# design 1

Fig. 1: design 1, selected gate families
Scale: 2 px per um.
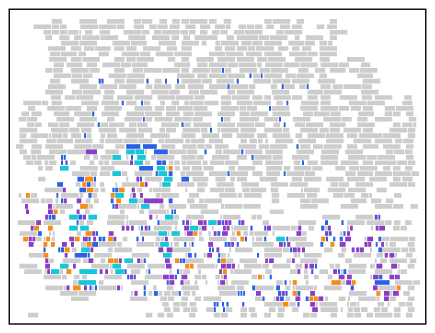

**config.mk**
```make
export PLATFORM = sky130hd
export DESIGN_NAME = dma_byte_writer
export DESIGN_NICKNAME = d
export VERILOG_FILES = /design/src/rtl/dma_byte_writer_pkg.sv /design/src/rtl/dma_byte_writer_word_fifo.sv /design/src/rtl/dma_byte_writer.sv
export SDC_FILE = /design/constraint.sdc
export NUM_CORES = 1
export LEC_CHECK = 0
export CAP_MARGIN = 10
export CORE_ASPECT_RATIO = 0.75
export CORE_MARGIN = 2
export CORE_UTILIZATION = 45
export DETAILED_ROUTE_END_ITERATION = 10
export SYNTH_ARGS = -nofsm -noshare
export SYNTH_HDL_FRONTEND = slang
export SYNTH_SLANG_ARGS = --single-unit
```
**constraint.sdc**
```tcl
create_clock -name CLK -period 2.8 [get_ports CLK]
set_input_delay 0.7 -clock CLK [delete_from_list [all_inputs] [get_ports CLK]]
set_output_delay 0.7 -clock CLK [all_outputs]
set_load 0.005 [all_outputs]
```
**src/rtl/dma_byte_writer_pkg.sv**
```systemverilog
// Shared types and constants for the DMA byte writer: FSM state encoding,
// word geometry and the address-step helper.
package dma_byte_writer_pkg;

  typedef enum logic [1:0] {
    Writer_IDLE,
    Writer_RUN,
    Writer_WAIT,
    Writer_DONE
  } Writer_state;

  localparam int          WORD_BYTES = 4;
  localparam logic [1:0]  LANE_LAST  = 2'(WORD_BYTES - 1);

  // Addresses wrap modulo 2^32 and are never realigned.
  function automatic logic [31:0] next_word_addr(input logic [31:0] addr);
    return addr + 32'(WORD_BYTES);
  endfunction

endpackage

```
**src/rtl/dma_byte_writer_word_fifo.sv**
```systemverilog
// Show-ahead synchronous FIFO of packed 32-bit words between the byte packer
// and the DMA write FSM.
module word_fifo #(
  parameter int FIFO_DEPTH = 4,
  parameter int DATA_W     = 32
) (
  input  logic              CLK,
  input  logic              RESETn,
  input  logic              push,
  input  logic              pop,
  input  logic [DATA_W-1:0] wdata,
  output logic [DATA_W-1:0] rdata,
  output logic              full,
  output logic              empty
);

  localparam int AW = $clog2(FIFO_DEPTH);

  logic [DATA_W-1:0] r_mem [FIFO_DEPTH];
  logic [AW:0]       r_wptr;
  logic [AW:0]       r_rptr;
  logic              w_do_push;
  logic              w_do_pop;

  // Pointers carry one extra wrap bit so full and empty are distinguishable.
  assign empty = (r_wptr == r_rptr);
  assign full  = (r_wptr[AW] != r_rptr[AW]) && (r_wptr[AW-1:0] == r_rptr[AW-1:0]);
  assign rdata = r_mem[r_rptr[AW-1:0]];

  assign w_do_pop  = pop && !empty;
  assign w_do_push = push && (!full || w_do_pop);

  always_ff @(posedge CLK or negedge RESETn) begin
    if (!RESETn) begin
      r_wptr <= '0;
      r_rptr <= '0;
      for (int i = 0; i < FIFO_DEPTH; i++) begin
        r_mem[i] <= '0;
      end
    end else begin
      if (w_do_push) begin
        r_mem[r_wptr[AW-1:0]] <= wdata;
        r_wptr                <= r_wptr + (AW+1)'(1);
      end
      if (w_do_pop) begin
        r_rptr <= r_rptr + (AW+1)'(1);
      end
    end
  end

endmodule

```
**src/rtl/dma_byte_writer.sv**
```systemverilog
// Packs a byte stream little-endian into words and issues one DMA write per word.
// Optional DMA_BYTE_WRITER_CHECKSUM_EN adds o_checksum (sum of completed words).
module dma_byte_writer
  import dma_byte_writer_pkg::*;
#(
  parameter int FIFO_DEPTH = 4,
  parameter int LEN_W      = 16
) (
  input  logic             CLK,
  input  logic             RESETn,
  input  logic [15:0]      i_RCC_DMA_ADDR_HIGH,
  input  logic [15:0]      i_RCC_DMA_ADDR_LOW,
  input  logic [LEN_W-1:0] i_RCC_DMA_LEN,
  input  logic             Write_Request,
  input  logic [7:0]       i_byte,
  input  logic             i_byte_valid,
  output logic             o_byte_ready,
  output logic             DMA_WRITE,
  output logic [31:0]      DMA_WRITE_addr,
  output logic [31:0]      DMA_WRITE_data,
  input  logic             i_DMA_WRITE_done,
  output logic             o_busy,
  output logic             o_done
`ifdef DMA_BYTE_WRITER_CHECKSUM_EN
  ,
  output logic [31:0]      o_checksum
`endif
);

  Writer_state      r_state;
  Writer_state      w_next_state;

  logic [31:0]      r_addr;
  logic [31:0]      r_data;
  logic [LEN_W-1:0] r_remaining;
  logic [LEN_W-1:0] r_len;
  logic [LEN_W-1:0] r_words_packed;
  logic [1:0]       r_lane;
  logic [23:0]      r_word;

  logic             w_start;
  logic             w_active;
  logic             w_accept;
  logic             w_push;
  logic             w_pop;
  logic             w_wait_done;
  logic [31:0]      w_push_data;
  logic [31:0]      w_fifo_rdata;
  logic             w_fifo_full;
  logic             w_fifo_empty;

  assign w_start     = (r_state == Writer_IDLE) && Write_Request;
  assign w_active    = (r_state == Writer_RUN) || (r_state == Writer_WAIT);
  assign w_accept    = i_byte_valid && o_byte_ready;
  assign w_push      = w_accept && (r_lane == LANE_LAST);
  assign w_pop       = (r_state == Writer_RUN) && !w_fifo_empty;
  assign w_wait_done = (r_state == Writer_WAIT) && i_DMA_WRITE_done;
  assign w_push_data = {i_byte, r_word};

  word_fifo #(
    .FIFO_DEPTH (FIFO_DEPTH),
    .DATA_W     (32)
  ) u_word_fifo (
    .CLK    (CLK),
    .RESETn (RESETn),
    .push   (w_push),
    .pop    (w_pop),
    .wdata  (w_push_data),
    .rdata  (w_fifo_rdata),
    .full   (w_fifo_full),
    .empty  (w_fifo_empty)
  );

  always_ff @(posedge CLK or negedge RESETn) begin
    if (!RESETn) begin
      r_state <= Writer_IDLE;
    end else begin
      r_state <= w_next_state;
    end
  end

  always_comb begin
    w_next_state   = r_state;
    DMA_WRITE      = 1'b0;
    DMA_WRITE_data = r_data;
    case (r_state)
      Writer_IDLE: begin
        if (Write_Request) begin
          w_next_state = (i_RCC_DMA_LEN == '0) ? Writer_DONE : Writer_RUN;
        end
      end
      Writer_RUN: begin
        // The head word is driven straight out so data is valid in the pulse cycle.
        if (!w_fifo_empty) begin
          DMA_WRITE      = 1'b1;
          DMA_WRITE_data = w_fifo_rdata;
          w_next_state   = Writer_WAIT;
        end
      end
      Writer_WAIT: begin
        if (i_DMA_WRITE_done) begin
          w_next_state = (r_remaining == LEN_W'(1)) ? Writer_DONE : Writer_RUN;
        end
      end
      Writer_DONE: begin
        w_next_state = Writer_IDLE;
      end
      default: begin
        w_next_state = Writer_IDLE;
      end
    endcase
  end

  assign o_busy         = (r_state != Writer_IDLE);
  assign o_done         = (r_state == Writer_DONE);
  assign DMA_WRITE_addr = r_addr;

  // A lane-3 byte needs a free FIFO slot; lanes 0-2 only fill the holding register.
  assign o_byte_ready = w_active
                     && (r_words_packed < r_len)
                     && !(w_fifo_full && (r_lane == LANE_LAST));

  always_ff @(posedge CLK or negedge RESETn) begin
    if (!RESETn) begin
      r_addr      <= '0;
      r_data      <= '0;
      r_remaining <= '0;
      r_len       <= '0;
    end else begin
      if (w_start) begin
        r_addr      <= {i_RCC_DMA_ADDR_HIGH, i_RCC_DMA_ADDR_LOW};
        r_remaining <= i_RCC_DMA_LEN;
        r_len       <= i_RCC_DMA_LEN;
      end
      if (w_pop) begin
        r_data <= w_fifo_rdata;
      end
      if (w_wait_done) begin
        r_addr      <= next_word_addr(r_addr);
        r_remaining <= r_remaining - LEN_W'(1);
      end
    end
  end

  always_ff @(posedge CLK or negedge RESETn) begin
    if (!RESETn) begin
      r_lane         <= '0;
      r_word         <= '0;
      r_words_packed <= '0;
    end else if (w_start) begin
      r_lane         <= '0;
      r_word         <= '0;
      r_words_packed <= '0;
    end else if (w_accept) begin
      case (r_lane)
        2'd0:    r_word[7:0]   <= i_byte;
        2'd1:    r_word[15:8]  <= i_byte;
        2'd2:    r_word[23:16] <= i_byte;
        default: r_words_packed <= r_words_packed + LEN_W'(1);
      endcase
      r_lane <= r_lane + 2'd1;
    end
  end

`ifdef DMA_BYTE_WRITER_CHECKSUM_EN
  logic [31:0] r_checksum;

  always_ff @(posedge CLK or negedge RESETn) begin
    if (!RESETn) begin
      r_checksum <= '0;
    end else if (w_start) begin
      r_checksum <= '0;
    end else if (w_wait_done) begin
      r_checksum <= r_checksum + r_data;
    end
  end

  assign o_checksum = r_checksum;
`endif

endmodule

```
# design 2

**src/rtl/silife_grid_dumper_if.sv**
```systemverilog
`default_nettype none
// ---------------------------------------------------------------------------
// Module   : silife_grid_dumper_if
// Purpose  : Host-side serial pin set for grid read-back (CS, serial clock,
//            host-to-device data, device-to-host data with output enable).
// Revision : 1.0 - initial release
// ---------------------------------------------------------------------------
interface silife_grid_dumper_if;
  logic i_dump_cs;
  logic i_dump_clk;
  logic i_dump_data;
  logic o_dump_data;
  logic o_dump_oe;

  modport slave (
    input  i_dump_cs,
    input  i_dump_clk,
    input  i_dump_data,
    output o_dump_data,
    output o_dump_oe
  );

  modport master (
    output i_dump_cs,
    output i_dump_clk,
    output i_dump_data,
    input  o_dump_data,
    input  o_dump_oe
  );
endinterface
`default_nettype wire

```
**src/rtl/silife_grid_dumper.sv**
```systemverilog
`default_nettype none
// ---------------------------------------------------------------------------
// Module   : silife_grid_dumper
// Purpose  : Decodes a serial read command (segment + row address), fetches
//            rows from the grid row-read port and shifts cells out LSB first,
//            auto-advancing through rows until chip select is released.
// Revision : 1.0 - initial release
// ---------------------------------------------------------------------------
module silife_grid_dumper #(
  parameter int WIDTH  = 32,
  parameter int HEIGHT = 32,
  localparam int ROW_BITS = $clog2(HEIGHT)
) (
  input  wire logic                clk,
  input  wire logic                reset_n,
  input  wire logic [14:0]         i_local_address,
  silife_grid_dumper_if.slave      dump,
  output logic      [ROW_BITS-1:0] o_row_select,
  input  wire logic [WIDTH-1:0]    i_row_cells
);

  // Counter must reach 15 for the row address and WIDTH-1 for the cells
  localparam int CNT_BITS = ($clog2(WIDTH) > 4) ? $clog2(WIDTH) : 4;

  localparam logic [CNT_BITS-1:0] c_seg_last  = CNT_BITS'(14);
  localparam logic [CNT_BITS-1:0] c_row_last  = CNT_BITS'(15);
  localparam logic [CNT_BITS-1:0] c_cell_last = CNT_BITS'(WIDTH - 1);

  localparam logic [2:0] c_st_idle       = 3'd0;
  localparam logic [2:0] c_st_ignore     = 3'd1;
  localparam logic [2:0] c_st_seg_addr   = 3'd2;
  localparam logic [2:0] c_st_row_addr   = 3'd3;
  localparam logic [2:0] c_st_fetch_sel  = 3'd4;
  localparam logic [2:0] c_st_fetch_load = 3'd5;
  localparam logic [2:0] c_st_cell_data  = 3'd6;

  logic                r_cs_meta, r_cs_sync;
  logic                r_clk_meta, r_clk_sync, r_clk_prev;
  logic                r_data_meta, r_data_sync;
  logic [2:0]          r_state;
  logic [CNT_BITS-1:0] r_cnt;
  logic [14:0]         r_seg;
  logic [15:0]         r_row;
  logic [WIDTH-1:0]    r_shreg;
  logic                r_dump_data;
  logic                w_rise, w_fall, w_selected;

  assign w_rise     = r_clk_sync & ~r_clk_prev;
  assign w_fall     = ~r_clk_sync & r_clk_prev;
  assign w_selected = (r_seg == i_local_address);

  assign dump.o_dump_data = r_dump_data;
  assign dump.o_dump_oe   = w_selected && (r_state == c_st_cell_data);

  // Two-flop synchronisers for the host pins plus a delayed clock for edge detect
  always_ff @(posedge clk) begin
    if (!reset_n) begin
      r_cs_meta   <= 1'b1;
      r_cs_sync   <= 1'b1;
      r_clk_meta  <= 1'b0;
      r_clk_sync  <= 1'b0;
      r_clk_prev  <= 1'b0;
      r_data_meta <= 1'b0;
      r_data_sync <= 1'b0;
    end else begin
      r_cs_meta   <= dump.i_dump_cs;
      r_cs_sync   <= r_cs_meta;
      r_clk_meta  <= dump.i_dump_clk;
      r_clk_sync  <= r_clk_meta;
      r_clk_prev  <= r_clk_sync;
      r_data_meta <= dump.i_dump_data;
      r_data_sync <= r_data_meta;
    end
  end

  // Command decode, row fetch and cell shift-out; cs high aborts from any state
  always_ff @(posedge clk) begin
    if (!reset_n) begin
      r_state      <= c_st_idle;
      r_cnt        <= '0;
      r_seg        <= '0;
      r_row        <= '0;
      r_shreg      <= '0;
      r_dump_data  <= 1'b0;
      o_row_select <= '0;
    end else if (r_cs_sync) begin
      r_state     <= c_st_idle;
      r_cnt       <= '0;
      r_dump_data <= 1'b0;
    end else begin
      case (r_state)
        c_st_idle: begin
          if (w_rise) begin
            r_cnt <= '0;
            if (r_data_sync) begin
              r_state <= c_st_ignore;
            end else begin
              r_state <= c_st_seg_addr;
              r_seg   <= '0;
              r_row   <= '0;
            end
          end
        end
        c_st_seg_addr: begin
          // Shift in from the top so the first (LSB) bit lands at bit 0
          if (w_rise) begin
            r_seg <= {r_data_sync, r_seg[14:1]};
            if (r_cnt == c_seg_last) begin
              r_cnt   <= '0;
              r_state <= c_st_row_addr;
            end else begin
              r_cnt <= r_cnt + 1'b1;
            end
          end
        end
        c_st_row_addr: begin
          if (w_rise) begin
            r_row <= {r_data_sync, r_row[15:1]};
            if (r_cnt == c_row_last) begin
              r_cnt   <= '0;
              r_state <= c_st_fetch_sel;
            end else begin
              r_cnt <= r_cnt + 1'b1;
            end
          end
        end
        c_st_fetch_sel: begin
          o_row_select <= r_row[ROW_BITS-1:0];
          r_state      <= c_st_fetch_load;
        end
        c_st_fetch_load: begin
          // Grid output is valid one cycle after the select changed
          r_shreg <= i_row_cells;
          r_cnt   <= '0;
          r_state <= c_st_cell_data;
        end
        c_st_cell_data: begin
          if (w_fall) begin
            r_dump_data <= w_selected ? r_shreg[0] : 1'b0;
            r_shreg     <= r_shreg >> 1;
          end
          // The counter tracks bits the host has consumed, hence the rise
          if (w_rise) begin
            if (r_cnt == c_cell_last) begin
              r_cnt   <= '0;
              r_row   <= r_row + 16'd1;
              r_state <= c_st_fetch_sel;
            end else begin
              r_cnt <= r_cnt + 1'b1;
            end
          end
        end
        default: begin
          // c_st_ignore and unused encodings wait here for cs to rise
          r_state <= r_state;
        end
      endcase
    end
  end

endmodule
`default_nettype wire

```
**src/flat_wrapper.sv**
```systemverilog
// flat-port wrapper written by rule: the top's interface ports become plain ports
module silife_grid_dumper_flat 
#(
  parameter int WIDTH  = 32,
  parameter int HEIGHT = 32,
  localparam int ROW_BITS = $clog2(HEIGHT)
)
  (clk, reset_n, i_local_address, o_row_select, i_row_cells, dump_i_dump_cs, dump_i_dump_clk, dump_i_dump_data, dump_o_dump_data, dump_o_dump_oe);
  silife_grid_dumper_if dump_i ();
  input  wire logic clk;
  input  wire logic reset_n;
  input  wire logic [14:0] i_local_address;
  output logic      [ROW_BITS-1:0] o_row_select;
  input  wire logic [WIDTH-1:0] i_row_cells;
  input wire logic [$bits(dump_i.i_dump_cs)-1:0] dump_i_dump_cs;
  input wire logic [$bits(dump_i.i_dump_clk)-1:0] dump_i_dump_clk;
  input wire logic [$bits(dump_i.i_dump_data)-1:0] dump_i_dump_data;
  output wire logic [$bits(dump_i.o_dump_data)-1:0] dump_o_dump_data;
  output wire logic [$bits(dump_i.o_dump_oe)-1:0] dump_o_dump_oe;
  assign dump_i.i_dump_cs = dump_i_dump_cs;
  assign dump_i.i_dump_clk = dump_i_dump_clk;
  assign dump_i.i_dump_data = dump_i_dump_data;
  assign dump_o_dump_data = dump_i.o_dump_data;
  assign dump_o_dump_oe = dump_i.o_dump_oe;
  silife_grid_dumper #(.WIDTH(WIDTH), .HEIGHT(HEIGHT)) u_core (.clk(clk), .reset_n(reset_n), .i_local_address(i_local_address), .dump(dump_i), .o_row_select(o_row_select), .i_row_cells(i_row_cells));
endmodule
```
**config.mk**
```make
export PLATFORM = sky130hd
export DESIGN_NAME = silife_grid_dumper_flat
export DESIGN_NICKNAME = d
export VERILOG_FILES = /design/src/rtl/silife_grid_dumper_if.sv /design/src/rtl/silife_grid_dumper.sv /design/src/flat_wrapper.sv
export SDC_FILE = /design/constraint.sdc
export NUM_CORES = 1
export LEC_CHECK = 0
export CAP_MARGIN = 20
export CORE_AREA = 4 4 97 99
export DETAILED_ROUTE_END_ITERATION = 6
export DIE_AREA = 0 0 101 103
export PLACE_DENSITY = 0.72
export SLEW_MARGIN = 15
export SYNTH_ARGS = -nofsm -noshare
export SYNTH_HDL_FRONTEND = slang
export SYNTH_SLANG_ARGS = --single-unit
export TNS_END_PERCENT = 50
```
**constraint.sdc**
```tcl
create_clock -name clk -period 1.72 [get_ports clk]
set_input_delay 0.344 -clock clk [delete_from_list [all_inputs] [get_ports clk]]
set_output_delay 0.344 -clock clk [all_outputs]
set_load 0.05 [all_outputs]
```
Fig. 2: design 2, ports around the boundary
Scale: 4 px per um. Pins as bars across the die edge, other pins in gray.
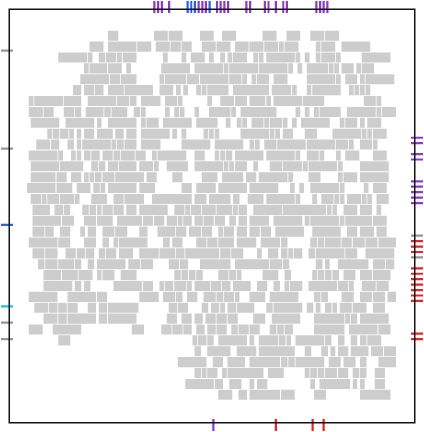
| port | color | pins | direction | edge |
|---|---|---|---|---|
| i_row_cells | purple | 32 | input | 22 top, 9 right, 1 bottom |
| dump_i_dump_cs | cyan | 1 | input | left |
| o_row_select | blue | 5 | output | 4 top, 1 left |
| i_local_address | red | 15 | input | 12 right, 3 bottom |
Die Y: 103 um
DIE WIDTH: 101 um
port bufs: 58

==> flow_summary.ini, design 2 <==
; generated from flow reports
[route]
ant_nets = 0
vias = 4276
drc = 0
wl_um = 11700
wl_per_cell_um = 15.88
wl_met3_um = 622

[power]
p_seq_mw = 1.95
internal-power_mw = 2.822
cellPowerDensity_nw_per_um2 = 625.5
leakage_nw = 2.191
powerComb_mw = 0.254
p_seq_share_pct = 53.0
power.share.clock_pct = 40.1

[final_timing]
fin_ws_ps = -380.2
worst_pin_slew_ps = 449.2
period_used_pct = 122.1
slew_violations = 0
holdWs_ps = 418.3
setup_viol = 20
rsz0062_at_grt = yes

[status]
status = complete, but fails checks
violations = negative setup slack

[layout]
syn2layout_area_growth_pct = 42.79
nets = 680
clock_area_share_pct = 3.565
antenna_cells = 0
comb_area_share_pct = 42.66
final_cells = 737
buf_share_pct = 22.18
ff_count = 84
seq_share_pct = 28.82
largest_cell_class = multi-input combinational cells
clock_buffers = 10
layout_top_cells = 94 x nand2_1, 74 x dfxtp_1, 58 x buf_4

[logic_synthesis]
ys_seq_share_pct = 40.73
xor_area_share_pct = 3.394
yosys.area.top_type = dfxtp_1
async_reset_ff_share_pct = 0
yosysMostFrequentCell = nand2_1
top_area_share_pct = 40.73
mux_area_share_pct = 1.212
area_leaders = dfxtp_1 41%, nand2_1 8.8%, a311oi_1 6.8%
postSynthCellCount = 516

[worst_setup_path]
cp-end-kind = primary output
cpPeakStageDelay_ps = 340
critPathTopFamily = simple AND/OR/NAND/NOR gates
crit_fanout = 3
worst-path-stages = 5
r2r-start = u_core.r_state[2]
arrival_ps = 1760
reg2reg_depth = 8

[clocking]
htreeDepth = 3
worstSkewPairLatency_ps = 360
path_clk_slew_ps = 80
clock_tree.root_cell = clkbuf_8
post_cts_buffers = 9

[hold_path]
min_path_type = reg2reg
min_from = u_core.r_cs_meta

[global_routing]
grt_use_total_pct = 20.79
antenna_found_initial = 0
grt_max_degree = 62
grt_use_met1_pct = 26.14
grt_pass1_vias = 3902

[placement]
postPlaceCellArea_sq_um = 5135

[floorplan]
ios = 59
dieArea_sq_um = 10400
core_area_sq_um = 8551
Fig. 3: design 1, the clock network
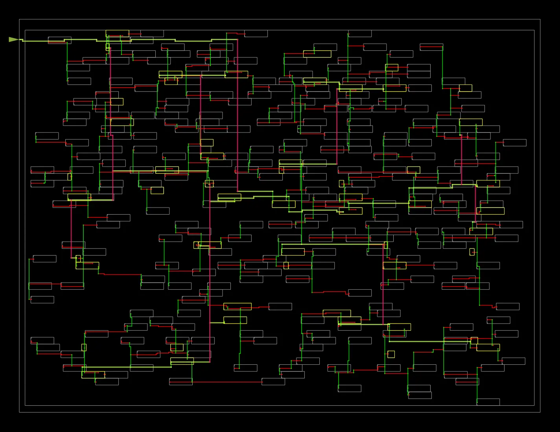
flop count: 274
clk ins delay skew pair: 560 ps

About Fig. 1:
| family | color | cells |
|---|---|---|
| AND and OR gates | orange | 47 |
| adder and majority cells | cyan | 34 |
| inverting AOI/OAI gates | purple | 140 |
| NAND gates | blue | 162 |
Commonest Layout Cell: dfrtp_1
non-filler cells, final: 1760
Comb area share: 36.80%

==> flow_summary.ini, design 1 <==
; generated from flow reports
[status]
status = complete, but fails checks
violations = negative setup slack

[layout]
clock_buffers = 40
drive_gt1_share_pct = 35.86
layout_top_cells = 273 x dfrtp_1, 151 x mux2_4, 115 x nand2_1

[global_routing]
grt_use_met2_pct = 32.22
grt_first_pass_wirelength_um = 57040

[worst_setup_path]
cpPeakStageDelay_ps = 530
crit_fanout = 2
critPathTopFamily = simple AND/OR/NAND/NOR gates

[logic_synthesis]
mux_area_share_pct = 25.76
async_reset_ff_share_pct = 100.0
synthTopCellsByCount = 274 x dfrtp_1, 119 x mux2_4, 116 x nand2_1
yosys_register_bits = 274
avgSynthCellArea_sq_um = 12.80
area_leaders = dfrtp_1 49%, mux2_4 13%, mux2_2 6.0%

[placement]
gp_congestion = 0.8096

[power]
cellPowerDensity_nw_per_um2 = 1016
pwr-share-comb_pct = 44.3
peakVddDrop_mv = 0.5850

[route]
vias = 9727
dr.first_iter.drc_count = 646
top_layer = met4

[final_timing]
slew_headroom_pct = 57.05
setup_viol = 83
fin_ws_ps = -234.7

[clocking]
clock-sinks = 274
numCtsBuffers = 29

[floorplan]
core_area_sq_um = 30350

## Gallery

Signal wires by layer.
(a)
Scale: 3 px per um. Only two layers are drawn.
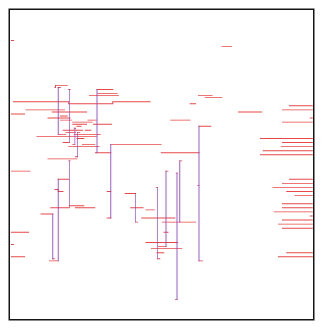
(b)
Scale: 1.5 px per um. Only two layers are drawn.
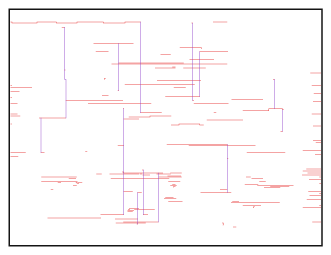
Of these, largest die: (b)
Design 2 is (a).
Design 1 is (b).

Key to (a):
| layer | color | wire length |
|---|---|---|
| met3 | red | 623 um |
| met4 | purple | 316 um |


# design 3

Fig. 4: design 3, ports around the boundary
Scale: 3 px per um. Pins as bars across the die edge, other pins in gray.
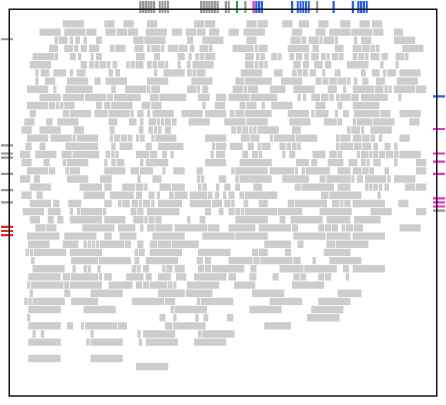

==> config.mk <==
export PLATFORM = sky130hd
export DESIGN_NAME = sva_seq_tracker
export DESIGN_NICKNAME = d
export VERILOG_FILES = /design/src/rtl/sva_seq_pkg.sv /design/src/rtl/sva_edge_sync.sv /design/src/rtl/sva_seq_tracker.sv
export SDC_FILE = /design/constraint.sdc
export NUM_CORES = 1
export LEC_CHECK = 0
export CAP_MARGIN = 40
export CORE_ASPECT_RATIO = 0.9
export CORE_MARGIN = 3
export CORE_UTILIZATION = 40
export DETAILED_ROUTE_END_ITERATION = 6
export GPL_TIMING_DRIVEN = 0
export SLEW_MARGIN = 20
export SYNTH_ARGS = -nofsm -noshare
export SYNTH_HDL_FRONTEND = slang
export SYNTH_SLANG_ARGS = --single-unit
export TNS_END_PERCENT = 5
==> constraint.sdc <==
create_clock -name sys_clk -period 2.6 [get_ports sys_clk]
set_input_delay 0.39 -clock sys_clk [delete_from_list [all_inputs] [get_ports sys_clk]]
set_output_delay 0.39 -clock sys_clk [all_outputs]
set_load 0.005 [all_outputs]
==> src/rtl/sva_seq_pkg.sv <==
`default_nettype none
// ============================================================================
// Module      : sva_seq_pkg
// Description : Shared types for the multi-thread sequence tracker
//               (a |-> ##1 b[*0:MAX_REP] ##1 c). Holds the control FSM
//               encoding, the per-slot control record and the pure
//               stage-advance function used by the evaluator.
// Revision    : 1.0 - initial release
// ============================================================================
package sva_seq_pkg;

  // Control FSM encoding.
  typedef logic [1:0] ctrl_fsm_t;
  localparam ctrl_fsm_t IDLE  = 2'd0;
  localparam ctrl_fsm_t EVAL  = 2'd1;
  localparam ctrl_fsm_t SPAWN = 2'd2;
  localparam ctrl_fsm_t ABORT = 2'd3;

  // Stage field is sized for the largest supported repetition depth
  // (MAX_REP + 1 <= 255). The start timestamp depends on the TS_W
  // parameter of the tracker, so it lives in a parallel array there.
  localparam int STAGE_W = 8;

  typedef struct packed {
    logic               active;
    logic [STAGE_W-1:0] stage;
  } slot_t;

  typedef struct packed {
    logic [STAGE_W-1:0] nxt;
    logic               succ;
    logic               fail;
  } stage_res_t;

  // Advance one attempt by one sampled edge. c wins over b; a b that
  // would exceed the repetition limit, or neither b nor c, is a failure.
  function automatic stage_res_t next_stage(
    input logic [STAGE_W-1:0] stage,
    input int                 max_rep,
    input logic               b,
    input logic               c
  );
    stage_res_t res;
    res = '0;
    if (c) begin
      res.succ = 1'b1;
    end else if (b && (int'(stage) <= max_rep)) begin
      res.nxt = stage + 1'b1;
    end else begin
      res.fail = 1'b1;
    end
    return res;
  endfunction

endpackage
`default_nettype wire

==> src/rtl/sva_edge_sync.sv <==
`default_nettype none
// ============================================================================
// Module      : sva_edge_sync
// Description : Two-flop synchronisers for gclk and the sampled signals,
//               gclk rising-edge flag and the per-edge sample latch.
// Ports       : clk, rst       - system clock, synchronous active-high reset
//               i_hold         - tracker busy; an edge seen now is lost
//               i_gclk..i_abort- asynchronous user-domain inputs
//               o_edge         - one-cycle pulse, samples updated this cycle
//               o_lost         - qualifies o_edge: edge arrived while busy
//               o_a..o_abort   - values latched at the last accepted edge
// Revision    : 1.0 - initial release
// ============================================================================
module sva_edge_sync (
  input  logic clk,
  input  logic rst,
  input  logic i_hold,
  input  logic i_gclk,
  input  logic i_a,
  input  logic i_b,
  input  logic i_c,
  input  logic i_abort,
  output logic o_edge,
  output logic o_lost,
  output logic o_a,
  output logic o_b,
  output logic o_c,
  output logic o_abort
);

  logic       r_g_s1;
  logic       r_g_d0;
  logic       r_g_d1;
  logic [3:0] r_sync1;
  logic [3:0] r_sync2;
  logic [3:0] r_smp;
  logic       r_edge;
  logic       r_lost;
  logic       w_edge;

  assign w_edge = r_g_d0 & ~r_g_d1;

  always_ff @(posedge clk) begin
    if (rst) begin
      r_g_s1  <= 1'b0;
      r_g_d0  <= 1'b0;
      r_g_d1  <= 1'b0;
      r_sync1 <= '0;
      r_sync2 <= '0;
      r_smp   <= '0;
      r_edge  <= 1'b0;
      r_lost  <= 1'b0;
    end else begin
      r_g_s1  <= i_gclk;
      r_g_d0  <= r_g_s1;
      r_g_d1  <= r_g_d0;
      r_sync1 <= {i_abort, i_c, i_b, i_a};
      r_sync2 <= r_sync1;
      r_edge  <= w_edge;
      r_lost  <= w_edge & i_hold;
      // Samples of a lost edge must not disturb an evaluation in flight.
      if (w_edge && !i_hold) begin
        r_smp <= r_sync2;
      end
    end
  end

  assign o_edge  = r_edge;
  assign o_lost  = r_lost;
  assign o_a     = r_smp[0];
  assign o_b     = r_smp[1];
  assign o_c     = r_smp[2];
  assign o_abort = r_smp[3];

endmodule
`default_nettype wire

==> src/rtl/sva_seq_tracker.sv <==
`default_nettype none
// ============================================================================
// Module      : sva_seq_tracker
// Description : Multi-thread checker for a |-> ##1 b[*0:MAX_REP] ##1 c,
//               oversampling gclk in the sys_clk domain. Each accepted gclk
//               edge walks every slot once (EVAL), then may spawn one new
//               attempt (SPAWN).
// Ports       : sys_clk, sys_rst - clock, synchronous active-high reset
//               enable           - 0 freezes the FSM and the threads
//               gclk,a,b,c,abort - user-domain inputs, treated as data
//               busy             - FSM in EVAL, SPAWN or ABORT
//               succ,fail,lazy_succ,overflow,edge_miss - 1-cycle pulses
//               succ_latency     - gclk edges from a to c, valid with succ
//               active_cnt       - occupied slots
//               succ_cnt,fail_cnt- saturating event counters
// Revision    : 1.0 - initial release
// ============================================================================
module sva_seq_tracker
  import sva_seq_pkg::*;
#(
  parameter int THREADS = 4,
  parameter int MAX_REP = 2,
  parameter int TS_W    = 8,
  parameter int CNT_W   = 16
) (
  input  logic                         sys_clk,
  input  logic                         sys_rst,
  input  logic                         enable,
  input  logic                         gclk,
  input  logic                         a,
  input  logic                         b,
  input  logic                         c,
  input  logic                         abort,
  output logic                         busy,
  output logic                         succ,
  output logic                         fail,
  output logic                         lazy_succ,
  output logic                         overflow,
  output logic                         edge_miss,
  output logic [TS_W-1:0]              succ_latency,
  output logic [$clog2(THREADS+1)-1:0] active_cnt,
  output logic [CNT_W-1:0]             succ_cnt,
  output logic [CNT_W-1:0]             fail_cnt
);

  localparam int IDX_W = (THREADS > 1) ? $clog2(THREADS) : 1;
  localparam int AW    = $clog2(THREADS + 1);

  ctrl_fsm_t        r_state;
  logic [IDX_W-1:0] r_idx;
  slot_t            r_slots    [THREADS];
  logic [TS_W-1:0]  r_start_ts [THREADS];
  logic [TS_W-1:0]  r_ts;
  logic             r_succ;
  logic             r_fail;
  logic             r_lazy;
  logic             r_ovf;
  logic             r_miss;
  logic [TS_W-1:0]  r_lat;
  logic [AW-1:0]    r_active_cnt;
  logic [CNT_W-1:0] r_succ_cnt;
  logic [CNT_W-1:0] r_fail_cnt;

  logic             w_busy;
  logic             w_edge;
  logic             w_lost;
  logic             w_smp_a;
  logic             w_smp_b;
  logic             w_smp_c;
  logic             w_smp_abort;
  slot_t            w_cur;
  stage_res_t       w_res;
  logic [TS_W-1:0]  w_lat;
  logic [AW-1:0]    w_pop;
  logic             w_free_found;
  logic [IDX_W-1:0] w_free_idx;

  assign w_busy = (r_state != IDLE);

  sva_edge_sync u_sync (
    .clk     (sys_clk),
    .rst     (sys_rst),
    .i_hold  (w_busy),
    .i_gclk  (gclk),
    .i_a     (a),
    .i_b     (b),
    .i_c     (c),
    .i_abort (abort),
    .o_edge  (w_edge),
    .o_lost  (w_lost),
    .o_a     (w_smp_a),
    .o_b     (w_smp_b),
    .o_c     (w_smp_c),
    .o_abort (w_smp_abort)
  );

  assign w_cur = r_slots[r_idx];
  assign w_res = next_stage(w_cur.stage, MAX_REP, w_smp_b, w_smp_c);
  assign w_lat = r_ts - r_start_ts[r_idx];

  // Occupancy count and lowest-index free slot (scan from the top so the
  // last hit is the lowest index).
  always_comb begin
    w_pop        = '0;
    w_free_found = 1'b0;
    w_free_idx   = '0;
    for (int i = THREADS - 1; i >= 0; i--) begin
      w_pop = w_pop + AW'(r_slots[i].active);
      if (!r_slots[i].active) begin
        w_free_found = 1'b1;
        w_free_idx   = IDX_W'(i);
      end
    end
  end

  always_ff @(posedge sys_clk) begin
    if (sys_rst) begin
      r_state      <= IDLE;
      r_idx        <= '0;
      r_ts         <= '0;
      r_succ       <= 1'b0;
      r_fail       <= 1'b0;
      r_lazy       <= 1'b0;
      r_ovf        <= 1'b0;
      r_miss       <= 1'b0;
      r_lat        <= '0;
      r_active_cnt <= '0;
      r_succ_cnt   <= '0;
      r_fail_cnt   <= '0;
      for (int i = 0; i < THREADS; i++) begin
        r_slots[i]    <= '0;
        r_start_ts[i] <= '0;
      end
    end else begin
      r_succ       <= 1'b0;
      r_fail       <= 1'b0;
      r_lazy       <= 1'b0;
      r_ovf        <= 1'b0;
      r_miss       <= 1'b0;
      r_active_cnt <= w_pop;

      if (r_succ && (r_succ_cnt != '1)) r_succ_cnt <= r_succ_cnt + 1'b1;
      if (r_fail && (r_fail_cnt != '1)) r_fail_cnt <= r_fail_cnt + 1'b1;

      // The timestamp follows every gclk edge, lost ones included, so
      // latencies stay in true gclk edges.
      if (w_edge) begin
        r_ts <= r_ts + 1'b1;
        if (w_lost) r_miss <= 1'b1;
      end

      if (enable) begin
        case (r_state)
          IDLE: begin
            if (w_edge && !w_lost) begin
              if (w_smp_abort) begin
                r_state <= ABORT;
              end else begin
                r_state <= EVAL;
                r_idx   <= '0;
              end
            end
          end
          EVAL: begin
            if (w_cur.active) begin
              if (w_res.succ) begin
                r_succ         <= 1'b1;
                r_lat          <= w_lat;
                r_slots[r_idx] <= '0;
              end else if (w_res.fail) begin
                r_fail         <= 1'b1;
                r_slots[r_idx] <= '0;
              end else begin
                r_slots[r_idx].stage <= w_res.nxt;
              end
            end
            if (r_idx == IDX_W'(THREADS - 1)) begin
              r_state <= SPAWN;
            end else begin
              r_idx <= r_idx + 1'b1;
            end
          end
          SPAWN: begin
            // Slots freed during EVAL are already visible here.
            if (!w_smp_a) begin
              r_lazy <= 1'b1;
            end else if (w_free_found) begin
              r_slots[w_free_idx]    <= '{active: 1'b1, stage: STAGE_W'(1)};
              r_start_ts[w_free_idx] <= r_ts;
            end else begin
              r_ovf <= 1'b1;
            end
            r_state <= IDLE;
          end
          ABORT: begin
            for (int i = 0; i < THREADS; i++) begin
              r_slots[i] <= '0;
            end
            r_state <= IDLE;
          end
          default: r_state <= IDLE;
        endcase
      end
    end
  end

  assign busy         = w_busy;
  assign succ         = r_succ;
  assign fail         = r_fail;
  assign lazy_succ    = r_lazy;
  assign overflow     = r_ovf;
  assign edge_miss    = r_miss;
  assign succ_latency = r_lat;
  assign active_cnt   = r_active_cnt;
  assign succ_cnt     = r_succ_cnt;
  assign fail_cnt     = r_fail_cnt;

endmodule
`default_nettype wire

# design 4

===== src/rtl/fetch_pkg.sv =====
// Shared definitions for the instruction-fetch controller: FSM state
// encoding plus default widths and the ack-wait limit.
package fetch_pkg;

    typedef enum logic [2:0] {
        ST_IDLE  = 3'd0,
        ST_REQ   = 3'd1,
        ST_HOLD  = 3'd2,
        ST_DRAIN = 3'd3,
        ST_REDIR = 3'd4
    } state_t;

    localparam int unsigned ADDR_W_DEF  = 16;
    localparam int unsigned DATA_W_DEF  = 16;
    localparam int unsigned TIMEOUT_DEF = 15;

endpackage


===== src/rtl/fetch_timer.sv =====
// Ack-wait cycle counter for fetch_ctrl. clr_i zeroes the count, en_i
// advances it, expired_o flags the TIMEOUT-th cycle since the last clear.
// Only present when FETCH_TIMEOUT_EN is defined, matching its only user.
`ifdef FETCH_TIMEOUT_EN
module fetch_timer
    import fetch_pkg::*;
#(
    parameter int unsigned TIMEOUT = TIMEOUT_DEF
) (
    input  logic clk,
    input  logic reset,
    input  logic clr_i,
    input  logic en_i,
    output logic expired_o
);

    localparam int unsigned    CNT_W = (TIMEOUT > 1) ? $clog2(TIMEOUT) : 1;
    localparam logic [CNT_W-1:0] LAST = CNT_W'(TIMEOUT - 1);

    logic [CNT_W-1:0] cnt_q, cnt_d;

    assign expired_o = (cnt_q == LAST);

    // Count cycles since the last clear, saturating at the expiry value.
    always_comb begin
        cnt_d = cnt_q;
        if (clr_i) begin
            cnt_d = '0;
        end else if (en_i && !expired_o) begin
            cnt_d = cnt_q + CNT_W'(1);
        end
    end

    // Counter register.
    always_ff @(posedge clk or negedge reset) begin
        if (!reset) begin
            cnt_q <= '0;
        end else begin
            cnt_q <= cnt_d;
        end
    end

endmodule
`endif


===== src/rtl/fetch_ctrl.sv =====
// Instruction-fetch control FSM: reads the PC, runs a req/ack read on
// instruction memory, holds the word in ir for decode (valid/ready) and
// drives the PC's incr/ld/din interface. Optional ack-wait limit with a
// sticky error flag is compiled in when FETCH_TIMEOUT_EN is defined.
module fetch_ctrl
    import fetch_pkg::*;
#(
    parameter int unsigned ADDR_W  = ADDR_W_DEF,
    parameter int unsigned DATA_W  = DATA_W_DEF,
    parameter int unsigned TIMEOUT = TIMEOUT_DEF
) (
    input  logic              clk,
    input  logic              reset,
    input  logic              fetch_en,
    input  logic [ADDR_W-1:0] pc_addr,
    output logic              pc_incr,
    output logic              pc_ld,
    output logic [ADDR_W-1:0] pc_din,
    input  logic              br_req,
    input  logic [ADDR_W-1:0] br_target,
    output logic              mem_req,
    output logic [ADDR_W-1:0] mem_addr,
    input  logic              mem_ack,
    input  logic [DATA_W-1:0] mem_rdata,
    output logic [DATA_W-1:0] ir,
    output logic              ir_valid,
    input  logic              ir_ready,
    output logic              fetch_err
);

    state_t            state_q, state_d;
    logic [DATA_W-1:0] ir_q, ir_d;
    logic [ADDR_W-1:0] mem_addr_q, mem_addr_d;
    logic [ADDR_W-1:0] pc_din_q, pc_din_d;
    logic              pc_incr_q, pc_incr_d;
    logic              err_q, err_d;
    logic              tmo;

`ifdef FETCH_TIMEOUT_EN
    // Counter restarts on every state change, so REQ and DRAIN each get a
    // full TIMEOUT window from their own entry.
    fetch_timer #(
        .TIMEOUT (TIMEOUT)
    ) u_timer (
        .clk       (clk),
        .reset     (reset),
        .clr_i     (state_d != state_q),
        .en_i      ((state_q == ST_REQ) || (state_q == ST_DRAIN)),
        .expired_o (tmo)
    );
`else
    assign tmo = 1'b0;
    // TIMEOUT has no effect without the ack-wait limit; this guard keeps it referenced.
    if (TIMEOUT == 0) begin : g_timeout_unused
    end
`endif

    // Outputs: registered values or pure decode of the current state.
    assign mem_req   = (state_q == ST_REQ) || (state_q == ST_DRAIN);
    assign ir_valid  = (state_q == ST_HOLD);
    assign pc_ld     = (state_q == ST_REDIR);
    assign pc_incr   = pc_incr_q;
    assign pc_din    = pc_din_q;
    assign mem_addr  = mem_addr_q;
    assign ir        = ir_q;
    assign fetch_err = err_q;

    // Next-state and datapath-capture decode.
    always_comb begin
        state_d    = state_q;
        ir_d       = ir_q;
        mem_addr_d = mem_addr_q;
        pc_din_d   = pc_din_q;
        pc_incr_d  = 1'b0;
        err_d      = err_q;
        case (state_q)
            ST_IDLE: begin
                if (br_req) begin
                    pc_din_d = br_target;
                    state_d  = ST_REDIR;
                end else if (fetch_en && !err_q) begin
                    mem_addr_d = pc_addr;
                    state_d    = ST_REQ;
                end
            end
            ST_REQ: begin
                if (br_req) begin
                    // A same-cycle ack is dropped: the read belongs to the old path.
                    pc_din_d = br_target;
                    state_d  = mem_ack ? ST_REDIR : ST_DRAIN;
                end else if (mem_ack) begin
                    ir_d      = mem_rdata;
                    pc_incr_d = 1'b1;
                    state_d   = ST_HOLD;
                end else if (tmo) begin
                    err_d   = 1'b1;
                    state_d = ST_IDLE;
                end
            end
            ST_HOLD: begin
                if (br_req) begin
                    pc_din_d = br_target;
                    state_d  = ST_REDIR;
                end else if (ir_ready) begin
                    state_d = ST_IDLE;
                end
            end
            ST_DRAIN: begin
                if (br_req) begin
                    pc_din_d = br_target;
                end
                if (mem_ack) begin
                    state_d = ST_REDIR;
                end else if (tmo) begin
                    err_d   = 1'b1;
                    state_d = ST_REDIR;
                end
            end
            ST_REDIR: begin
                if (br_req) begin
                    pc_din_d = br_target;
                end else begin
                    state_d = ST_IDLE;
                end
            end
            default: begin
                state_d = ST_IDLE;
            end
        endcase
    end

    // State and datapath registers.
    always_ff @(posedge clk or negedge reset) begin
        if (!reset) begin
            state_q    <= ST_IDLE;
            ir_q       <= '0;
            mem_addr_q <= '0;
            pc_din_q   <= '0;
            pc_incr_q  <= 1'b0;
            err_q      <= 1'b0;
        end else begin
            state_q    <= state_d;
            ir_q       <= ir_d;
            mem_addr_q <= mem_addr_d;
            pc_din_q   <= pc_din_d;
            pc_incr_q  <= pc_incr_d;
            err_q      <= err_d;
        end
    end

endmodule


===== config.mk =====
export PLATFORM = sky130hd
export DESIGN_NAME = fetch_ctrl
export DESIGN_NICKNAME = d
export VERILOG_FILES = /design/src/rtl/fetch_pkg.sv /design/src/rtl/fetch_timer.sv /design/src/rtl/fetch_ctrl.sv
export SDC_FILE = /design/constraint.sdc
export NUM_CORES = 1
export LEC_CHECK = 0
export CORE_ASPECT_RATIO = 0.9
export CORE_MARGIN = 2
export CORE_UTILIZATION = 39
export CTS_CLUSTER_SIZE = 30
export DETAILED_ROUTE_END_ITERATION = 16
export PLACE_DENSITY_LB_ADDON = 0.12
export SLEW_MARGIN = 20
export SYNTH_ARGS = -nofsm -noshare
export SYNTH_HDL_FRONTEND = slang
export SYNTH_SLANG_ARGS = --single-unit

===== constraint.sdc =====
create_clock -name clk -period 2.2 [get_ports clk]
set_clock_uncertainty 0.05 [all_clocks]
set_input_delay 0.22 -clock clk [delete_from_list [all_inputs] [get_ports clk]]
set_output_delay 0.22 -clock clk [all_outputs]
set_load 0.01 [all_outputs]

Fig. 5: design 4, ports around the boundary
Scale: 4 px per um. Pins as bars across the die edge, other pins in gray.
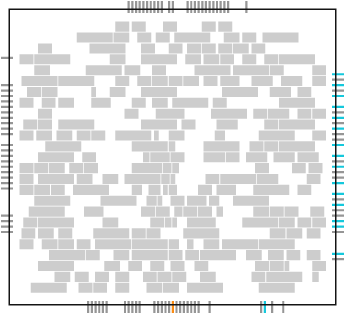
| port | color | pins | direction | edge |
|---|---|---|---|---|
| fetch_en | orange | 1 | input | bottom |
| mem_addr | cyan | 16 | output | 15 right, 1 bottom |
DIE WIDTH: 81.25 um
port bufs: 105
Die Y: 73.53 um

Fig. 6: design 4, routed clock nets over the placement
Scale: 6 px per um.
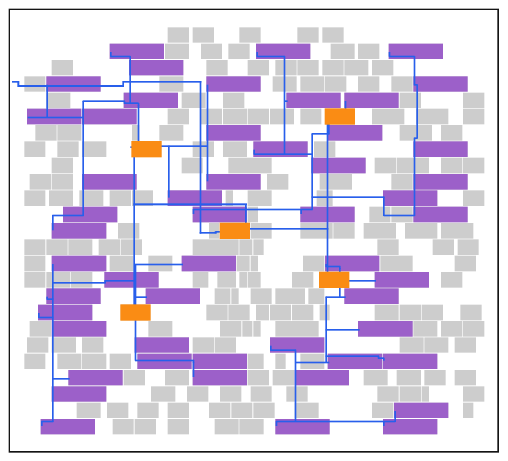
[clock wires] blue | length: 570 um
[cells driving clock nets] orange | count: 5
[flip-flops] purple | count: 52
routed clock nets: 6
clock share of power: 16.1%
clk ins delay skew pair: 300 ps

==> flow_summary.ini, design 4 <==
; generated from flow reports
[final_timing]
holdWs_ps = 411.1
slew_violations = 0
rsz0062_at_grt = no
fin_ws_ps = 244.3
setup_tns_ps = 0
worst_pin_slew_ps = 622.1

[layout]
logic_gate_count = 69
syn2layout_area_growth_pct = 57.59
layout_top_cell = clkdlybuf4s50_1
clock_area_share_pct = 2.350
drive_gt1_share_pct = 26.36
nNonClkBuffers = 111
n_all_inverters = 0

[logic_synthesis]
postSynthCellCount = 128
yosysMostFrequentCell = dfrtp_1
fp_nets = 182
xor_area_share_pct = 0
ys_seq_share_pct = 62.13
mux_area_share_pct = 27.60
avgSynthCellArea_sq_um = 16.36
synth_area_sq_um = 2095
area_leaders = dfrtp_1 62%, mux2_2 20%, mux2_4 7.2%
ys_types = 23
synthAoiAreaFrac_pct = 1.852

[placement]
postPlaceCellArea_sq_um = 3213
gp_congestion = 0.7503

[route]
wl_um = 4673
wl_met1_um = 1783
first_pass_iters = 3
top_layer = met4

[power]
powerClk_mw = 0.504
leakage_nw = 1.418
powerComb_mw = 1.23

[global_routing]
met3_usage_pct = 4.914
grt_first_pass_wirelength_um = 7507
grt_max_degree = 28

[worst_setup_path]
reg2reg_depth = 3
timing.rr.end = mem_addr[9]
crit_buf_inv = 1
crit_chain = nor3b_1 -> clkdlybuf4s50_1
critPathRequiredTime_ps = 1930
cp-start-kind = register
crit_slowest_cell = clkdlybuf4s50_1

[clocking]
clock-sinks = 52
htreeDepth = 2
post_cts_buffers = 0
cts_tree = yes

[status]
status = complete, no violations

[floorplan]
core_area_sq_um = 5224
Fig. 7: design 3, signal wires by layer
Scale: 2 px per um. Only two layers are drawn.
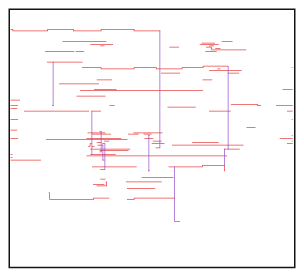
| layer | color | wire length |
|---|---|---|
| met4 | purple | 227 um |
| met3 | red | 1060 um |
detail-routed net length per standard cell: 16.22 um
total wire length: 15130 um
Global Route Usage Sum: 17.06%

Notes on Fig. 4 above:
| port | color | pins | direction | edge |
|---|---|---|---|---|
| succ_latency | magenta | 8 | output | 7 right, 1 top |
| succ_cnt | blue | 16 | output | 15 top, 1 right |
| sys_rst | green | 1 | input | top |
| active_cnt | red | 3 | output | left |
all pins by edge: 38 top, 10 left, 9 right
Die Y: 128.4 um
DIE WIDTH: 142.0 um
port bufs: 56

==> flow_summary.ini, design 3 <==
; generated from flow reports
[status]
status = complete, but fails checks
violations = negative setup slack

[logic_synthesis]
synthTopCellsByCount = 79 x dfxtp_1, 72 x nor2_1, 68 x edfxtp_1
synth_area_sq_um = 6659
area_leaders = edfxtp_1 31%, dfxtp_1 24%, nor2_1 4.1%
yosys_register_bits = 147
yosysMostFrequentCell = dfxtp_1
avgSynthCellArea_sq_um = 11.02
top_area_share_pct = 30.67

[worst_setup_path]
crit_chain = buf_6 -> buf_12 -> mux4_2 -> ha_4 -> fa_2 -> nor2b_2 -> o31a_1 -> o21ai_2 -> nor4b_4 -> a311o_1
critical_path_class = reg2reg
worst-path-stages = 10
cp-start-kind = register

[floorplan]
n_tap_cell = 207
rows = 44
ios = 57

[route]
drc = 0
vias_per_cell = 5.300
wl_met3_um = 1055
route.met2.wl_um = 6867

[power]
internal-power_mw = 4.054
powerComb_mw = 0.182
cellPowerDensity_nw_per_um2 = 614.5
power_leader = registers

[placement]
gp_congestion = 0.9190
dpl.cell_count = 889
postPlaceCellArea_sq_um = 7587

[final_timing]
slew_violations = 0
worst_pin_slew_ps = 627.7
fin_ws_ps = -9.535
setup_viol = 1
period_used_pct = 100.4

[layout]
drive_gt1_share_pct = 14.46
logic_gate_count = 424
seq_area_sq_um = 3625
comb_area_share_pct = 35.78
largest-register = r_slots
clock_buffers = 21

[hold_path]
hold_depth = 1
min_from = u_sync.r_g_s1

[clocking]
htreeDepth = 4
hold_buffers = 0
cts_resized = 13
numCtsBuffers = 17

## Gallery

Selected gate families.
image #1
Scale: 4 px per um.
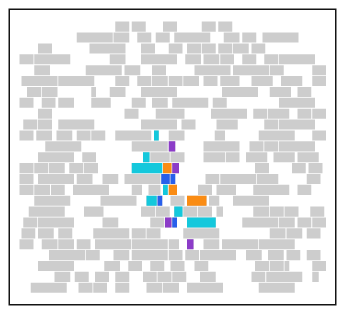
image #2
Scale: 3 px per um.
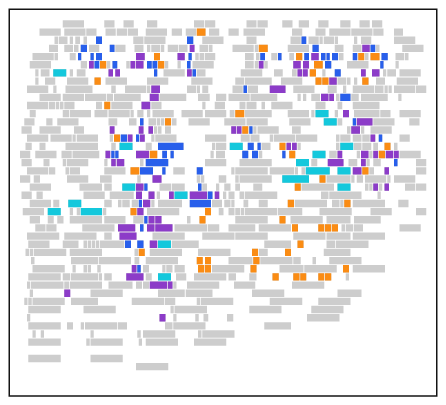
The one with the largest die is image #2.
The one with the most cells is image #2.
Image #2 comes from design 3.
Image #1 comes from design 4.

Key to image #2:
| family | color | cells |
|---|---|---|
| inverting AOI/OAI gates | purple | 75 |
| adder and majority cells | cyan | 19 |
| NAND gates | blue | 62 |
| AND and OR gates | orange | 54 |


# design 5

Fig. 8: design 5, cells by drive strength
Scale: 6 px per um.
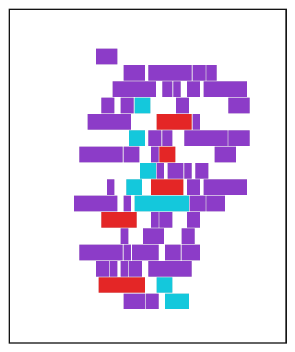

`config.mk`:
```
export PLATFORM = sky130hd
export DESIGN_NAME = debounce_pulse
export DESIGN_NICKNAME = d
export VERILOG_FILES = /design/src/rtl/debounce_pkg.sv /design/src/rtl/debounce_pulse_sync2.sv /design/src/rtl/debounce_pulse.sv
export SDC_FILE = /design/constraint.sdc
export NUM_CORES = 1
export LEC_CHECK = 0
export ABC_CLOCK_PERIOD_IN_PS = 1600
export CAP_MARGIN = 30
export CORE_ASPECT_RATIO = 1.25
export CORE_MARGIN = 4
export CORE_UTILIZATION = 29
export CTS_CLUSTER_DIAMETER = 100
export DETAILED_ROUTE_END_ITERATION = 6
export PLACE_DENSITY = 0.56
export SYNTH_ARGS = -nofsm -noshare
export SYNTH_HDL_FRONTEND = slang
export SYNTH_SLANG_ARGS = --single-unit
```
`constraint.sdc`:
```
create_clock -name clk -period 1.6 [get_ports clk]
set_input_delay 0.24 -clock clk [delete_from_list [all_inputs] [get_ports clk]]
set_output_delay 0.24 -clock clk [all_outputs]
set_load 0.03 [all_outputs]
```
`src/rtl/debounce_pkg.sv`:
```
// Shared types and default sizing for the debounce_pulse block.
// State enum is 2 bits; defaults give a 16-sample qualification window.
package debounce_pkg;

  localparam int STABLE_CYCLES_DEF = 16;
  localparam int CNT_W_DEF         = 5;

  typedef enum logic [1:0] {
    ST_IDLE         = 2'd0,
    ST_WAIT_PRESS   = 2'd1,
    ST_PRESSED      = 2'd2,
    ST_WAIT_RELEASE = 2'd3
  } state_e;

  // Qualifying states, i.e. a level change is being timed.
  function automatic logic is_busy(state_e s);
    return (s == ST_WAIT_PRESS) || (s == ST_WAIT_RELEASE);
  endfunction

endpackage

```
`src/rtl/debounce_pulse_sync2.sv`:
```
// Two-flop synchronizer for the raw switch level; 2-cycle latency, no backpressure.
// Both stages clear on synchronous active-low reset.
module sync2 (
  input  logic clk,
  input  logic reset,
  input  logic d,
  output logic q
);

  logic s1_q;
  logic s2_q;

  always_ff @(posedge clk) begin
    if (!reset) begin
      s1_q <= 1'b0;
      s2_q <= 1'b0;
    end else begin
      s1_q <= d;
      s2_q <= s1_q;
    end
  end

  assign q = s2_q;

endmodule

```
`src/rtl/debounce_pulse.sv`:
```
// Switch debouncer: press accepted after STABLE_CYCLES+1 stable samples, then a one-cycle pulse.
// Define DEBOUNCE_RELEASE_PULSE_EN to add a release_pulse strobe on accepted release.
module debounce_pulse
  import debounce_pkg::*;
#(
  parameter int STABLE_CYCLES = STABLE_CYCLES_DEF,
  parameter int CNT_W         = CNT_W_DEF
) (
  input  logic clk,
  input  logic reset,
  input  logic btn_in,
  input  logic en,
  output logic pulse,
  output logic level,
`ifdef DEBOUNCE_RELEASE_PULSE_EN
  output logic release_pulse,
`endif
  output logic busy
);

  localparam logic [CNT_W-1:0] CNT_MAX = CNT_W'(STABLE_CYCLES - 1);

  logic             s2;
  state_e           state_q, state_d;
  logic [CNT_W-1:0] cnt_q, cnt_d;
  logic             level_q, level_d;
  logic             pulse_q, pulse_d;

  sync2 u_sync2 (
    .clk   (clk),
    .reset (reset),
    .d     (btn_in),
    .q     (s2)
  );

  always_ff @(posedge clk) begin
    if (!reset) begin
      state_q <= ST_IDLE;
      cnt_q   <= '0;
      level_q <= 1'b0;
      pulse_q <= 1'b0;
    end else begin
      state_q <= state_d;
      cnt_q   <= cnt_d;
      level_q <= level_d;
      pulse_q <= pulse_d;
    end
  end

  // With en low everything holds and pulse_d stays 0, so a pending accept is retried later.
  always_comb begin
    state_d = state_q;
    cnt_d   = cnt_q;
    level_d = level_q;
    pulse_d = 1'b0;
    if (en) begin
      case (state_q)
        ST_IDLE: begin
          if (s2) begin
            state_d = ST_WAIT_PRESS;
            cnt_d   = '0;
          end
        end
        ST_WAIT_PRESS: begin
          if (!s2) begin
            state_d = ST_IDLE;
          end else if (cnt_q == CNT_MAX) begin
            state_d = ST_PRESSED;
            level_d = 1'b1;
            pulse_d = 1'b1;
          end else begin
            cnt_d = cnt_q + 1'b1;
          end
        end
        ST_PRESSED: begin
          if (!s2) begin
            state_d = ST_WAIT_RELEASE;
            cnt_d   = '0;
          end
        end
        ST_WAIT_RELEASE: begin
          if (s2) begin
            state_d = ST_PRESSED;
          end else if (cnt_q == CNT_MAX) begin
            state_d = ST_IDLE;
            level_d = 1'b0;
          end else begin
            cnt_d = cnt_q + 1'b1;
          end
        end
        default: state_d = ST_IDLE;
      endcase
    end
  end

  assign pulse = pulse_q;
  assign level = level_q;
  assign busy  = is_busy(state_q);

`ifdef DEBOUNCE_RELEASE_PULSE_EN
  logic rel_q;
  logic rel_d;

  assign rel_d = en && (state_q == ST_WAIT_RELEASE) && !s2 && (cnt_q == CNT_MAX);

  always_ff @(posedge clk) begin
    if (!reset) begin
      rel_q <= 1'b0;
    end else begin
      rel_q <= rel_d;
    end
  end

  assign release_pulse = rel_q;
`endif

endmodule

```
# design 6

[config.mk]
export PLATFORM = sky130hd
export DESIGN_NAME = bit_serial_alu_ctrl_flat
export DESIGN_NICKNAME = d
export VERILOG_FILES = /design/src/rtl/bit_serial_alu_ctrl_pkg.sv /design/src/rtl/bit_serial_alu_ctrl_if.sv /design/src/rtl/bit_serial_alu_ctrl_shreg.sv /design/src/rtl/bit_serial_alu_ctrl.sv /design/src/flat_wrapper.sv
export SDC_FILE = /design/constraint.sdc
export NUM_CORES = 1
export LEC_CHECK = 0
export CAP_MARGIN = 20
export CORE_AREA = 3 3 60 62
export CTS_CLUSTER_SIZE = 25
export DETAILED_ROUTE_END_ITERATION = 12
export DIE_AREA = 0 0 63 65
export PLACE_DENSITY = 0.8
export SLEW_MARGIN = 30
export SYNTH_ARGS = -nofsm -noshare
export SYNTH_HDL_FRONTEND = slang
export SYNTH_SLANG_ARGS = --single-unit
[constraint.sdc]
create_clock -name clk -period 2.7 [get_ports clk]
set_input_delay 0.405 -clock clk [delete_from_list [all_inputs] [get_ports clk]]
set_output_delay 0.405 -clock clk [all_outputs]
set_load 0.01 [all_outputs]
[src/rtl/bit_serial_alu_ctrl_pkg.sv]
// Package bsalu_pkg: shared types and constants for the bit-serial ALU sequencer.
//   bsalu_state_e  : controller FSM states (idle, running bits, result held)
//   BS_MODE_ARITH  : slice mode selecting the arithmetic path
//   BS_MODE_LOGIC  : slice mode selecting the logic path
package bsalu_pkg;

    typedef enum logic [1:0] {
        BS_IDLE,
        BS_RUN,
        BS_DONE
    } bsalu_state_e;

    localparam logic BS_MODE_ARITH = 1'b0;
    localparam logic BS_MODE_LOGIC = 1'b1;

endpackage

[src/rtl/bit_serial_alu_ctrl_if.sv]
// Interface bsalu_if: groups the request, slice and result signals of the
// bit-serial ALU sequencer.
//   req_*  : operation request (valid/ready) from the issue logic
//   slc_*  : one-bit operands/controls to the external slice and its result/carry
//   res_*  : assembled result word (valid/ready) to the consumer
// Modports:
//   slave  : the sequencer's view
//   master : the surrounding environment's view (issue logic, slice, consumer)
// Optional: BSALU_FLAGS_EN adds res_zero and res_ovf.
interface bsalu_if #(
    parameter int WIDTH = 8
);
    logic             req_valid;
    logic             req_ready;
    logic [WIDTH-1:0] req_op1;
    logic [WIDTH-1:0] req_op2;
    logic             req_cin;
    logic [2:0]       req_opsel;
    logic             req_mode;

    logic             slc_op1;
    logic             slc_op2;
    logic             slc_cin;
    logic [2:0]       slc_opsel;
    logic             slc_mode;
    logic             slc_result;
    logic             slc_cout;

    logic             res_valid;
    logic             res_ready;
    logic [WIDTH-1:0] res_data;
    logic             res_cout;
`ifdef BSALU_FLAGS_EN
    logic             res_zero;
    logic             res_ovf;
`endif

    modport slave (
        input  req_valid, req_op1, req_op2, req_cin, req_opsel, req_mode,
        output req_ready,
        output slc_op1, slc_op2, slc_cin, slc_opsel, slc_mode,
        input  slc_result, slc_cout,
`ifdef BSALU_FLAGS_EN
        output res_zero, res_ovf,
`endif
        output res_valid, res_data, res_cout,
        input  res_ready
    );

    modport master (
        output req_valid, req_op1, req_op2, req_cin, req_opsel, req_mode,
        input  req_ready,
        input  slc_op1, slc_op2, slc_cin, slc_opsel, slc_mode,
        output slc_result, slc_cout,
`ifdef BSALU_FLAGS_EN
        input  res_zero, res_ovf,
`endif
        input  res_valid, res_data, res_cout,
        output res_ready
    );

endinterface

[src/rtl/bit_serial_alu_ctrl_shreg.sv]
// bsalu_shreg: right-shifting register with parallel load.
//   clk        : clock, rising edge
//   rst_n      : synchronous active-low reset, clears the register
//   load       : parallel load of load_data (has priority over shift)
//   load_data  : WIDTH-bit parallel load value
//   shift      : shift right by one, serial_in enters at the MSB
//   serial_in  : bit shifted into the MSB
//   serial_out : current LSB
//   data       : current register contents
module bsalu_shreg #(
    parameter int WIDTH = 8
) (
    input  logic             clk,
    input  logic             rst_n,
    input  logic             load,
    input  logic [WIDTH-1:0] load_data,
    input  logic             shift,
    input  logic             serial_in,
    output logic             serial_out,
    output logic [WIDTH-1:0] data
);

    logic [WIDTH-1:0] sr_reg;
    logic [WIDTH-1:0] sr_next;

    genvar gi;
    generate
        for (gi = 0; gi < WIDTH; gi++) begin : g_bit
            // Each bit takes its upper neighbour on a shift; the MSB takes serial_in.
            if (gi == WIDTH - 1) begin : g_msb
                assign sr_next[gi] = load  ? load_data[gi] :
                                     shift ? serial_in     : sr_reg[gi];
            end else begin : g_low
                assign sr_next[gi] = load  ? load_data[gi] :
                                     shift ? sr_reg[gi+1]  : sr_reg[gi];
            end
        end
    endgenerate

    always_ff @(posedge clk) begin
        if (!rst_n) begin
            sr_reg <= '0;
        end else begin
            sr_reg <= sr_next;
        end
    end

    assign serial_out = sr_reg[0];
    assign data       = sr_reg;

endmodule

[src/rtl/bit_serial_alu_ctrl.sv]
// bit_serial_alu_ctrl: sequences an external combinational 1-bit ALU slice
// across a WIDTH-bit operation, LSB first, feeding the slice carry-out back
// as the next bit's carry-in, and returns the assembled word.
// Ports:
//   clk   : clock, all state updates on the rising edge
//   rst_n : synchronous active-low reset (aborts any operation in progress)
//   bus   : bsalu_if.slave -- request (req_*), slice (slc_*), result (res_*)
// Parameter WIDTH: operand/result width, 2..64.
// Optional: BSALU_FLAGS_EN adds res_zero / res_ovf, valid with res_valid.
// Timing: accept edge, then WIDTH RUN cycles; res_valid rises WIDTH edges
// after the accept edge. DONE always returns to IDLE before a new accept.
module bit_serial_alu_ctrl
    import bsalu_pkg::*;
#(
    parameter int WIDTH = 8
) (
    input  logic   clk,
    input  logic   rst_n,
    bsalu_if.slave bus
);

    localparam int CNT_W = $clog2(WIDTH);
    localparam logic [CNT_W-1:0] CNT_LAST = CNT_W'(WIDTH - 1);

    bsalu_state_e state_reg, state_next;

    logic [CNT_W-1:0] cnt_reg;
    logic             carry_reg;
    logic [2:0]       opsel_reg;
    logic             mode_reg;
    logic             res_cout_reg;

    // FSM decode
    logic             accept;
    logic             run_en;
    logic             last_bit;
    logic             req_ready;
    logic             res_valid;
    logic             slc_op1;
    logic             slc_op2;
    logic             slc_cin;
    logic [2:0]       slc_opsel;
    logic             slc_mode;

    // Shift register taps
    logic             op1_bit;
    logic             op2_bit;
    logic [WIDTH-1:0] op1_word;
    logic [WIDTH-1:0] op2_word;
    logic [WIDTH-1:0] res_word;
    logic             res_serial;

    // ------------------------------------------------------------------
    // Operand and result shift registers
    // ------------------------------------------------------------------
    bsalu_shreg #(.WIDTH(WIDTH)) u_op1_sr (
        .clk        (clk),
        .rst_n      (rst_n),
        .load       (accept),
        .load_data  (bus.req_op1),
        .shift      (run_en),
        .serial_in  (1'b0),
        .serial_out (op1_bit),
        .data       (op1_word)
    );

    bsalu_shreg #(.WIDTH(WIDTH)) u_op2_sr (
        .clk        (clk),
        .rst_n      (rst_n),
        .load       (accept),
        .load_data  (bus.req_op2),
        .shift      (run_en),
        .serial_in  (1'b0),
        .serial_out (op2_bit),
        .data       (op2_word)
    );

    // Result bits enter at the MSB, so after WIDTH shifts bit 0 has
    // reached position 0. Cleared on accept so no stale bits survive.
    bsalu_shreg #(.WIDTH(WIDTH)) u_res_sr (
        .clk        (clk),
        .rst_n      (rst_n),
        .load       (accept),
        .load_data  ('0),
        .shift      (run_en),
        .serial_in  (bus.slc_result),
        .serial_out (res_serial),
        .data       (res_word)
    );

    // Parallel views of the operand registers and the serial tap of the
    // result register are not needed by the sequencer.
    logic unused_shreg_taps;
    assign unused_shreg_taps = ^{op1_word, op2_word, res_serial};

    // ------------------------------------------------------------------
    // FSM: state register
    // ------------------------------------------------------------------
    always_ff @(posedge clk) begin
        if (!rst_n) begin
            state_reg <= BS_IDLE;
        end else begin
            state_reg <= state_next;
        end
    end

    // ------------------------------------------------------------------
    // FSM: next state and outputs
    // ------------------------------------------------------------------
    always_comb begin
        state_next = state_reg;
        accept     = 1'b0;
        run_en     = 1'b0;
        last_bit   = 1'b0;
        req_ready  = 1'b0;
        res_valid  = 1'b0;
        slc_op1    = 1'b0;
        slc_op2    = 1'b0;
        slc_cin    = 1'b0;
        slc_opsel  = 3'b000;
        slc_mode   = 1'b0;

        case (state_reg)
            BS_IDLE: begin
                req_ready = 1'b1;
                if (bus.req_valid) begin
                    accept     = 1'b1;
                    state_next = BS_RUN;
                end
            end
            BS_RUN: begin
                run_en    = 1'b1;
                slc_op1   = op1_bit;
                slc_op2   = op2_bit;
                slc_cin   = carry_reg;
                slc_opsel = opsel_reg;
                slc_mode  = mode_reg;
                if (cnt_reg == CNT_LAST) begin
                    last_bit   = 1'b1;
                    state_next = BS_DONE;
                end
            end
            BS_DONE: begin
                res_valid = 1'b1;
                // No accept here even with req_valid high: IDLE is visited first.
                if (bus.res_ready) begin
                    state_next = BS_IDLE;
                end
            end
            default: begin
                state_next = BS_IDLE;
            end
        endcase
    end

    // ------------------------------------------------------------------
    // Bit counter, carry chain and per-operation control registers
    // ------------------------------------------------------------------
    always_ff @(posedge clk) begin
        if (!rst_n) begin
            cnt_reg      <= '0;
            carry_reg    <= 1'b0;
            opsel_reg    <= 3'b000;
            mode_reg     <= BS_MODE_ARITH;
            res_cout_reg <= 1'b0;
        end else if (accept) begin
            cnt_reg   <= '0;
            carry_reg <= bus.req_cin;
            opsel_reg <= bus.req_opsel;
            mode_reg  <= bus.req_mode ? BS_MODE_LOGIC : BS_MODE_ARITH;
        end else if (run_en) begin
            // Slice carry-out becomes the next bit's carry-in, in both modes.
            carry_reg <= bus.slc_cout;
            if (last_bit) begin
                cnt_reg      <= '0;
                res_cout_reg <= bus.slc_cout;
            end else begin
                cnt_reg <= cnt_reg + CNT_W'(1);
            end
        end
    end

`ifdef BSALU_FLAGS_EN
    logic zero_reg;
    logic ovf_reg;

    // Captured on the last bit: the full result word is the shift-register
    // contents with the final slice bit entering at the top, and carry_reg
    // still holds the carry into the MSB.
    always_ff @(posedge clk) begin
        if (!rst_n) begin
            zero_reg <= 1'b0;
            ovf_reg  <= 1'b0;
        end else if (last_bit) begin
            zero_reg <= ({bus.slc_result, res_word[WIDTH-1:1]} == '0);
            ovf_reg  <= (mode_reg == BS_MODE_ARITH) ? (carry_reg ^ bus.slc_cout) : 1'b0;
        end
    end

    assign bus.res_zero = zero_reg;
    assign bus.res_ovf  = ovf_reg;
`endif

    // ------------------------------------------------------------------
    // Interface outputs
    // ------------------------------------------------------------------
    assign bus.req_ready = req_ready;
    assign bus.res_valid = res_valid;
    assign bus.res_data  = res_word;
    assign bus.res_cout  = res_cout_reg;
    assign bus.slc_op1   = slc_op1;
    assign bus.slc_op2   = slc_op2;
    assign bus.slc_cin   = slc_cin;
    assign bus.slc_opsel = slc_opsel;
    assign bus.slc_mode  = slc_mode;

endmodule

[src/flat_wrapper.sv]
// flat-port wrapper written by rule: the top's interface ports become plain ports
module bit_serial_alu_ctrl_flat import bsalu_pkg::*;
#(
    parameter int WIDTH = 8
)
  (clk, rst_n, bus_req_valid, bus_req_op1, bus_req_op2, bus_req_cin, bus_req_opsel, bus_req_mode, bus_req_ready, bus_slc_op1, bus_slc_op2, bus_slc_cin, bus_slc_opsel, bus_slc_mode, bus_slc_result, bus_slc_cout, bus_res_valid, bus_res_data, bus_res_cout, bus_res_ready);
  bsalu_if #(.WIDTH(WIDTH)) bus_i ();
  input  logic clk;
  input  logic rst_n;
  input wire logic [$bits(bus_i.req_valid)-1:0] bus_req_valid;
  input wire logic [$bits(bus_i.req_op1)-1:0] bus_req_op1;
  input wire logic [$bits(bus_i.req_op2)-1:0] bus_req_op2;
  input wire logic [$bits(bus_i.req_cin)-1:0] bus_req_cin;
  input wire logic [$bits(bus_i.req_opsel)-1:0] bus_req_opsel;
  input wire logic [$bits(bus_i.req_mode)-1:0] bus_req_mode;
  output wire logic [$bits(bus_i.req_ready)-1:0] bus_req_ready;
  output wire logic [$bits(bus_i.slc_op1)-1:0] bus_slc_op1;
  output wire logic [$bits(bus_i.slc_op2)-1:0] bus_slc_op2;
  output wire logic [$bits(bus_i.slc_cin)-1:0] bus_slc_cin;
  output wire logic [$bits(bus_i.slc_opsel)-1:0] bus_slc_opsel;
  output wire logic [$bits(bus_i.slc_mode)-1:0] bus_slc_mode;
  input wire logic [$bits(bus_i.slc_result)-1:0] bus_slc_result;
  input wire logic [$bits(bus_i.slc_cout)-1:0] bus_slc_cout;
  output wire logic [$bits(bus_i.res_valid)-1:0] bus_res_valid;
  output wire logic [$bits(bus_i.res_data)-1:0] bus_res_data;
  output wire logic [$bits(bus_i.res_cout)-1:0] bus_res_cout;
  input wire logic [$bits(bus_i.res_ready)-1:0] bus_res_ready;
  assign bus_i.req_valid = bus_req_valid;
  assign bus_i.req_op1 = bus_req_op1;
  assign bus_i.req_op2 = bus_req_op2;
  assign bus_i.req_cin = bus_req_cin;
  assign bus_i.req_opsel = bus_req_opsel;
  assign bus_i.req_mode = bus_req_mode;
  assign bus_req_ready = bus_i.req_ready;
  assign bus_slc_op1 = bus_i.slc_op1;
  assign bus_slc_op2 = bus_i.slc_op2;
  assign bus_slc_cin = bus_i.slc_cin;
  assign bus_slc_opsel = bus_i.slc_opsel;
  assign bus_slc_mode = bus_i.slc_mode;
  assign bus_i.slc_result = bus_slc_result;
  assign bus_i.slc_cout = bus_slc_cout;
  assign bus_res_valid = bus_i.res_valid;
  assign bus_res_data = bus_i.res_data;
  assign bus_res_cout = bus_i.res_cout;
  assign bus_i.res_ready = bus_res_ready;
  bit_serial_alu_ctrl #(.WIDTH(WIDTH)) u_core (.clk(clk), .rst_n(rst_n), .bus(bus_i));
endmodule
# design 7

**config.mk**
```make
export PLATFORM = sky130hd
export DESIGN_NAME = enc4to2_hs
export DESIGN_NICKNAME = d
export VERILOG_FILES = /design/src/rtl/enc4to2_hs.sv
export SDC_FILE = /design/constraint.sdc
export NUM_CORES = 1
export LEC_CHECK = 0
export ABC_CLOCK_PERIOD_IN_PS = 1100
export CAP_MARGIN = 10
export CORE_AREA = 8 8 45 47
export DETAILED_ROUTE_END_ITERATION = 7
export DIE_AREA = 0 0 53 55
export PLACE_DENSITY_LB_ADDON = 0.2
export SYNTH_ARGS = -nofsm -noshare
export SYNTH_HDL_FRONTEND = slang
export SYNTH_SLANG_ARGS = --single-unit
export TNS_END_PERCENT = 20
```
**constraint.sdc**
```tcl
create_clock -name clk -period 1.1 [get_ports clk]
set_input_delay 0.33 -clock clk [delete_from_list [all_inputs] [get_ports clk]]
set_output_delay 0.33 -clock clk [all_outputs]
set_load 0.01 [all_outputs]
```
**src/rtl/enc4to2_hs.sv**
```systemverilog
// Sequential 4-to-2 encoder with enable and a valid/ready output handshake.
// Define ENC4TO2_ROUND_ROBIN_EN for round-robin selection (default: fixed priority, y0 highest).
module enc4to2_hs (
  input  logic       clk,
  input  logic       rst,
  input  logic       e,
  input  logic       y0,
  input  logic       y1,
  input  logic       y2,
  input  logic       y3,
  input  logic       ready,
  output logic [1:0] a,
  output logic       valid,
  output logic       multi
);

  typedef enum logic {IDLE, HOLD} state_t;

  state_t     state_q, state_d;
  logic [1:0] a_q, a_d;
  logic       multi_q, multi_d;
  logic [3:0] y;
  logic       any_req;
  logic       multi_hot;
  logic       capture;
  logic [1:0] sel;

  assign y         = {y3, y2, y1, y0};
  assign any_req   = |y;
  assign multi_hot = (y & (y - 4'd1)) != 4'd0;
  // A new code may load from IDLE, or from HOLD in the same edge the old one is accepted.
  assign capture   = e && any_req && ((state_q == IDLE) || ready);

`ifdef ENC4TO2_ROUND_ROBIN_EN
  logic [1:0] last_q, last_d;
  logic [1:0] idx;
  logic       found;

  always_comb begin
    sel   = last_q;
    idx   = 2'd0;
    found = 1'b0;
    for (int k = 0; k < 4; k++) begin
      idx = last_q + 2'(k + 1);
      if (!found && y[idx]) begin
        sel   = idx;
        found = 1'b1;
      end
    end
  end

  assign last_d = capture ? sel : last_q;

  always_ff @(posedge clk or posedge rst) begin
    if (rst) last_q <= 2'd3;
    else     last_q <= last_d;
  end
`else
  always_comb begin
    sel = 2'd0;
    if      (y[0]) sel = 2'd0;
    else if (y[1]) sel = 2'd1;
    else if (y[2]) sel = 2'd2;
    else if (y[3]) sel = 2'd3;
  end
`endif

  always_comb begin
    state_d = state_q;
    a_d     = a_q;
    multi_d = multi_q;
    if (capture) begin
      state_d = HOLD;
      a_d     = sel;
      multi_d = multi_hot;
    end else if ((state_q == HOLD) && ready) begin
      state_d = IDLE;
    end
  end

  always_ff @(posedge clk or posedge rst) begin
    if (rst) begin
      state_q <= IDLE;
      a_q     <= 2'b00;
      multi_q <= 1'b0;
    end else begin
      state_q <= state_d;
      a_q     <= a_d;
      multi_q <= multi_d;
    end
  end

  assign a     = a_q;
  assign valid = (state_q == HOLD);
  assign multi = multi_q;

endmodule
```
# design 8

===== config.mk =====
export PLATFORM = sky130hd
export DESIGN_NAME = execute_cycle_cc
export DESIGN_NICKNAME = d
export VERILOG_FILES = /design/src/rtl/execute_cycle_cc.sv
export SDC_FILE = /design/constraint.sdc
export NUM_CORES = 1
export LEC_CHECK = 0
export CORE_ASPECT_RATIO = 1.75
export CORE_UTILIZATION = 54
export DETAILED_ROUTE_END_ITERATION = 8
export GPL_TIMING_DRIVEN = 0
export HOLD_SLACK_MARGIN = 0.05
export PLACE_DENSITY = 0.93
export SLEW_MARGIN = 40
export SYNTH_ARGS = -nofsm -noshare
export SYNTH_HDL_FRONTEND = slang
export SYNTH_SLANG_ARGS = --single-unit

===== constraint.sdc =====
create_clock -name clk -period 5.76 [get_ports clk]
set_input_delay 0.576 -clock clk [delete_from_list [all_inputs] [get_ports clk]]
set_output_delay 0.576 -clock clk [all_outputs]
set_load 0.1 [all_outputs]

===== src/rtl/execute_cycle_cc.sv =====
// Execute stage: forwarding muxes, ALU, branch target, EX/MEM register, and a
// 32-cycle shift-add multiplier that stalls the front of the pipeline while busy.
module execute_cycle_cc (
  input  logic        clk,
  input  logic        rst,
  input  logic        RegWriteE,
  input  logic        ResultSrcE,
  input  logic        MemWriteE,
  input  logic        JumpE,
  input  logic        BranchE,
  input  logic        ALUSrcE,
  input  logic        MulE,
  input  logic [2:0]  ALUControlE,
  input  logic [1:0]  ForwardAE,
  input  logic [1:0]  ForwardBE,
  input  logic [4:0]  RDE,
  input  logic [31:0] RD1E,
  input  logic [31:0] RD2E,
  input  logic [31:0] ImmExtE,
  input  logic [31:0] PCE,
  input  logic [31:0] PCPlus4E,
  input  logic [31:0] ResultW,
  output logic        RegWriteM,
  output logic        ResultSrcM,
  output logic        MemWriteM,
  output logic [4:0]  RDM,
  output logic [31:0] ALUResultM,
  output logic [31:0] WriteDataM,
  output logic        PCSrcE,
  output logic [31:0] PCTargetE,
  output logic        StallE
);

  typedef enum logic [1:0] {S_IDLE, S_BUSY, S_DONE} state_t;

  state_t      r_state;
  state_t      w_state_next;
  logic [5:0]  r_cnt;
  logic [31:0] r_mcand;
  logic [31:0] r_mplier;
  logic [31:0] r_acc;
  logic [4:0]  r_rd;
  logic        r_rw;

  logic [31:0] w_srca;
  logic [31:0] w_wd;
  logic [31:0] w_srcb;
  logic [31:0] w_alu;
  logic        w_zero;
  logic        w_stall;
  logic        w_done;

  always_comb begin
    case (ForwardAE)
      2'b01:   w_srca = ResultW;
      2'b10:   w_srca = ALUResultM;
      default: w_srca = RD1E;
    endcase
    case (ForwardBE)
      2'b01:   w_wd = ResultW;
      2'b10:   w_wd = ALUResultM;
      default: w_wd = RD2E;
    endcase
    w_srcb = ALUSrcE ? ImmExtE : w_wd;
  end

  always_comb begin
    case (ALUControlE)
      3'b000:  w_alu = w_srca + w_srcb;
      3'b001:  w_alu = w_srca - w_srcb;
      3'b010:  w_alu = w_srca & w_srcb;
      3'b011:  w_alu = w_srca | w_srcb;
      3'b101:  w_alu = ($signed(w_srca) < $signed(w_srcb)) ? 32'd1 : 32'd0;
      default: w_alu = 32'd0;
    endcase
  end

  assign w_zero    = (w_alu == 32'd0);
  assign PCTargetE = PCE + ImmExtE;

  // FSM state register
  always_ff @(posedge clk or negedge rst) begin
    if (!rst) r_state <= S_IDLE;
    else      r_state <= w_state_next;
  end

  // FSM next-state logic; the counter is loaded with 32, so leaving BUSY when it
  // is about to hit zero gives exactly 32 BUSY cycles.
  always_comb begin
    w_state_next = r_state;
    case (r_state)
      S_IDLE:  if (MulE) w_state_next = S_BUSY;
      S_BUSY:  if (r_cnt == 6'd1) w_state_next = S_DONE;
      S_DONE:  w_state_next = S_IDLE;
      default: w_state_next = S_IDLE;
    endcase
  end

  // FSM outputs; stall is masked by reset so it drops immediately on rst=0
  always_comb begin
    w_stall = 1'b0;
    w_done  = 1'b0;
    case (r_state)
      S_IDLE:  w_stall = MulE & rst;
      S_BUSY:  w_stall = rst;
      S_DONE:  w_done  = 1'b1;
      default: w_stall = 1'b0;
    endcase
  end

  assign StallE = w_stall;
  assign PCSrcE = ((BranchE & w_zero) | JumpE) & ~MulE & ~w_stall;

  always_ff @(posedge clk or negedge rst) begin
    if (!rst) begin
      r_cnt    <= 6'd0;
      r_mcand  <= 32'd0;
      r_mplier <= 32'd0;
      r_acc    <= 32'd0;
      r_rd     <= 5'd0;
      r_rw     <= 1'b0;
    end else begin
      case (r_state)
        S_IDLE: begin
          if (MulE) begin
            r_mcand  <= w_srca;
            r_mplier <= w_wd;
            r_acc    <= 32'd0;
            r_cnt    <= 6'd32;
            r_rd     <= RDE;
            r_rw     <= RegWriteE;
          end
        end
        S_BUSY: begin
          if (r_mplier[0]) r_acc <= r_acc + r_mcand;
          r_mcand  <= r_mcand << 1;
          r_mplier <= r_mplier >> 1;
          r_cnt    <= r_cnt - 6'd1;
        end
        default: ;
      endcase
    end
  end

  always_ff @(posedge clk or negedge rst) begin
    if (!rst) begin
      RegWriteM  <= 1'b0;
      ResultSrcM <= 1'b0;
      MemWriteM  <= 1'b0;
      RDM        <= 5'd0;
      ALUResultM <= 32'd0;
      WriteDataM <= 32'd0;
    end else if (w_stall) begin
      RegWriteM  <= 1'b0;
      ResultSrcM <= 1'b0;
      MemWriteM  <= 1'b0;
      RDM        <= 5'd0;
      ALUResultM <= 32'd0;
      WriteDataM <= 32'd0;
    end else if (w_done) begin
      RegWriteM  <= r_rw;
      ResultSrcM <= 1'b0;
      MemWriteM  <= 1'b0;
      RDM        <= r_rd;
      ALUResultM <= r_acc;
      WriteDataM <= 32'd0;
    end else begin
      RegWriteM  <= RegWriteE;
      ResultSrcM <= ResultSrcE;
      MemWriteM  <= MemWriteE;
      RDM        <= RDE;
      ALUResultM <= JumpE ? PCPlus4E : w_alu;
      WriteDataM <= w_wd;
    end
  end

endmodule


Fig. 9: design 6, routed clock nets over the placement
Scale: 8 px per um.
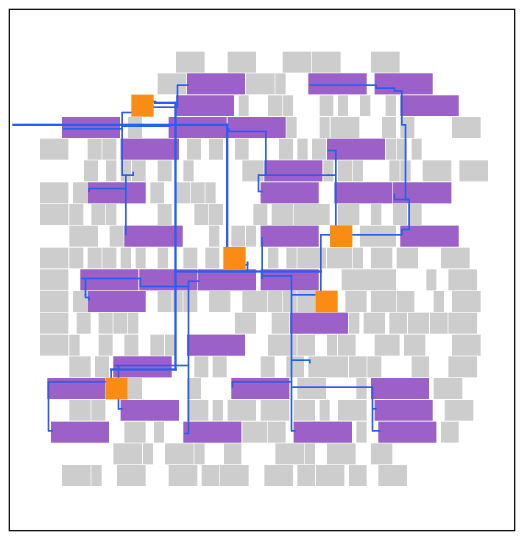
[flip-flops] purple | count: 35
[cells driving clock nets] orange | count: 5
[clock wires] blue | length: 377 um
routed clock nets: 6
Clock Power: 0.283 mW
clk ins delay skew pair: 330 ps
Final Skew: 10.01 ps
clock share of power: 28.0%

==> flow_summary.ini, design 6 <==
; generated from flow reports
[route]
first_pass_iters = 4
vias_per_cell = 5.059
dr.first_iter.drc_count = 57
wl_um = 3205
wl_met3_um = 140

[clocking]
cts_tree = yes
numCtsBuffers = 5
htreeDepth = 2
path_clk_slew_ps = 100
cts_resized = 0

[global_routing]
top_usage_layer = met2
grt_use_total_pct = 17.33

[final_timing]
max_freq_mhz = 423.4

[worst_setup_path]
reg2reg_slack_ps = 1120
cp-end-kind = primary output
endpoint = bus_slc_opsel[0]
crit_slowest_cell = clkdlybuf4s50_1
worstSetupStartpoint = u_core.state_reg[0]
reg2reg_depth = 4

[logic_synthesis]
synth-simple-area-share_pct = 21.19
synthAoiAreaFrac_pct = 23.41
ys_top_logic_family = AND-OR/OR-AND gates
yosys.area_share.adder_pct = 1.649
async_reset_ff_share_pct = 0
ys_area_sq_um = 1518
synth_area_sq_um = 1518
ff_type = dfxtp_1
postSynthCellCount = 186

[power]
p_sw_share_pct = 25.48
p_seq_mw = 0.564
internal-power_mw = 0.7512
p_total_mw = 1.008
pwr-share-comb_pct = 16.1
peakVddDrop_mv = 0.3649

[layout]
layout_top_cells = 44 x clkdlybuf4s50_1, 42 x nand2_1, 37 x a21oi_1
seq_area_sq_um = 700.7
antenna_cells = 0
final_cells = 272
logic_gate_count = 134
nNonClkBuffers = 50
buf_share_pct = 24.04
logic_area_sq_um = 714.4

[flow_run]
drv_cap = 0

[floorplan]
die_x_um = 63

[status]
status = complete, no violations
Fig. 10: design 5, routed clock nets over the placement
Scale: 8 px per um.
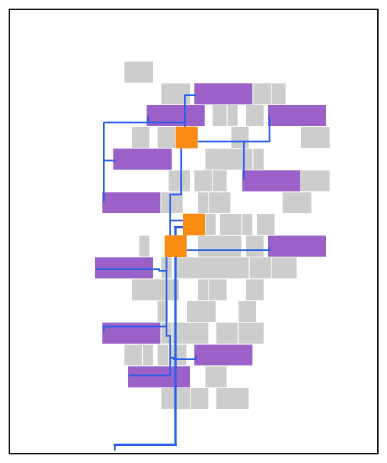
[cells driving clock nets] orange | count: 3
[flip-flops] purple | count: 11
[clock wires] blue | length: 155 um
routed clock nets: 4
Clock Power: 0.186 mW
clk ins delay skew pair: 260 ps

Fig. 11: design 5, selected gate families
Scale: 6 px per um.
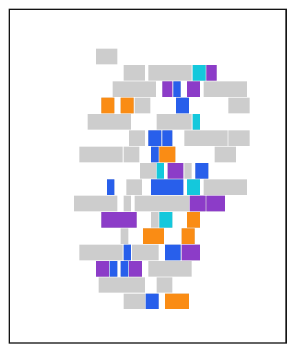
| family | color | cells |
|---|---|---|
| inverting AOI/OAI gates | purple | 10 |
| AND and OR gates | orange | 7 |
| NOR gates | cyan | 5 |
| NAND gates | blue | 13 |
Commonest Layout Cell: dfxtp_1
non-filler cells, final: 83

Notes on Fig. 8 above:
| size | color | cells | share |
|---|---|---|---|
| drive 3 to 4 | cyan | 7 | 11% |
| drive 1 or less | purple | 53 | 82% |
| drive 2 | red | 5 | 7.7% |
Syn-to-layout area delta: 25.00%
fin worst setup slack: 72.32 ps

==> flow_summary.ini, design 5 <==
; generated from flow reports
[status]
status = complete, no violations

[layout]
clock_area_share_pct = 4.038
largest_cell_class = multi-input combinational cells
largest_register_ffs = 5
buf_share_pct = 11.54
seq_share_pct = 34.04
nNonClkBuffers = 8
largest-register = cnt_q
ff_count = 11
antenna_cells = 0
drive_gt1_share_pct = 18.46
n_all_inverters = 3
comb_area_share_pct = 45.19

[global_routing]
grt.overflow.total = 0
top_usage_layer = met2
grt_use_met1_pct = 10.20
met3_usage_pct = 3.247
grt_use_total_pct = 9.057
antenna_found_initial = 0

[logic_synthesis]
xor_area_share_pct = 3.125
synthAoiAreaFrac_pct = 16.35
ys_top_logic_family = simple AND/OR/NAND/NOR gates
ys_seq_share_pct = 42.31
yosys_register_bits = 11
fp_nets = 62
mux_area_share_pct = 0
ys_warn_count = 0
async_reset_ff_share_pct = 0
yosys.area_share.adder_pct = 4.808
synth-simple-area-share_pct = 28.85
synth_area_sq_um = 520.5

[final_timing]
period_needed_ps = 1528
finalHoldViolations = 0
rsz0062_at_grt = no
finClkSkew_ps = 7.071
period_used_pct = 95.48

[worst_setup_path]
critPathRequiredTime_ps = 1760
endpoint = cnt_q[3]
reg2reg_depth = 6
arrival_ps = 1680
reg2reg_slack_ps = 70
cp-end-kind = register
crit_buf_inv = 0
critPathTopFamily = simple AND/OR/NAND/NOR gates
worstSetupStartpoint = cnt_q[0]

[clocking]
cts_tree = yes
path_clk_slew_ps = 70
hold_buffers = 0
numCtsBuffers = 3
cts_resized = 1

[power]
p_sw_share_pct = 21.85
p_total_mw = 0.4959

[floorplan]
die_h_um = 55.37
die_x_um = 45.89
n_tap_cell = 18

[flow_run]
warnings = 26

[hold_path]
min_to = u_sync2.q
min_from = u_sync2.s1_q

[route]
wl_met3_um = 31
first_pass_iters = 1
top_layer = met4
drc = 0

[placement]
port_buffers = 6
dp_slack_ps = -0.3265
Fig. 12: design 8, ports around the boundary
Scale: 2 px per um. Pins as bars across the die edge, other pins in gray.
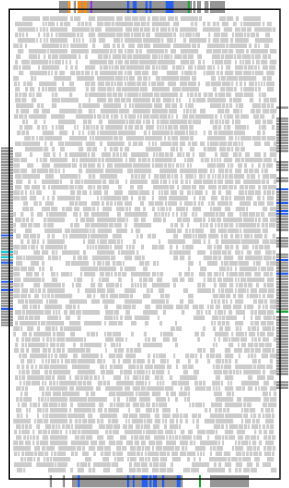
| port | color | pins | direction | edge |
|---|---|---|---|---|
| MemWriteE | purple | 1 | input | top |
| RDM | orange | 5 | output | top |
| ForwardBE | cyan | 2 | input | left |
| RD2E | blue | 32 | input | 12 bottom, 9 top, 6 right, 5 left |
| ALUControlE | green | 3 | input | 1 bottom, 1 top, 1 right |
DIE WIDTH: 134.6 um
Die Y: 234.1 um
port bufs: 316

==> flow_summary.ini, design 8 <==
; generated from flow reports
[status]
status = complete, but fails checks
violations = negative setup slack

[final_timing]
fin_ws_ps = -60.72
setup_viol = 1

[logic_synthesis]
ys_area_sq_um = 16630
ys_top_logic_family = AND-OR/OR-AND gates
postSynthCellCount = 2113

[layout]
drive_gt1_share_pct = 19.63
layout_top_cell = clkdlybuf4s50_1
seq_share_pct = 20.26
utilization_pct = 74.54

[power]
p_seq_mw = 2.04

[floorplan]
dieArea_sq_um = 31520
rows = 84

[route]
dr.first_iter.drc_count = 2010

[clocking]
clock_tree.root_cell = clkbuf_16
Fig. 13: design 7, the clock network
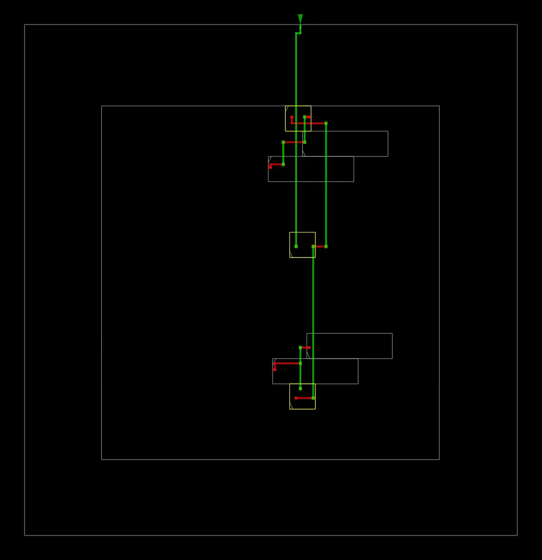
TritonCTS buffer count: 3
Clock Buffer Count: 3
Final Skew: 0.1407 ps
clk ins delay skew pair: 230 ps
clock sinks: 4

Fig. 14: design 7, routed clock nets over the placement
Scale: 8 px per um.
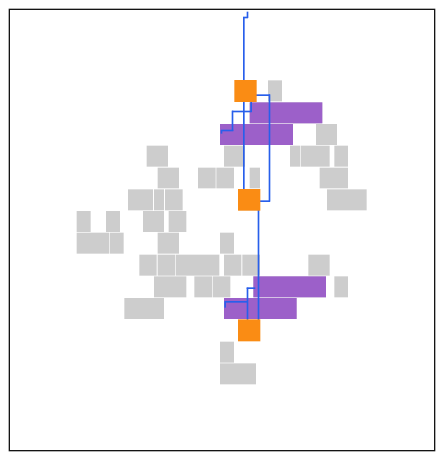
[flip-flops] purple | count: 4
[clock wires] blue | length: 79.6 um
[cells driving clock nets] orange | count: 3
routed clock nets: 4
clock share of power: 35.1%
Clock Power: 0.177 mW

==> flow_summary.ini, design 7 <==
; generated from flow reports
[status]
status = complete, no violations

[logic_synthesis]
ys_types = 12
ys_cells = 24
ys_area_sq_um = 227.7
synthAoiAreaFrac_pct = 25.82

[layout]
nNonClkBuffers = 17
comb_area_share_pct = 34.04
fin_area_sq_um = 415.4
nets = 54

[clocking]
htreeDepth = 1

[route]
top_layer = met3
wl_um = 643
vias_per_cell = 4.317
first_pass_iters = 4

[floorplan]
die_h_um = 55
n_tap_cell = 16
fp_util_pct = 16.46
die_x_um = 53

[global_routing]
grt_first_pass_wirelength_um = 1207
grt_use_total_pct = 5.857
met3_usage_pct = 2.139

[power]
p_total_mw = 0.5031

[hold_path]
min_path_type = in2async

[worst_setup_path]
critPathTopFamily = flip-flops
cpPeakStageDelay_ps = 370

# design 9

Fig. 15: design 9, selected gate families
Scale: 6 px per um.
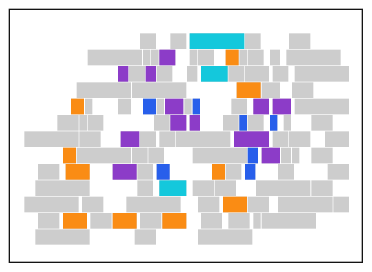

<file path="src/rtl/serial_bit_feeder.sv">
// Parallel-to-serial feeder: shifts WIDTH-bit words out MSB-first with an optional idle gap.
// Define SERIAL_BIT_FEEDER_PARITY_EN to append an even-parity bit after the LSB.
module serial_bit_feeder #(
    parameter int unsigned WIDTH      = 8,
    parameter int unsigned GAP_CYCLES = 0,
    parameter logic        IDLE_BIT   = 1'b0
) (
    input  logic             clk,
    input  logic             rst_n,
    input  logic             in_valid,
    output logic             in_ready,
    input  logic [WIDTH-1:0] in_data,
    output logic             ser_out,
    output logic             ser_valid,
    output logic             word_done,
    output logic             busy
);

`ifdef SERIAL_BIT_FEEDER_PARITY_EN
    localparam int unsigned NBITS = WIDTH + 1;
`else
    localparam int unsigned NBITS = WIDTH;
`endif
    localparam int unsigned CW = $clog2(NBITS + 1);
    localparam int unsigned GW = (GAP_CYCLES > 0) ? $clog2(GAP_CYCLES + 1) : 1;
    localparam logic [GW-1:0] GAP_LOAD = GW'((GAP_CYCLES > 0) ? GAP_CYCLES - 1 : 0);
    localparam logic [CW-1:0] CNT_LOAD = CW'(NBITS - 1);

    typedef enum logic [1:0] {
        IDLE,
        SHIFT,
        GAP
    } state_t;

    state_t            state_q, state_d;
    logic [NBITS-1:0]  sr_q, sr_d;
    logic [CW-1:0]     cnt_q, cnt_d;
    logic [GW-1:0]     gap_q, gap_d;
    logic              ser_out_q, ser_out_d;
    logic              ser_valid_q, ser_valid_d;
    logic              word_done_q, word_done_d;
    logic              busy_q, busy_d;
    logic [NBITS-1:0]  load_word;
    logic              accept;

`ifdef SERIAL_BIT_FEEDER_PARITY_EN
    assign load_word = {in_data, ^in_data};
`else
    assign load_word = in_data;
`endif

    // Ready depends only on state and counter so upstream never sees a loop through in_valid.
    assign in_ready = (state_q == IDLE) ||
                      ((GAP_CYCLES == 0) && (state_q == SHIFT) && (cnt_q == '0));
    assign accept   = in_valid && in_ready;

    always_comb begin
        state_d     = state_q;
        sr_d        = sr_q;
        cnt_d       = cnt_q;
        gap_d       = gap_q;
        ser_out_d   = ser_out_q;
        ser_valid_d = ser_valid_q;
        word_done_d = 1'b0;

        case (state_q)
            IDLE: begin
                if (accept) begin
                    state_d     = SHIFT;
                    sr_d        = load_word << 1;
                    cnt_d       = CNT_LOAD;
                    ser_out_d   = load_word[NBITS-1];
                    ser_valid_d = 1'b1;
                end
            end
            SHIFT: begin
                // The bit on ser_out now is already presented; sr_q holds the remaining bits.
                if (cnt_q != '0) begin
                    ser_out_d   = sr_q[NBITS-1];
                    sr_d        = sr_q << 1;
                    cnt_d       = cnt_q - CW'(1);
                    word_done_d = (cnt_q == CW'(1));
                end else if (GAP_CYCLES != 0) begin
                    state_d     = GAP;
                    gap_d       = GAP_LOAD;
                    ser_out_d   = IDLE_BIT;
                    ser_valid_d = 1'b0;
                end else if (accept) begin
                    sr_d        = load_word << 1;
                    cnt_d       = CNT_LOAD;
                    ser_out_d   = load_word[NBITS-1];
                    ser_valid_d = 1'b1;
                end else begin
                    state_d     = IDLE;
                    ser_out_d   = IDLE_BIT;
                    ser_valid_d = 1'b0;
                end
            end
            GAP: begin
                ser_out_d   = IDLE_BIT;
                ser_valid_d = 1'b0;
                if (gap_q == '0) begin
                    state_d = IDLE;
                end else begin
                    gap_d = gap_q - GW'(1);
                end
            end
            default: begin
                state_d     = IDLE;
                ser_out_d   = IDLE_BIT;
                ser_valid_d = 1'b0;
            end
        endcase

        busy_d = (state_d != IDLE);
    end

    always_ff @(posedge clk or negedge rst_n) begin
        if (!rst_n) begin
            state_q     <= IDLE;
            sr_q        <= '0;
            cnt_q       <= '0;
            gap_q       <= '0;
            ser_out_q   <= IDLE_BIT;
            ser_valid_q <= 1'b0;
            word_done_q <= 1'b0;
            busy_q      <= 1'b0;
        end else begin
            state_q     <= state_d;
            sr_q        <= sr_d;
            cnt_q       <= cnt_d;
            gap_q       <= gap_d;
            ser_out_q   <= ser_out_d;
            ser_valid_q <= ser_valid_d;
            word_done_q <= word_done_d;
            busy_q      <= busy_d;
        end
    end

    assign ser_out   = ser_out_q;
    assign ser_valid = ser_valid_q;
    assign word_done = word_done_q;
    assign busy      = busy_q;

endmodule

</file>
<file path="config.mk">
export PLATFORM = sky130hd
export DESIGN_NAME = serial_bit_feeder
export DESIGN_NICKNAME = d
export VERILOG_FILES = /design/src/rtl/serial_bit_feeder.sv
export SDC_FILE = /design/constraint.sdc
export NUM_CORES = 1
export LEC_CHECK = 0
export CAP_MARGIN = 20
export CORE_ASPECT_RATIO = 0.7
export CORE_MARGIN = 1.5
export CORE_UTILIZATION = 40
export DETAILED_ROUTE_END_ITERATION = 8
export GPL_ROUTABILITY_DRIVEN = 0
export PLACE_DENSITY_LB_ADDON = 0.12
export SKIP_LAST_GASP = 1
export SYNTH_ARGS = -nofsm -noshare
export SYNTH_HDL_FRONTEND = slang
export SYNTH_SLANG_ARGS = --single-unit
</file>
<file path="constraint.sdc">
create_clock -name clk -period 1.59 [get_ports clk]
set_input_delay 0.2385 -clock clk [delete_from_list [all_inputs] [get_ports clk]]
set_output_delay 0.2385 -clock clk [all_outputs]
set_load 0.02 [all_outputs]
</file>
# design 10

### src/rtl/alu_seq_pkg.sv
`default_nettype none
// ============================================================================
// Module      : alu_seq_pkg
// Description : Shared definitions for the sequential ALU: opcode encodings,
//               FSM state type, output flag bundle and the iterative-unit
//               mode encodings.
// Ports       : none (package)
// Config      : ALU_SEQ_MUL_EN enables opcode OP_MUL in the design.
// Revision    : 1.0 - initial release
// ============================================================================
package alu_seq_pkg;

    // Opcodes (zero-extended to OP_WIDTH where compared)
    localparam logic [3:0] OP_AND = 4'd0;
    localparam logic [3:0] OP_OR  = 4'd1;
    localparam logic [3:0] OP_XOR = 4'd2;
    localparam logic [3:0] OP_ADD = 4'd3;
    localparam logic [3:0] OP_SUB = 4'd4;
    localparam logic [3:0] OP_SLL = 4'd5;
    localparam logic [3:0] OP_SRL = 4'd6;
    localparam logic [3:0] OP_SLT = 4'd7;
    localparam logic [3:0] OP_SRA = 4'd8;
    localparam logic [3:0] OP_MUL = 4'd9;

    // Top-level control FSM
    typedef enum logic [0:0] {
        IDLE = 1'b0,
        BUSY = 1'b1
    } alu_state_e;

    // Flags that travel with every result
    typedef struct packed {
        logic zero;
        logic negative;
        logic carry;
        logic overflow;
        logic illegal;
    } alu_flags_t;

    // Operation selector for the iterative datapath
    localparam logic [1:0] ITER_SLL = 2'd0;
    localparam logic [1:0] ITER_SRL = 2'd1;
    localparam logic [1:0] ITER_SRA = 2'd2;
    localparam logic [1:0] ITER_MUL = 2'd3;

endpackage
`default_nettype wire

### src/rtl/alu_seq_iter.sv
`default_nettype none
// ============================================================================
// Module      : alu_seq_iter
// Description : Iterative datapath of the sequential ALU. Shifts advance one
//               bit per step; the optional multiplier performs one shift-add
//               step per cycle for WIDTH steps.
// Ports       : clk, rst_n          - clock, async active-low reset
//               start_i             - load operands and step count
//               mode_i              - ITER_SLL/SRL/SRA/MUL
//               x_i, y_i, shamt_i   - operands / shift amount
//               step_i              - advance one step (ignored at count 0)
//               done_o              - result_o is final (last step or held)
//               result_o, ovf_o     - final value, multiply overflow
// Config      : ALU_SEQ_MUL_EN adds the shift-add multiplier.
// Revision    : 1.0 - initial release
// ============================================================================
module alu_seq_iter
    import alu_seq_pkg::*;
#(
    parameter int WIDTH = 8,
    parameter int SHIFT = $clog2(WIDTH)
) (
    input  logic             clk,
    input  logic             rst_n,
    input  logic             start_i,
    input  logic [1:0]       mode_i,
    input  logic [WIDTH-1:0] x_i,
    input  logic [WIDTH-1:0] y_i,
    input  logic [SHIFT-1:0] shamt_i,
    input  logic             step_i,
    output logic             done_o,
    output logic [WIDTH-1:0] result_o,
    output logic             ovf_o
);

    // Counter must hold WIDTH for the multiply as well as any shift amount
    localparam int CW = $clog2(WIDTH + 1);

    logic [1:0]       mode_q;
    logic [CW-1:0]    cnt_q;
    logic [WIDTH-1:0] val_q;
    logic [WIDTH-1:0] w_step_val;
    logic [WIDTH-1:0] w_shift_res;
    logic             w_adv;

    assign w_adv = step_i && (cnt_q != '0);

    always_comb begin
        w_step_val = val_q;
        case (mode_q)
            ITER_SLL: w_step_val = {val_q[WIDTH-2:0], 1'b0};
            ITER_SRL: w_step_val = {1'b0, val_q[WIDTH-1:1]};
            ITER_SRA: w_step_val = {val_q[WIDTH-1], val_q[WIDTH-1:1]};
            default:  w_step_val = val_q;
        endcase
    end

    // With one step left the next value is already final, so it is handed
    // out combinationally and the consumer can capture it on this edge.
    assign done_o      = (cnt_q <= CW'(1));
    assign w_shift_res = (cnt_q == '0) ? val_q : w_step_val;

    always_ff @(posedge clk or negedge rst_n) begin
        if (!rst_n) begin
            mode_q <= ITER_SLL;
            cnt_q  <= '0;
            val_q  <= '0;
        end else if (start_i) begin
            mode_q <= mode_i;
            val_q  <= x_i;
            cnt_q  <= (mode_i == ITER_MUL) ? CW'(WIDTH) : CW'(shamt_i);
        end else if (w_adv) begin
            val_q  <= w_step_val;
            cnt_q  <= cnt_q - CW'(1);
        end
    end

`ifdef ALU_SEQ_MUL_EN
    logic [2*WIDTH-1:0] acc_q;
    logic [2*WIDTH-1:0] mcand_q;
    logic [WIDTH-1:0]   mplier_q;
    logic [2*WIDTH-1:0] w_acc_next;
    logic [2*WIDTH-1:0] w_prod;

    assign w_acc_next = acc_q + (mplier_q[0] ? mcand_q : '0);
    assign w_prod     = (cnt_q == '0) ? acc_q : w_acc_next;

    always_ff @(posedge clk or negedge rst_n) begin
        if (!rst_n) begin
            acc_q    <= '0;
            mcand_q  <= '0;
            mplier_q <= '0;
        end else if (start_i) begin
            acc_q    <= '0;
            mcand_q  <= {{WIDTH{1'b0}}, x_i};
            mplier_q <= y_i;
        end else if (w_adv) begin
            acc_q    <= w_acc_next;
            mcand_q  <= mcand_q << 1;
            mplier_q <= mplier_q >> 1;
        end
    end

    assign result_o = (mode_q == ITER_MUL) ? w_prod[WIDTH-1:0] : w_shift_res;
    assign ovf_o    = (mode_q == ITER_MUL) && (|w_prod[2*WIDTH-1:WIDTH]);
`else
    // y is only consumed by the multiplier
    logic w_unused_y;
    assign w_unused_y = ^y_i;

    assign result_o = w_shift_res;
    assign ovf_o    = 1'b0;
`endif

endmodule
`default_nettype wire

### src/rtl/alu_sequential.sv
`default_nettype none
// ============================================================================
// Module      : alu_sequential
// Description : Handshaked ALU. Logic, add/sub and SLT complete in one cycle;
//               shifts (and the optional multiply) run on alu_seq_iter.
//               Results and flags sit in a one-entry output register with a
//               valid/ready handshake.
// Ports       : clk, rst_n                    - clock, async active-low reset
//               in_valid/in_ready             - input handshake
//               operation, x, y, shamt, carry_in - opcode and operands
//               out_valid/out_ready           - output handshake
//               result, zero, negative, carry, overflow, illegal - outputs
// Config      : ALU_SEQ_MUL_EN enables opcode 9 (iterative unsigned multiply);
//               otherwise opcode 9 reports illegal.
// Revision    : 1.0 - initial release
// ============================================================================
module alu_sequential
    import alu_seq_pkg::*;
#(
    parameter int WIDTH    = 8,
    parameter int SHIFT    = $clog2(WIDTH),
    parameter int OP_WIDTH = 4
) (
    input  logic                clk,
    input  logic                rst_n,
    input  logic                in_valid,
    output logic                in_ready,
    input  logic [OP_WIDTH-1:0] operation,
    input  logic [WIDTH-1:0]    x,
    input  logic [WIDTH-1:0]    y,
    input  logic [SHIFT-1:0]    shamt,
    input  logic                carry_in,
    output logic                out_valid,
    input  logic                out_ready,
    output logic [WIDTH-1:0]    result,
    output logic                zero,
    output logic                negative,
    output logic                carry,
    output logic                overflow,
    output logic                illegal
);

    alu_state_e       state_q, state_d;
    logic             out_valid_q, out_valid_d;
    logic [WIDTH-1:0] result_q, result_d;
    alu_flags_t       flags_q, flags_d;

    // ------------------------------------------------------------------
    // Handshake
    // ------------------------------------------------------------------
    logic w_free, w_accept, w_pop;

    assign w_free   = !out_valid_q || out_ready;
    assign in_ready = (state_q == IDLE) && w_free;
    assign w_accept = in_valid && in_ready;
    assign w_pop    = out_valid_q && out_ready;

    // ------------------------------------------------------------------
    // Opcode decode
    // ------------------------------------------------------------------
    logic w_op_and, w_op_or, w_op_xor, w_op_add, w_op_sub;
    logic w_op_sll, w_op_srl, w_op_slt, w_op_sra, w_op_mul;
    logic w_op_shift;

    assign w_op_and = (operation == OP_WIDTH'(OP_AND));
    assign w_op_or  = (operation == OP_WIDTH'(OP_OR));
    assign w_op_xor = (operation == OP_WIDTH'(OP_XOR));
    assign w_op_add = (operation == OP_WIDTH'(OP_ADD));
    assign w_op_sub = (operation == OP_WIDTH'(OP_SUB));
    assign w_op_sll = (operation == OP_WIDTH'(OP_SLL));
    assign w_op_srl = (operation == OP_WIDTH'(OP_SRL));
    assign w_op_slt = (operation == OP_WIDTH'(OP_SLT));
    assign w_op_sra = (operation == OP_WIDTH'(OP_SRA));
`ifdef ALU_SEQ_MUL_EN
    assign w_op_mul = (operation == OP_WIDTH'(OP_MUL));
`else
    assign w_op_mul = 1'b0;
`endif
    assign w_op_shift = w_op_sll || w_op_srl || w_op_sra;

    // Zero-distance shifts bypass the iterative unit
    logic w_go_busy;
    assign w_go_busy = w_accept && ((w_op_shift && (shamt != '0)) || w_op_mul);

    // ------------------------------------------------------------------
    // Single-cycle datapath
    // ------------------------------------------------------------------
    logic [WIDTH:0]   w_add, w_sub;
    logic [WIDTH-1:0] w_sc_res;
    logic             w_sc_carry, w_sc_ovf, w_sc_ill;

    assign w_add = {1'b0, x} + {1'b0, y} + {{WIDTH{1'b0}}, carry_in};
    // Bit WIDTH of the extended difference is the unsigned borrow
    assign w_sub = {1'b0, x} - {1'b0, y};

    always_comb begin
        w_sc_res   = '0;
        w_sc_carry = 1'b0;
        w_sc_ovf   = 1'b0;
        w_sc_ill   = 1'b0;
        if (w_op_and) begin
            w_sc_res = x & y;
        end else if (w_op_or) begin
            w_sc_res = x | y;
        end else if (w_op_xor) begin
            w_sc_res = x ^ y;
        end else if (w_op_add) begin
            w_sc_res   = w_add[WIDTH-1:0];
            w_sc_carry = w_add[WIDTH];
            w_sc_ovf   = (x[WIDTH-1] == y[WIDTH-1]) && (w_add[WIDTH-1] != x[WIDTH-1]);
        end else if (w_op_sub) begin
            w_sc_res   = w_sub[WIDTH-1:0];
            w_sc_carry = w_sub[WIDTH];
            w_sc_ovf   = (x[WIDTH-1] != y[WIDTH-1]) && (w_sub[WIDTH-1] != x[WIDTH-1]);
        end else if (w_op_slt) begin
            w_sc_res = {{(WIDTH-1){1'b0}}, ($signed(x) < $signed(y))};
        end else if (w_op_shift) begin
            w_sc_res = x;
        end else begin
            w_sc_ill = 1'b1;
        end
    end

    // ------------------------------------------------------------------
    // Iterative unit
    // ------------------------------------------------------------------
    logic [1:0]       w_it_mode;
    logic             w_it_done, w_it_ovf;
    logic [WIDTH-1:0] w_it_res;

    always_comb begin
        w_it_mode = ITER_SLL;
        if (w_op_srl)      w_it_mode = ITER_SRL;
        else if (w_op_sra) w_it_mode = ITER_SRA;
        else if (w_op_mul) w_it_mode = ITER_MUL;
    end

    alu_seq_iter #(
        .WIDTH (WIDTH),
        .SHIFT (SHIFT)
    ) u_iter (
        .clk      (clk),
        .rst_n    (rst_n),
        .start_i  (w_go_busy),
        .mode_i   (w_it_mode),
        .x_i      (x),
        .y_i      (y),
        .shamt_i  (shamt),
        .step_i   (state_q == BUSY),
        .done_o   (w_it_done),
        .result_o (w_it_res),
        .ovf_o    (w_it_ovf)
    );

    // ------------------------------------------------------------------
    // FSM and output register
    // ------------------------------------------------------------------
    logic w_wr_sc, w_wr_it;

    assign w_wr_sc = w_accept && !w_go_busy;
    assign w_wr_it = (state_q == BUSY) && w_it_done && w_free;

    always_comb begin
        state_d = state_q;
        case (state_q)
            IDLE:    if (w_go_busy) state_d = BUSY;
            BUSY:    if (w_wr_it)   state_d = IDLE;
            default: state_d = IDLE;
        endcase
    end

    // A write in the same cycle as a pop overrides the clear, keeping out_valid high
    always_comb begin
        result_d    = result_q;
        flags_d     = flags_q;
        out_valid_d = out_valid_q;
        if (w_pop) out_valid_d = 1'b0;
        if (w_wr_sc) begin
            result_d          = w_sc_res;
            flags_d.zero      = (w_sc_res == '0);
            flags_d.negative  = w_sc_res[WIDTH-1];
            flags_d.carry     = w_sc_carry;
            flags_d.overflow  = w_sc_ovf;
            flags_d.illegal   = w_sc_ill;
            out_valid_d       = 1'b1;
        end else if (w_wr_it) begin
            result_d          = w_it_res;
            flags_d.zero      = (w_it_res == '0);
            flags_d.negative  = w_it_res[WIDTH-1];
            flags_d.carry     = 1'b0;
            flags_d.overflow  = w_it_ovf;
            flags_d.illegal   = 1'b0;
            out_valid_d       = 1'b1;
        end
    end

    always_ff @(posedge clk or negedge rst_n) begin
        if (!rst_n) begin
            state_q     <= IDLE;
            out_valid_q <= 1'b0;
            result_q    <= '0;
            flags_q     <= '0;
        end else begin
            state_q     <= state_d;
            out_valid_q <= out_valid_d;
            result_q    <= result_d;
            flags_q     <= flags_d;
        end
    end

    assign out_valid = out_valid_q;
    assign result    = result_q;
    assign zero      = flags_q.zero;
    assign negative  = flags_q.negative;
    assign carry     = flags_q.carry;
    assign overflow  = flags_q.overflow;
    assign illegal   = flags_q.illegal;

endmodule
`default_nettype wire

### config.mk
export PLATFORM = sky130hd
export DESIGN_NAME = alu_sequential
export DESIGN_NICKNAME = d
export VERILOG_FILES = /design/src/rtl/alu_seq_pkg.sv /design/src/rtl/alu_seq_iter.sv /design/src/rtl/alu_sequential.sv
export SDC_FILE = /design/constraint.sdc
export NUM_CORES = 1
export LEC_CHECK = 0
export CORE_MARGIN = 2
export CORE_UTILIZATION = 43
export DETAILED_ROUTE_END_ITERATION = 16
export GPL_ROUTABILITY_DRIVEN = 0
export GPL_TIMING_DRIVEN = 0
export HOLD_SLACK_MARGIN = 0.05
export PLACE_DENSITY = 0.76
export SLEW_MARGIN = 20
export SYNTH_ARGS = -nofsm -noshare
export SYNTH_HDL_FRONTEND = slang
export SYNTH_SLANG_ARGS = --single-unit
### constraint.sdc
create_clock -name clk -period 2.07 [get_ports clk]
set_input_delay 0.621 -clock clk [delete_from_list [all_inputs] [get_ports clk]]
set_output_delay 0.621 -clock clk [all_outputs]
set_load 0.005 [all_outputs]
# design 11

--- src/rtl/uart_byte_rx.sv ---
`timescale 1ns/1ps
// 8N1 UART receiver: 2-flop synchronised rx in, dataRX/WR_RX out.
// Byte appears ~9.5 bit times + 3 clk after the start edge. There is no backpressure, so the consumer must take each byte within one frame.
module uart_byte_rx #(
  parameter int CLK_HZ  = 25_000_000,
  parameter int BAUD    = 115200,
  parameter int WR_HOLD = 4
) (
  input  logic       clk,
  input  logic       rstn,
  input  logic       rx,
  output logic [7:0] dataRX,
  output logic       WR_RX,
  output logic       frame_err,
  output logic       busy
);

  localparam int CLKS_PER_BIT = CLK_HZ / BAUD;
  localparam int HALF_BIT     = CLKS_PER_BIT / 2;
  localparam int CW           = $clog2(CLKS_PER_BIT);
  localparam int HW           = $clog2(WR_HOLD + 1);

  localparam logic [CW-1:0] BIT_LAST  = CW'(CLKS_PER_BIT - 1);
  localparam logic [CW-1:0] HALF_LAST = CW'(HALF_BIT - 1);
  localparam logic [HW-1:0] HOLD_LOAD = HW'(WR_HOLD);

  typedef enum logic [2:0] {WAIT_IDLE, IDLE, START, DATA, STOP} state_t;

  state_t        state;
  logic          rx_m;
  logic          rx_s;
  logic [CW-1:0] cnt;
  logic [2:0]    idx;
  logic [7:0]    shift;
  logic [HW-1:0] wr_cnt;
  logic          accept;

  always_ff @(posedge clk or negedge rstn) begin
    if (!rstn) begin
      rx_m <= 1'b1;
      rx_s <= 1'b1;
    end else begin
      rx_m <= rx;
      rx_s <= rx_m;
    end
  end

  always_ff @(posedge clk or negedge rstn) begin
    if (!rstn) begin
      state     <= WAIT_IDLE;
      cnt       <= '0;
      idx       <= '0;
      shift     <= '0;
      dataRX    <= '0;
      frame_err <= 1'b0;
    end else begin
      frame_err <= 1'b0;
      case (state)
        WAIT_IDLE: begin
          if (rx_s) state <= IDLE;
        end
        IDLE: begin
          if (!rx_s) begin
            state <= START;
            cnt   <= '0;
          end
        end
        START: begin
          if (cnt == HALF_LAST) begin
            cnt   <= '0;
            idx   <= '0;
            // A start bit that is already high again at its midpoint is a glitch
            state <= rx_s ? IDLE : DATA;
          end else begin
            cnt <= cnt + 1'b1;
          end
        end
        DATA: begin
          if (cnt == BIT_LAST) begin
            shift[idx] <= rx_s;
            cnt        <= '0;
            idx        <= idx + 1'b1;
            if (idx == 3'd7) state <= STOP;
          end else begin
            cnt <= cnt + 1'b1;
          end
        end
        STOP: begin
          if (cnt == BIT_LAST) begin
            cnt <= '0;
            if (rx_s) begin
              dataRX <= shift;
              state  <= IDLE;
            end else begin
              frame_err <= 1'b1;
              state     <= WAIT_IDLE;
            end
          end else begin
            cnt <= cnt + 1'b1;
          end
        end
        default: state <= WAIT_IDLE;
      endcase
    end
  end

  assign accept = (state == STOP) && (cnt == BIT_LAST) && rx_s;

  // Stretched strobe so a slower px_clk domain sees at least two edges
  always_ff @(posedge clk or negedge rstn) begin
    if (!rstn) begin
      wr_cnt <= '0;
    end else if (accept) begin
      wr_cnt <= HOLD_LOAD;
    end else if (wr_cnt != '0) begin
      wr_cnt <= wr_cnt - 1'b1;
    end
  end

  assign WR_RX = (wr_cnt != '0);
  assign busy  = (state != IDLE);

endmodule

--- config.mk ---
export PLATFORM = sky130hd
export DESIGN_NAME = uart_byte_rx
export DESIGN_NICKNAME = d
export VERILOG_FILES = /design/src/rtl/uart_byte_rx.sv
export SDC_FILE = /design/constraint.sdc
export NUM_CORES = 1
export LEC_CHECK = 0
export CORE_ASPECT_RATIO = 0.8
export CORE_UTILIZATION = 40
export DETAILED_ROUTE_END_ITERATION = 8
export PLACE_DENSITY = 0.6
export SLEW_MARGIN = 20
export SYNTH_ARGS = -nofsm -noshare
export SYNTH_HDL_FRONTEND = slang
export SYNTH_SLANG_ARGS = --single-unit
--- constraint.sdc ---
create_clock -name clk -period 2.2 [get_ports clk]
set_input_delay 0.66 -clock clk [delete_from_list [all_inputs] [get_ports clk]]
set_output_delay 0.66 -clock clk [all_outputs]
set_load 0.02 [all_outputs]
Fig. 16: design 9, signal wires by layer
Scale: 4 px per um. Only two layers are drawn.
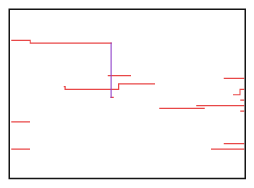
| layer | color | wire length |
|---|---|---|
| met4 | purple | 13.6 um |
| met3 | red | 110 um |
Global Route Usage Sum: 17.30%
total wire length: 1948 um
detail-routed net length per standard cell: 14.43 um
Vias: 699

## Picture notes: Fig. 15
| family | color | cells |
|---|---|---|
| AND and OR gates | orange | 10 |
| adder and majority cells | cyan | 3 |
| inverting AOI/OAI gates | purple | 12 |
| NAND gates | blue | 7 |
non-filler cells, final: 135
Comb area share: 34.04%
Commonest Layout Cell: buf_4

==> flow_summary.ini, design 9 <==
; generated from flow reports
[worst_setup_path]
crit_slowest_cell = dfrtp_1
crit_fanout = 2
cp-end-kind = primary output

[layout]
logic_gate_count = 52
drive_gt1_share_pct = 31.86
seq_share_pct = 36.36
logic_area_sq_um = 421.7
syn2layout_area_growth_pct = 43.06
antenna_cells = 0
fin_area_sq_um = 1239
nNonClkBuffers = 34

[route]
drc = 0
top_layer = met4

[power]
p_sw_share_pct = 31.70
pwr-share-comb_pct = 42.4
power_leader = registers

[final_timing]
setup_viol = 15
setup_tns_ps = -1517
fin_ws_ps = -198.8
max_freq_mhz = 559.0

[floorplan]
rows = 13

[logic_synthesis]
ys_seq_share_pct = 52.02
synth_area_sq_um = 865.8

[global_routing]
grt_max_degree = 19

[status]
violations = negative setup slack
status = complete, but fails checks
Fig. 17: design 11, routed clock nets over the placement
Scale: 6 px per um.
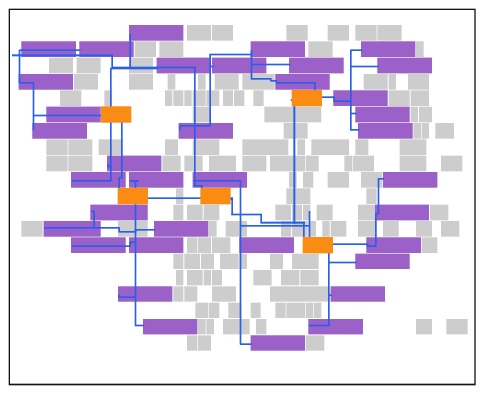
[cells driving clock nets] orange | count: 5
[flip-flops] purple | count: 36
[clock wires] blue | length: 458 um
routed clock nets: 6
flops lie: widely spread
clock share of power: 26.6%
Clock Power: 0.472 mW
clk ins delay skew pair: 280 ps

==> flow_summary.ini, design 11 <==
; generated from flow reports
[worst_setup_path]
worst-path-stages = 2
endpoint = busy
cpPeakStageDelay_ps = 450
crit_fanout = 2
reg2reg_slack_ps = 270
arrival_ps = 1440
critPathTopFamily = simple AND/OR/NAND/NOR gates

[layout]
seq_share_pct = 42.55
antenna_cells = 0
fin_area_sq_um = 2123
utilization_pct = 49.58

[clocking]
cts_tree = yes
hold_buffers = 0
numCtsBuffers = 5

[logic_synthesis]
postSynthCellCount = 151
mux_area_share_pct = 11.22
ys_seq_share_pct = 49.69
synth_area_sq_um = 1818
synthAoiAreaFrac_pct = 13.21
avgSynthCellArea_sq_um = 12.04
top_area_share_pct = 46.80
ff_type = dfrtp_1
fp_nets = 160
yosys_register_bits = 36

[flow_run]
warnings = 28

[placement]
postPlaceCellArea_sq_um = 2036
dp_slack_ps = 147.2

[power]
leakage_nw = 0.9794
pwr-share-comb_pct = 28.4
p_seq_share_pct = 45.0
internal-power_mw = 1.192
peakVddDrop_mv = 0.4075

[route]
dr.first_iter.drc_count = 49
drc = 0
wl_um = 3255
ant_nets = 0

[floorplan]
fp_util_pct = 42.45
ios = 14

[final_timing]
max_freq_mhz = 476.6
period_needed_ps = 2098
fin_ws_ps = 101.7
finClkSkew_ps = 7.297
slew_violations = 0

[global_routing]
top_usage_layer = met2
grt_use_met1_pct = 20.74
grt_max_degree = 37

[hold_path]
min_from = rx_m

[status]
status = complete, no violations
Fig. 18: design 10, signal wires by layer
Scale: 3 px per um. Only two layers are drawn.
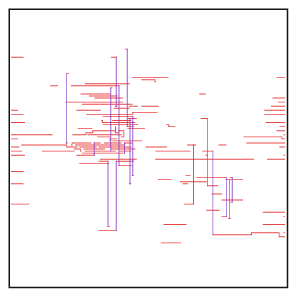
| layer | color | wire length |
|---|---|---|
| met3 | red | 741 um |
| met4 | purple | 311 um |
Vias: 3662
detail-routed net length per standard cell: 17.37 um
total wire length: 10510 um

==> flow_summary.ini, design 10 <==
; generated from flow reports
[worst_setup_path]
critPathMostFrequentCell = fa_2
crit_slowest_cell = fa_2
arrival_ps = 2950
reg2reg_slack_ps = -170
crit_fanout = 3

[final_timing]
setup_viol = 10
fin_ws_ps = -704.8
period_used_pct = 134.0
finClkSkew_ps = 6.449

[global_routing]
grt.overflow.total = 0

[route]
wl_met1_um = 4361

[power]
peakVddDrop_mv = 0.4189
powerComb_mw = 2.46

[logic_synthesis]
yosys_register_bits = 28
synth_area_sq_um = 3349
ff_type = dfrtp_1
fp_nets = 495
synthAoiAreaFrac_pct = 28.88

[floorplan]
core_area_sq_um = 7647

[clocking]
clk_path_buf_depth = 2
htreeDepth = 1

[layout]
drive_gt1_share_pct = 27.24
nNonClkBuffers = 89

[status]
status = complete, but fails checks
violations = negative setup slack


==> gallery <==
Ports around the boundary.
panel A
Scale: 4 px per um. Pins as bars across the die edge, other pins in gray.
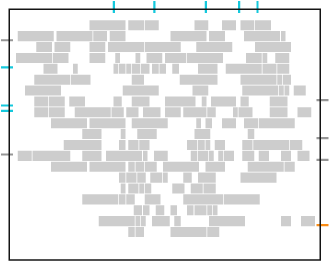
panel B
Scale: 2 px per um. Pins as bars across the die edge, other pins in gray.
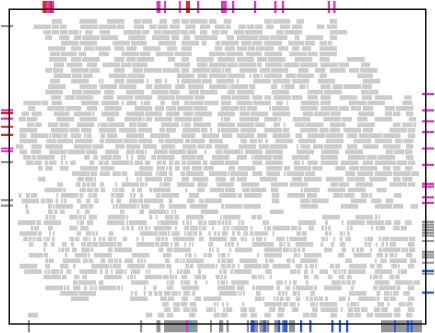
panel C
Scale: 6 px per um. Pins as bars across the die edge, other pins in gray.
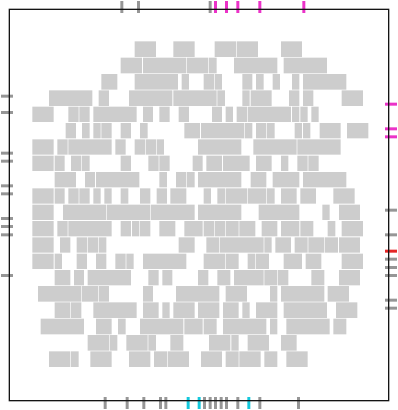
panel D
Scale: 6 px per um. Pins as bars across the die edge, other pins in gray.
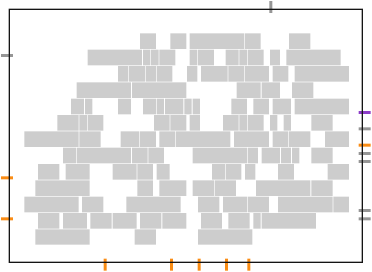
panel E
Scale: 6 px per um. Pins as bars across the die edge, other pins in gray.
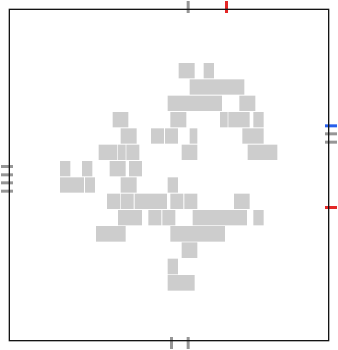
panel F
Scale: 4 px per um. Pins as bars across the die edge, other pins in gray.
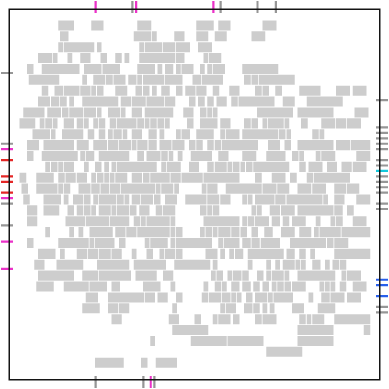
design 9 -> panel D
design 11 -> panel A
design 10 -> panel F
design 1 -> panel B
design 7 -> panel E
design 6 -> panel C
The one with the smallest die is panel D.


## Gallery

Signal wires by layer.
picture 1
Scale: 4 px per um. Only two layers are drawn.
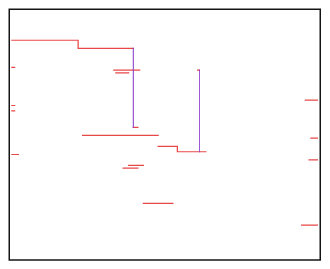
picture 2
Scale: 4 px per um. Only two layers are drawn.
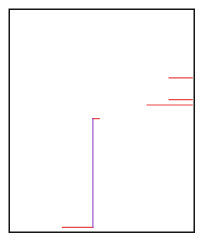
picture 3
Scale: 3 px per um. Only two layers are drawn.
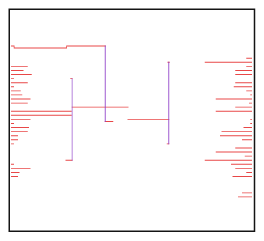
picture 4
Scale: 4 px per um. Only two layers are drawn.
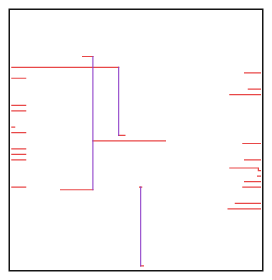
picture 5
Scale: 1.5 px per um. Only two layers are drawn.
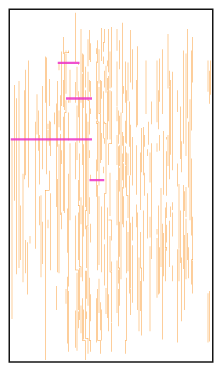
picture 6
Scale: 4 px per um. Only two layers are drawn.
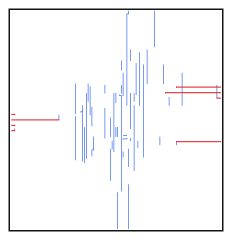
- most wire: picture 5
- picture 6 = design 7
- picture 2 = design 5
- picture 4 = design 6
- picture 5 = design 8
- picture 3 = design 4
- picture 1 = design 11

Key to picture 3:
| layer | color | wire length |
|---|---|---|
| met4 | purple | 79.6 um |
| met3 | red | 344 um |

Power and IR drop assume default switching activity.
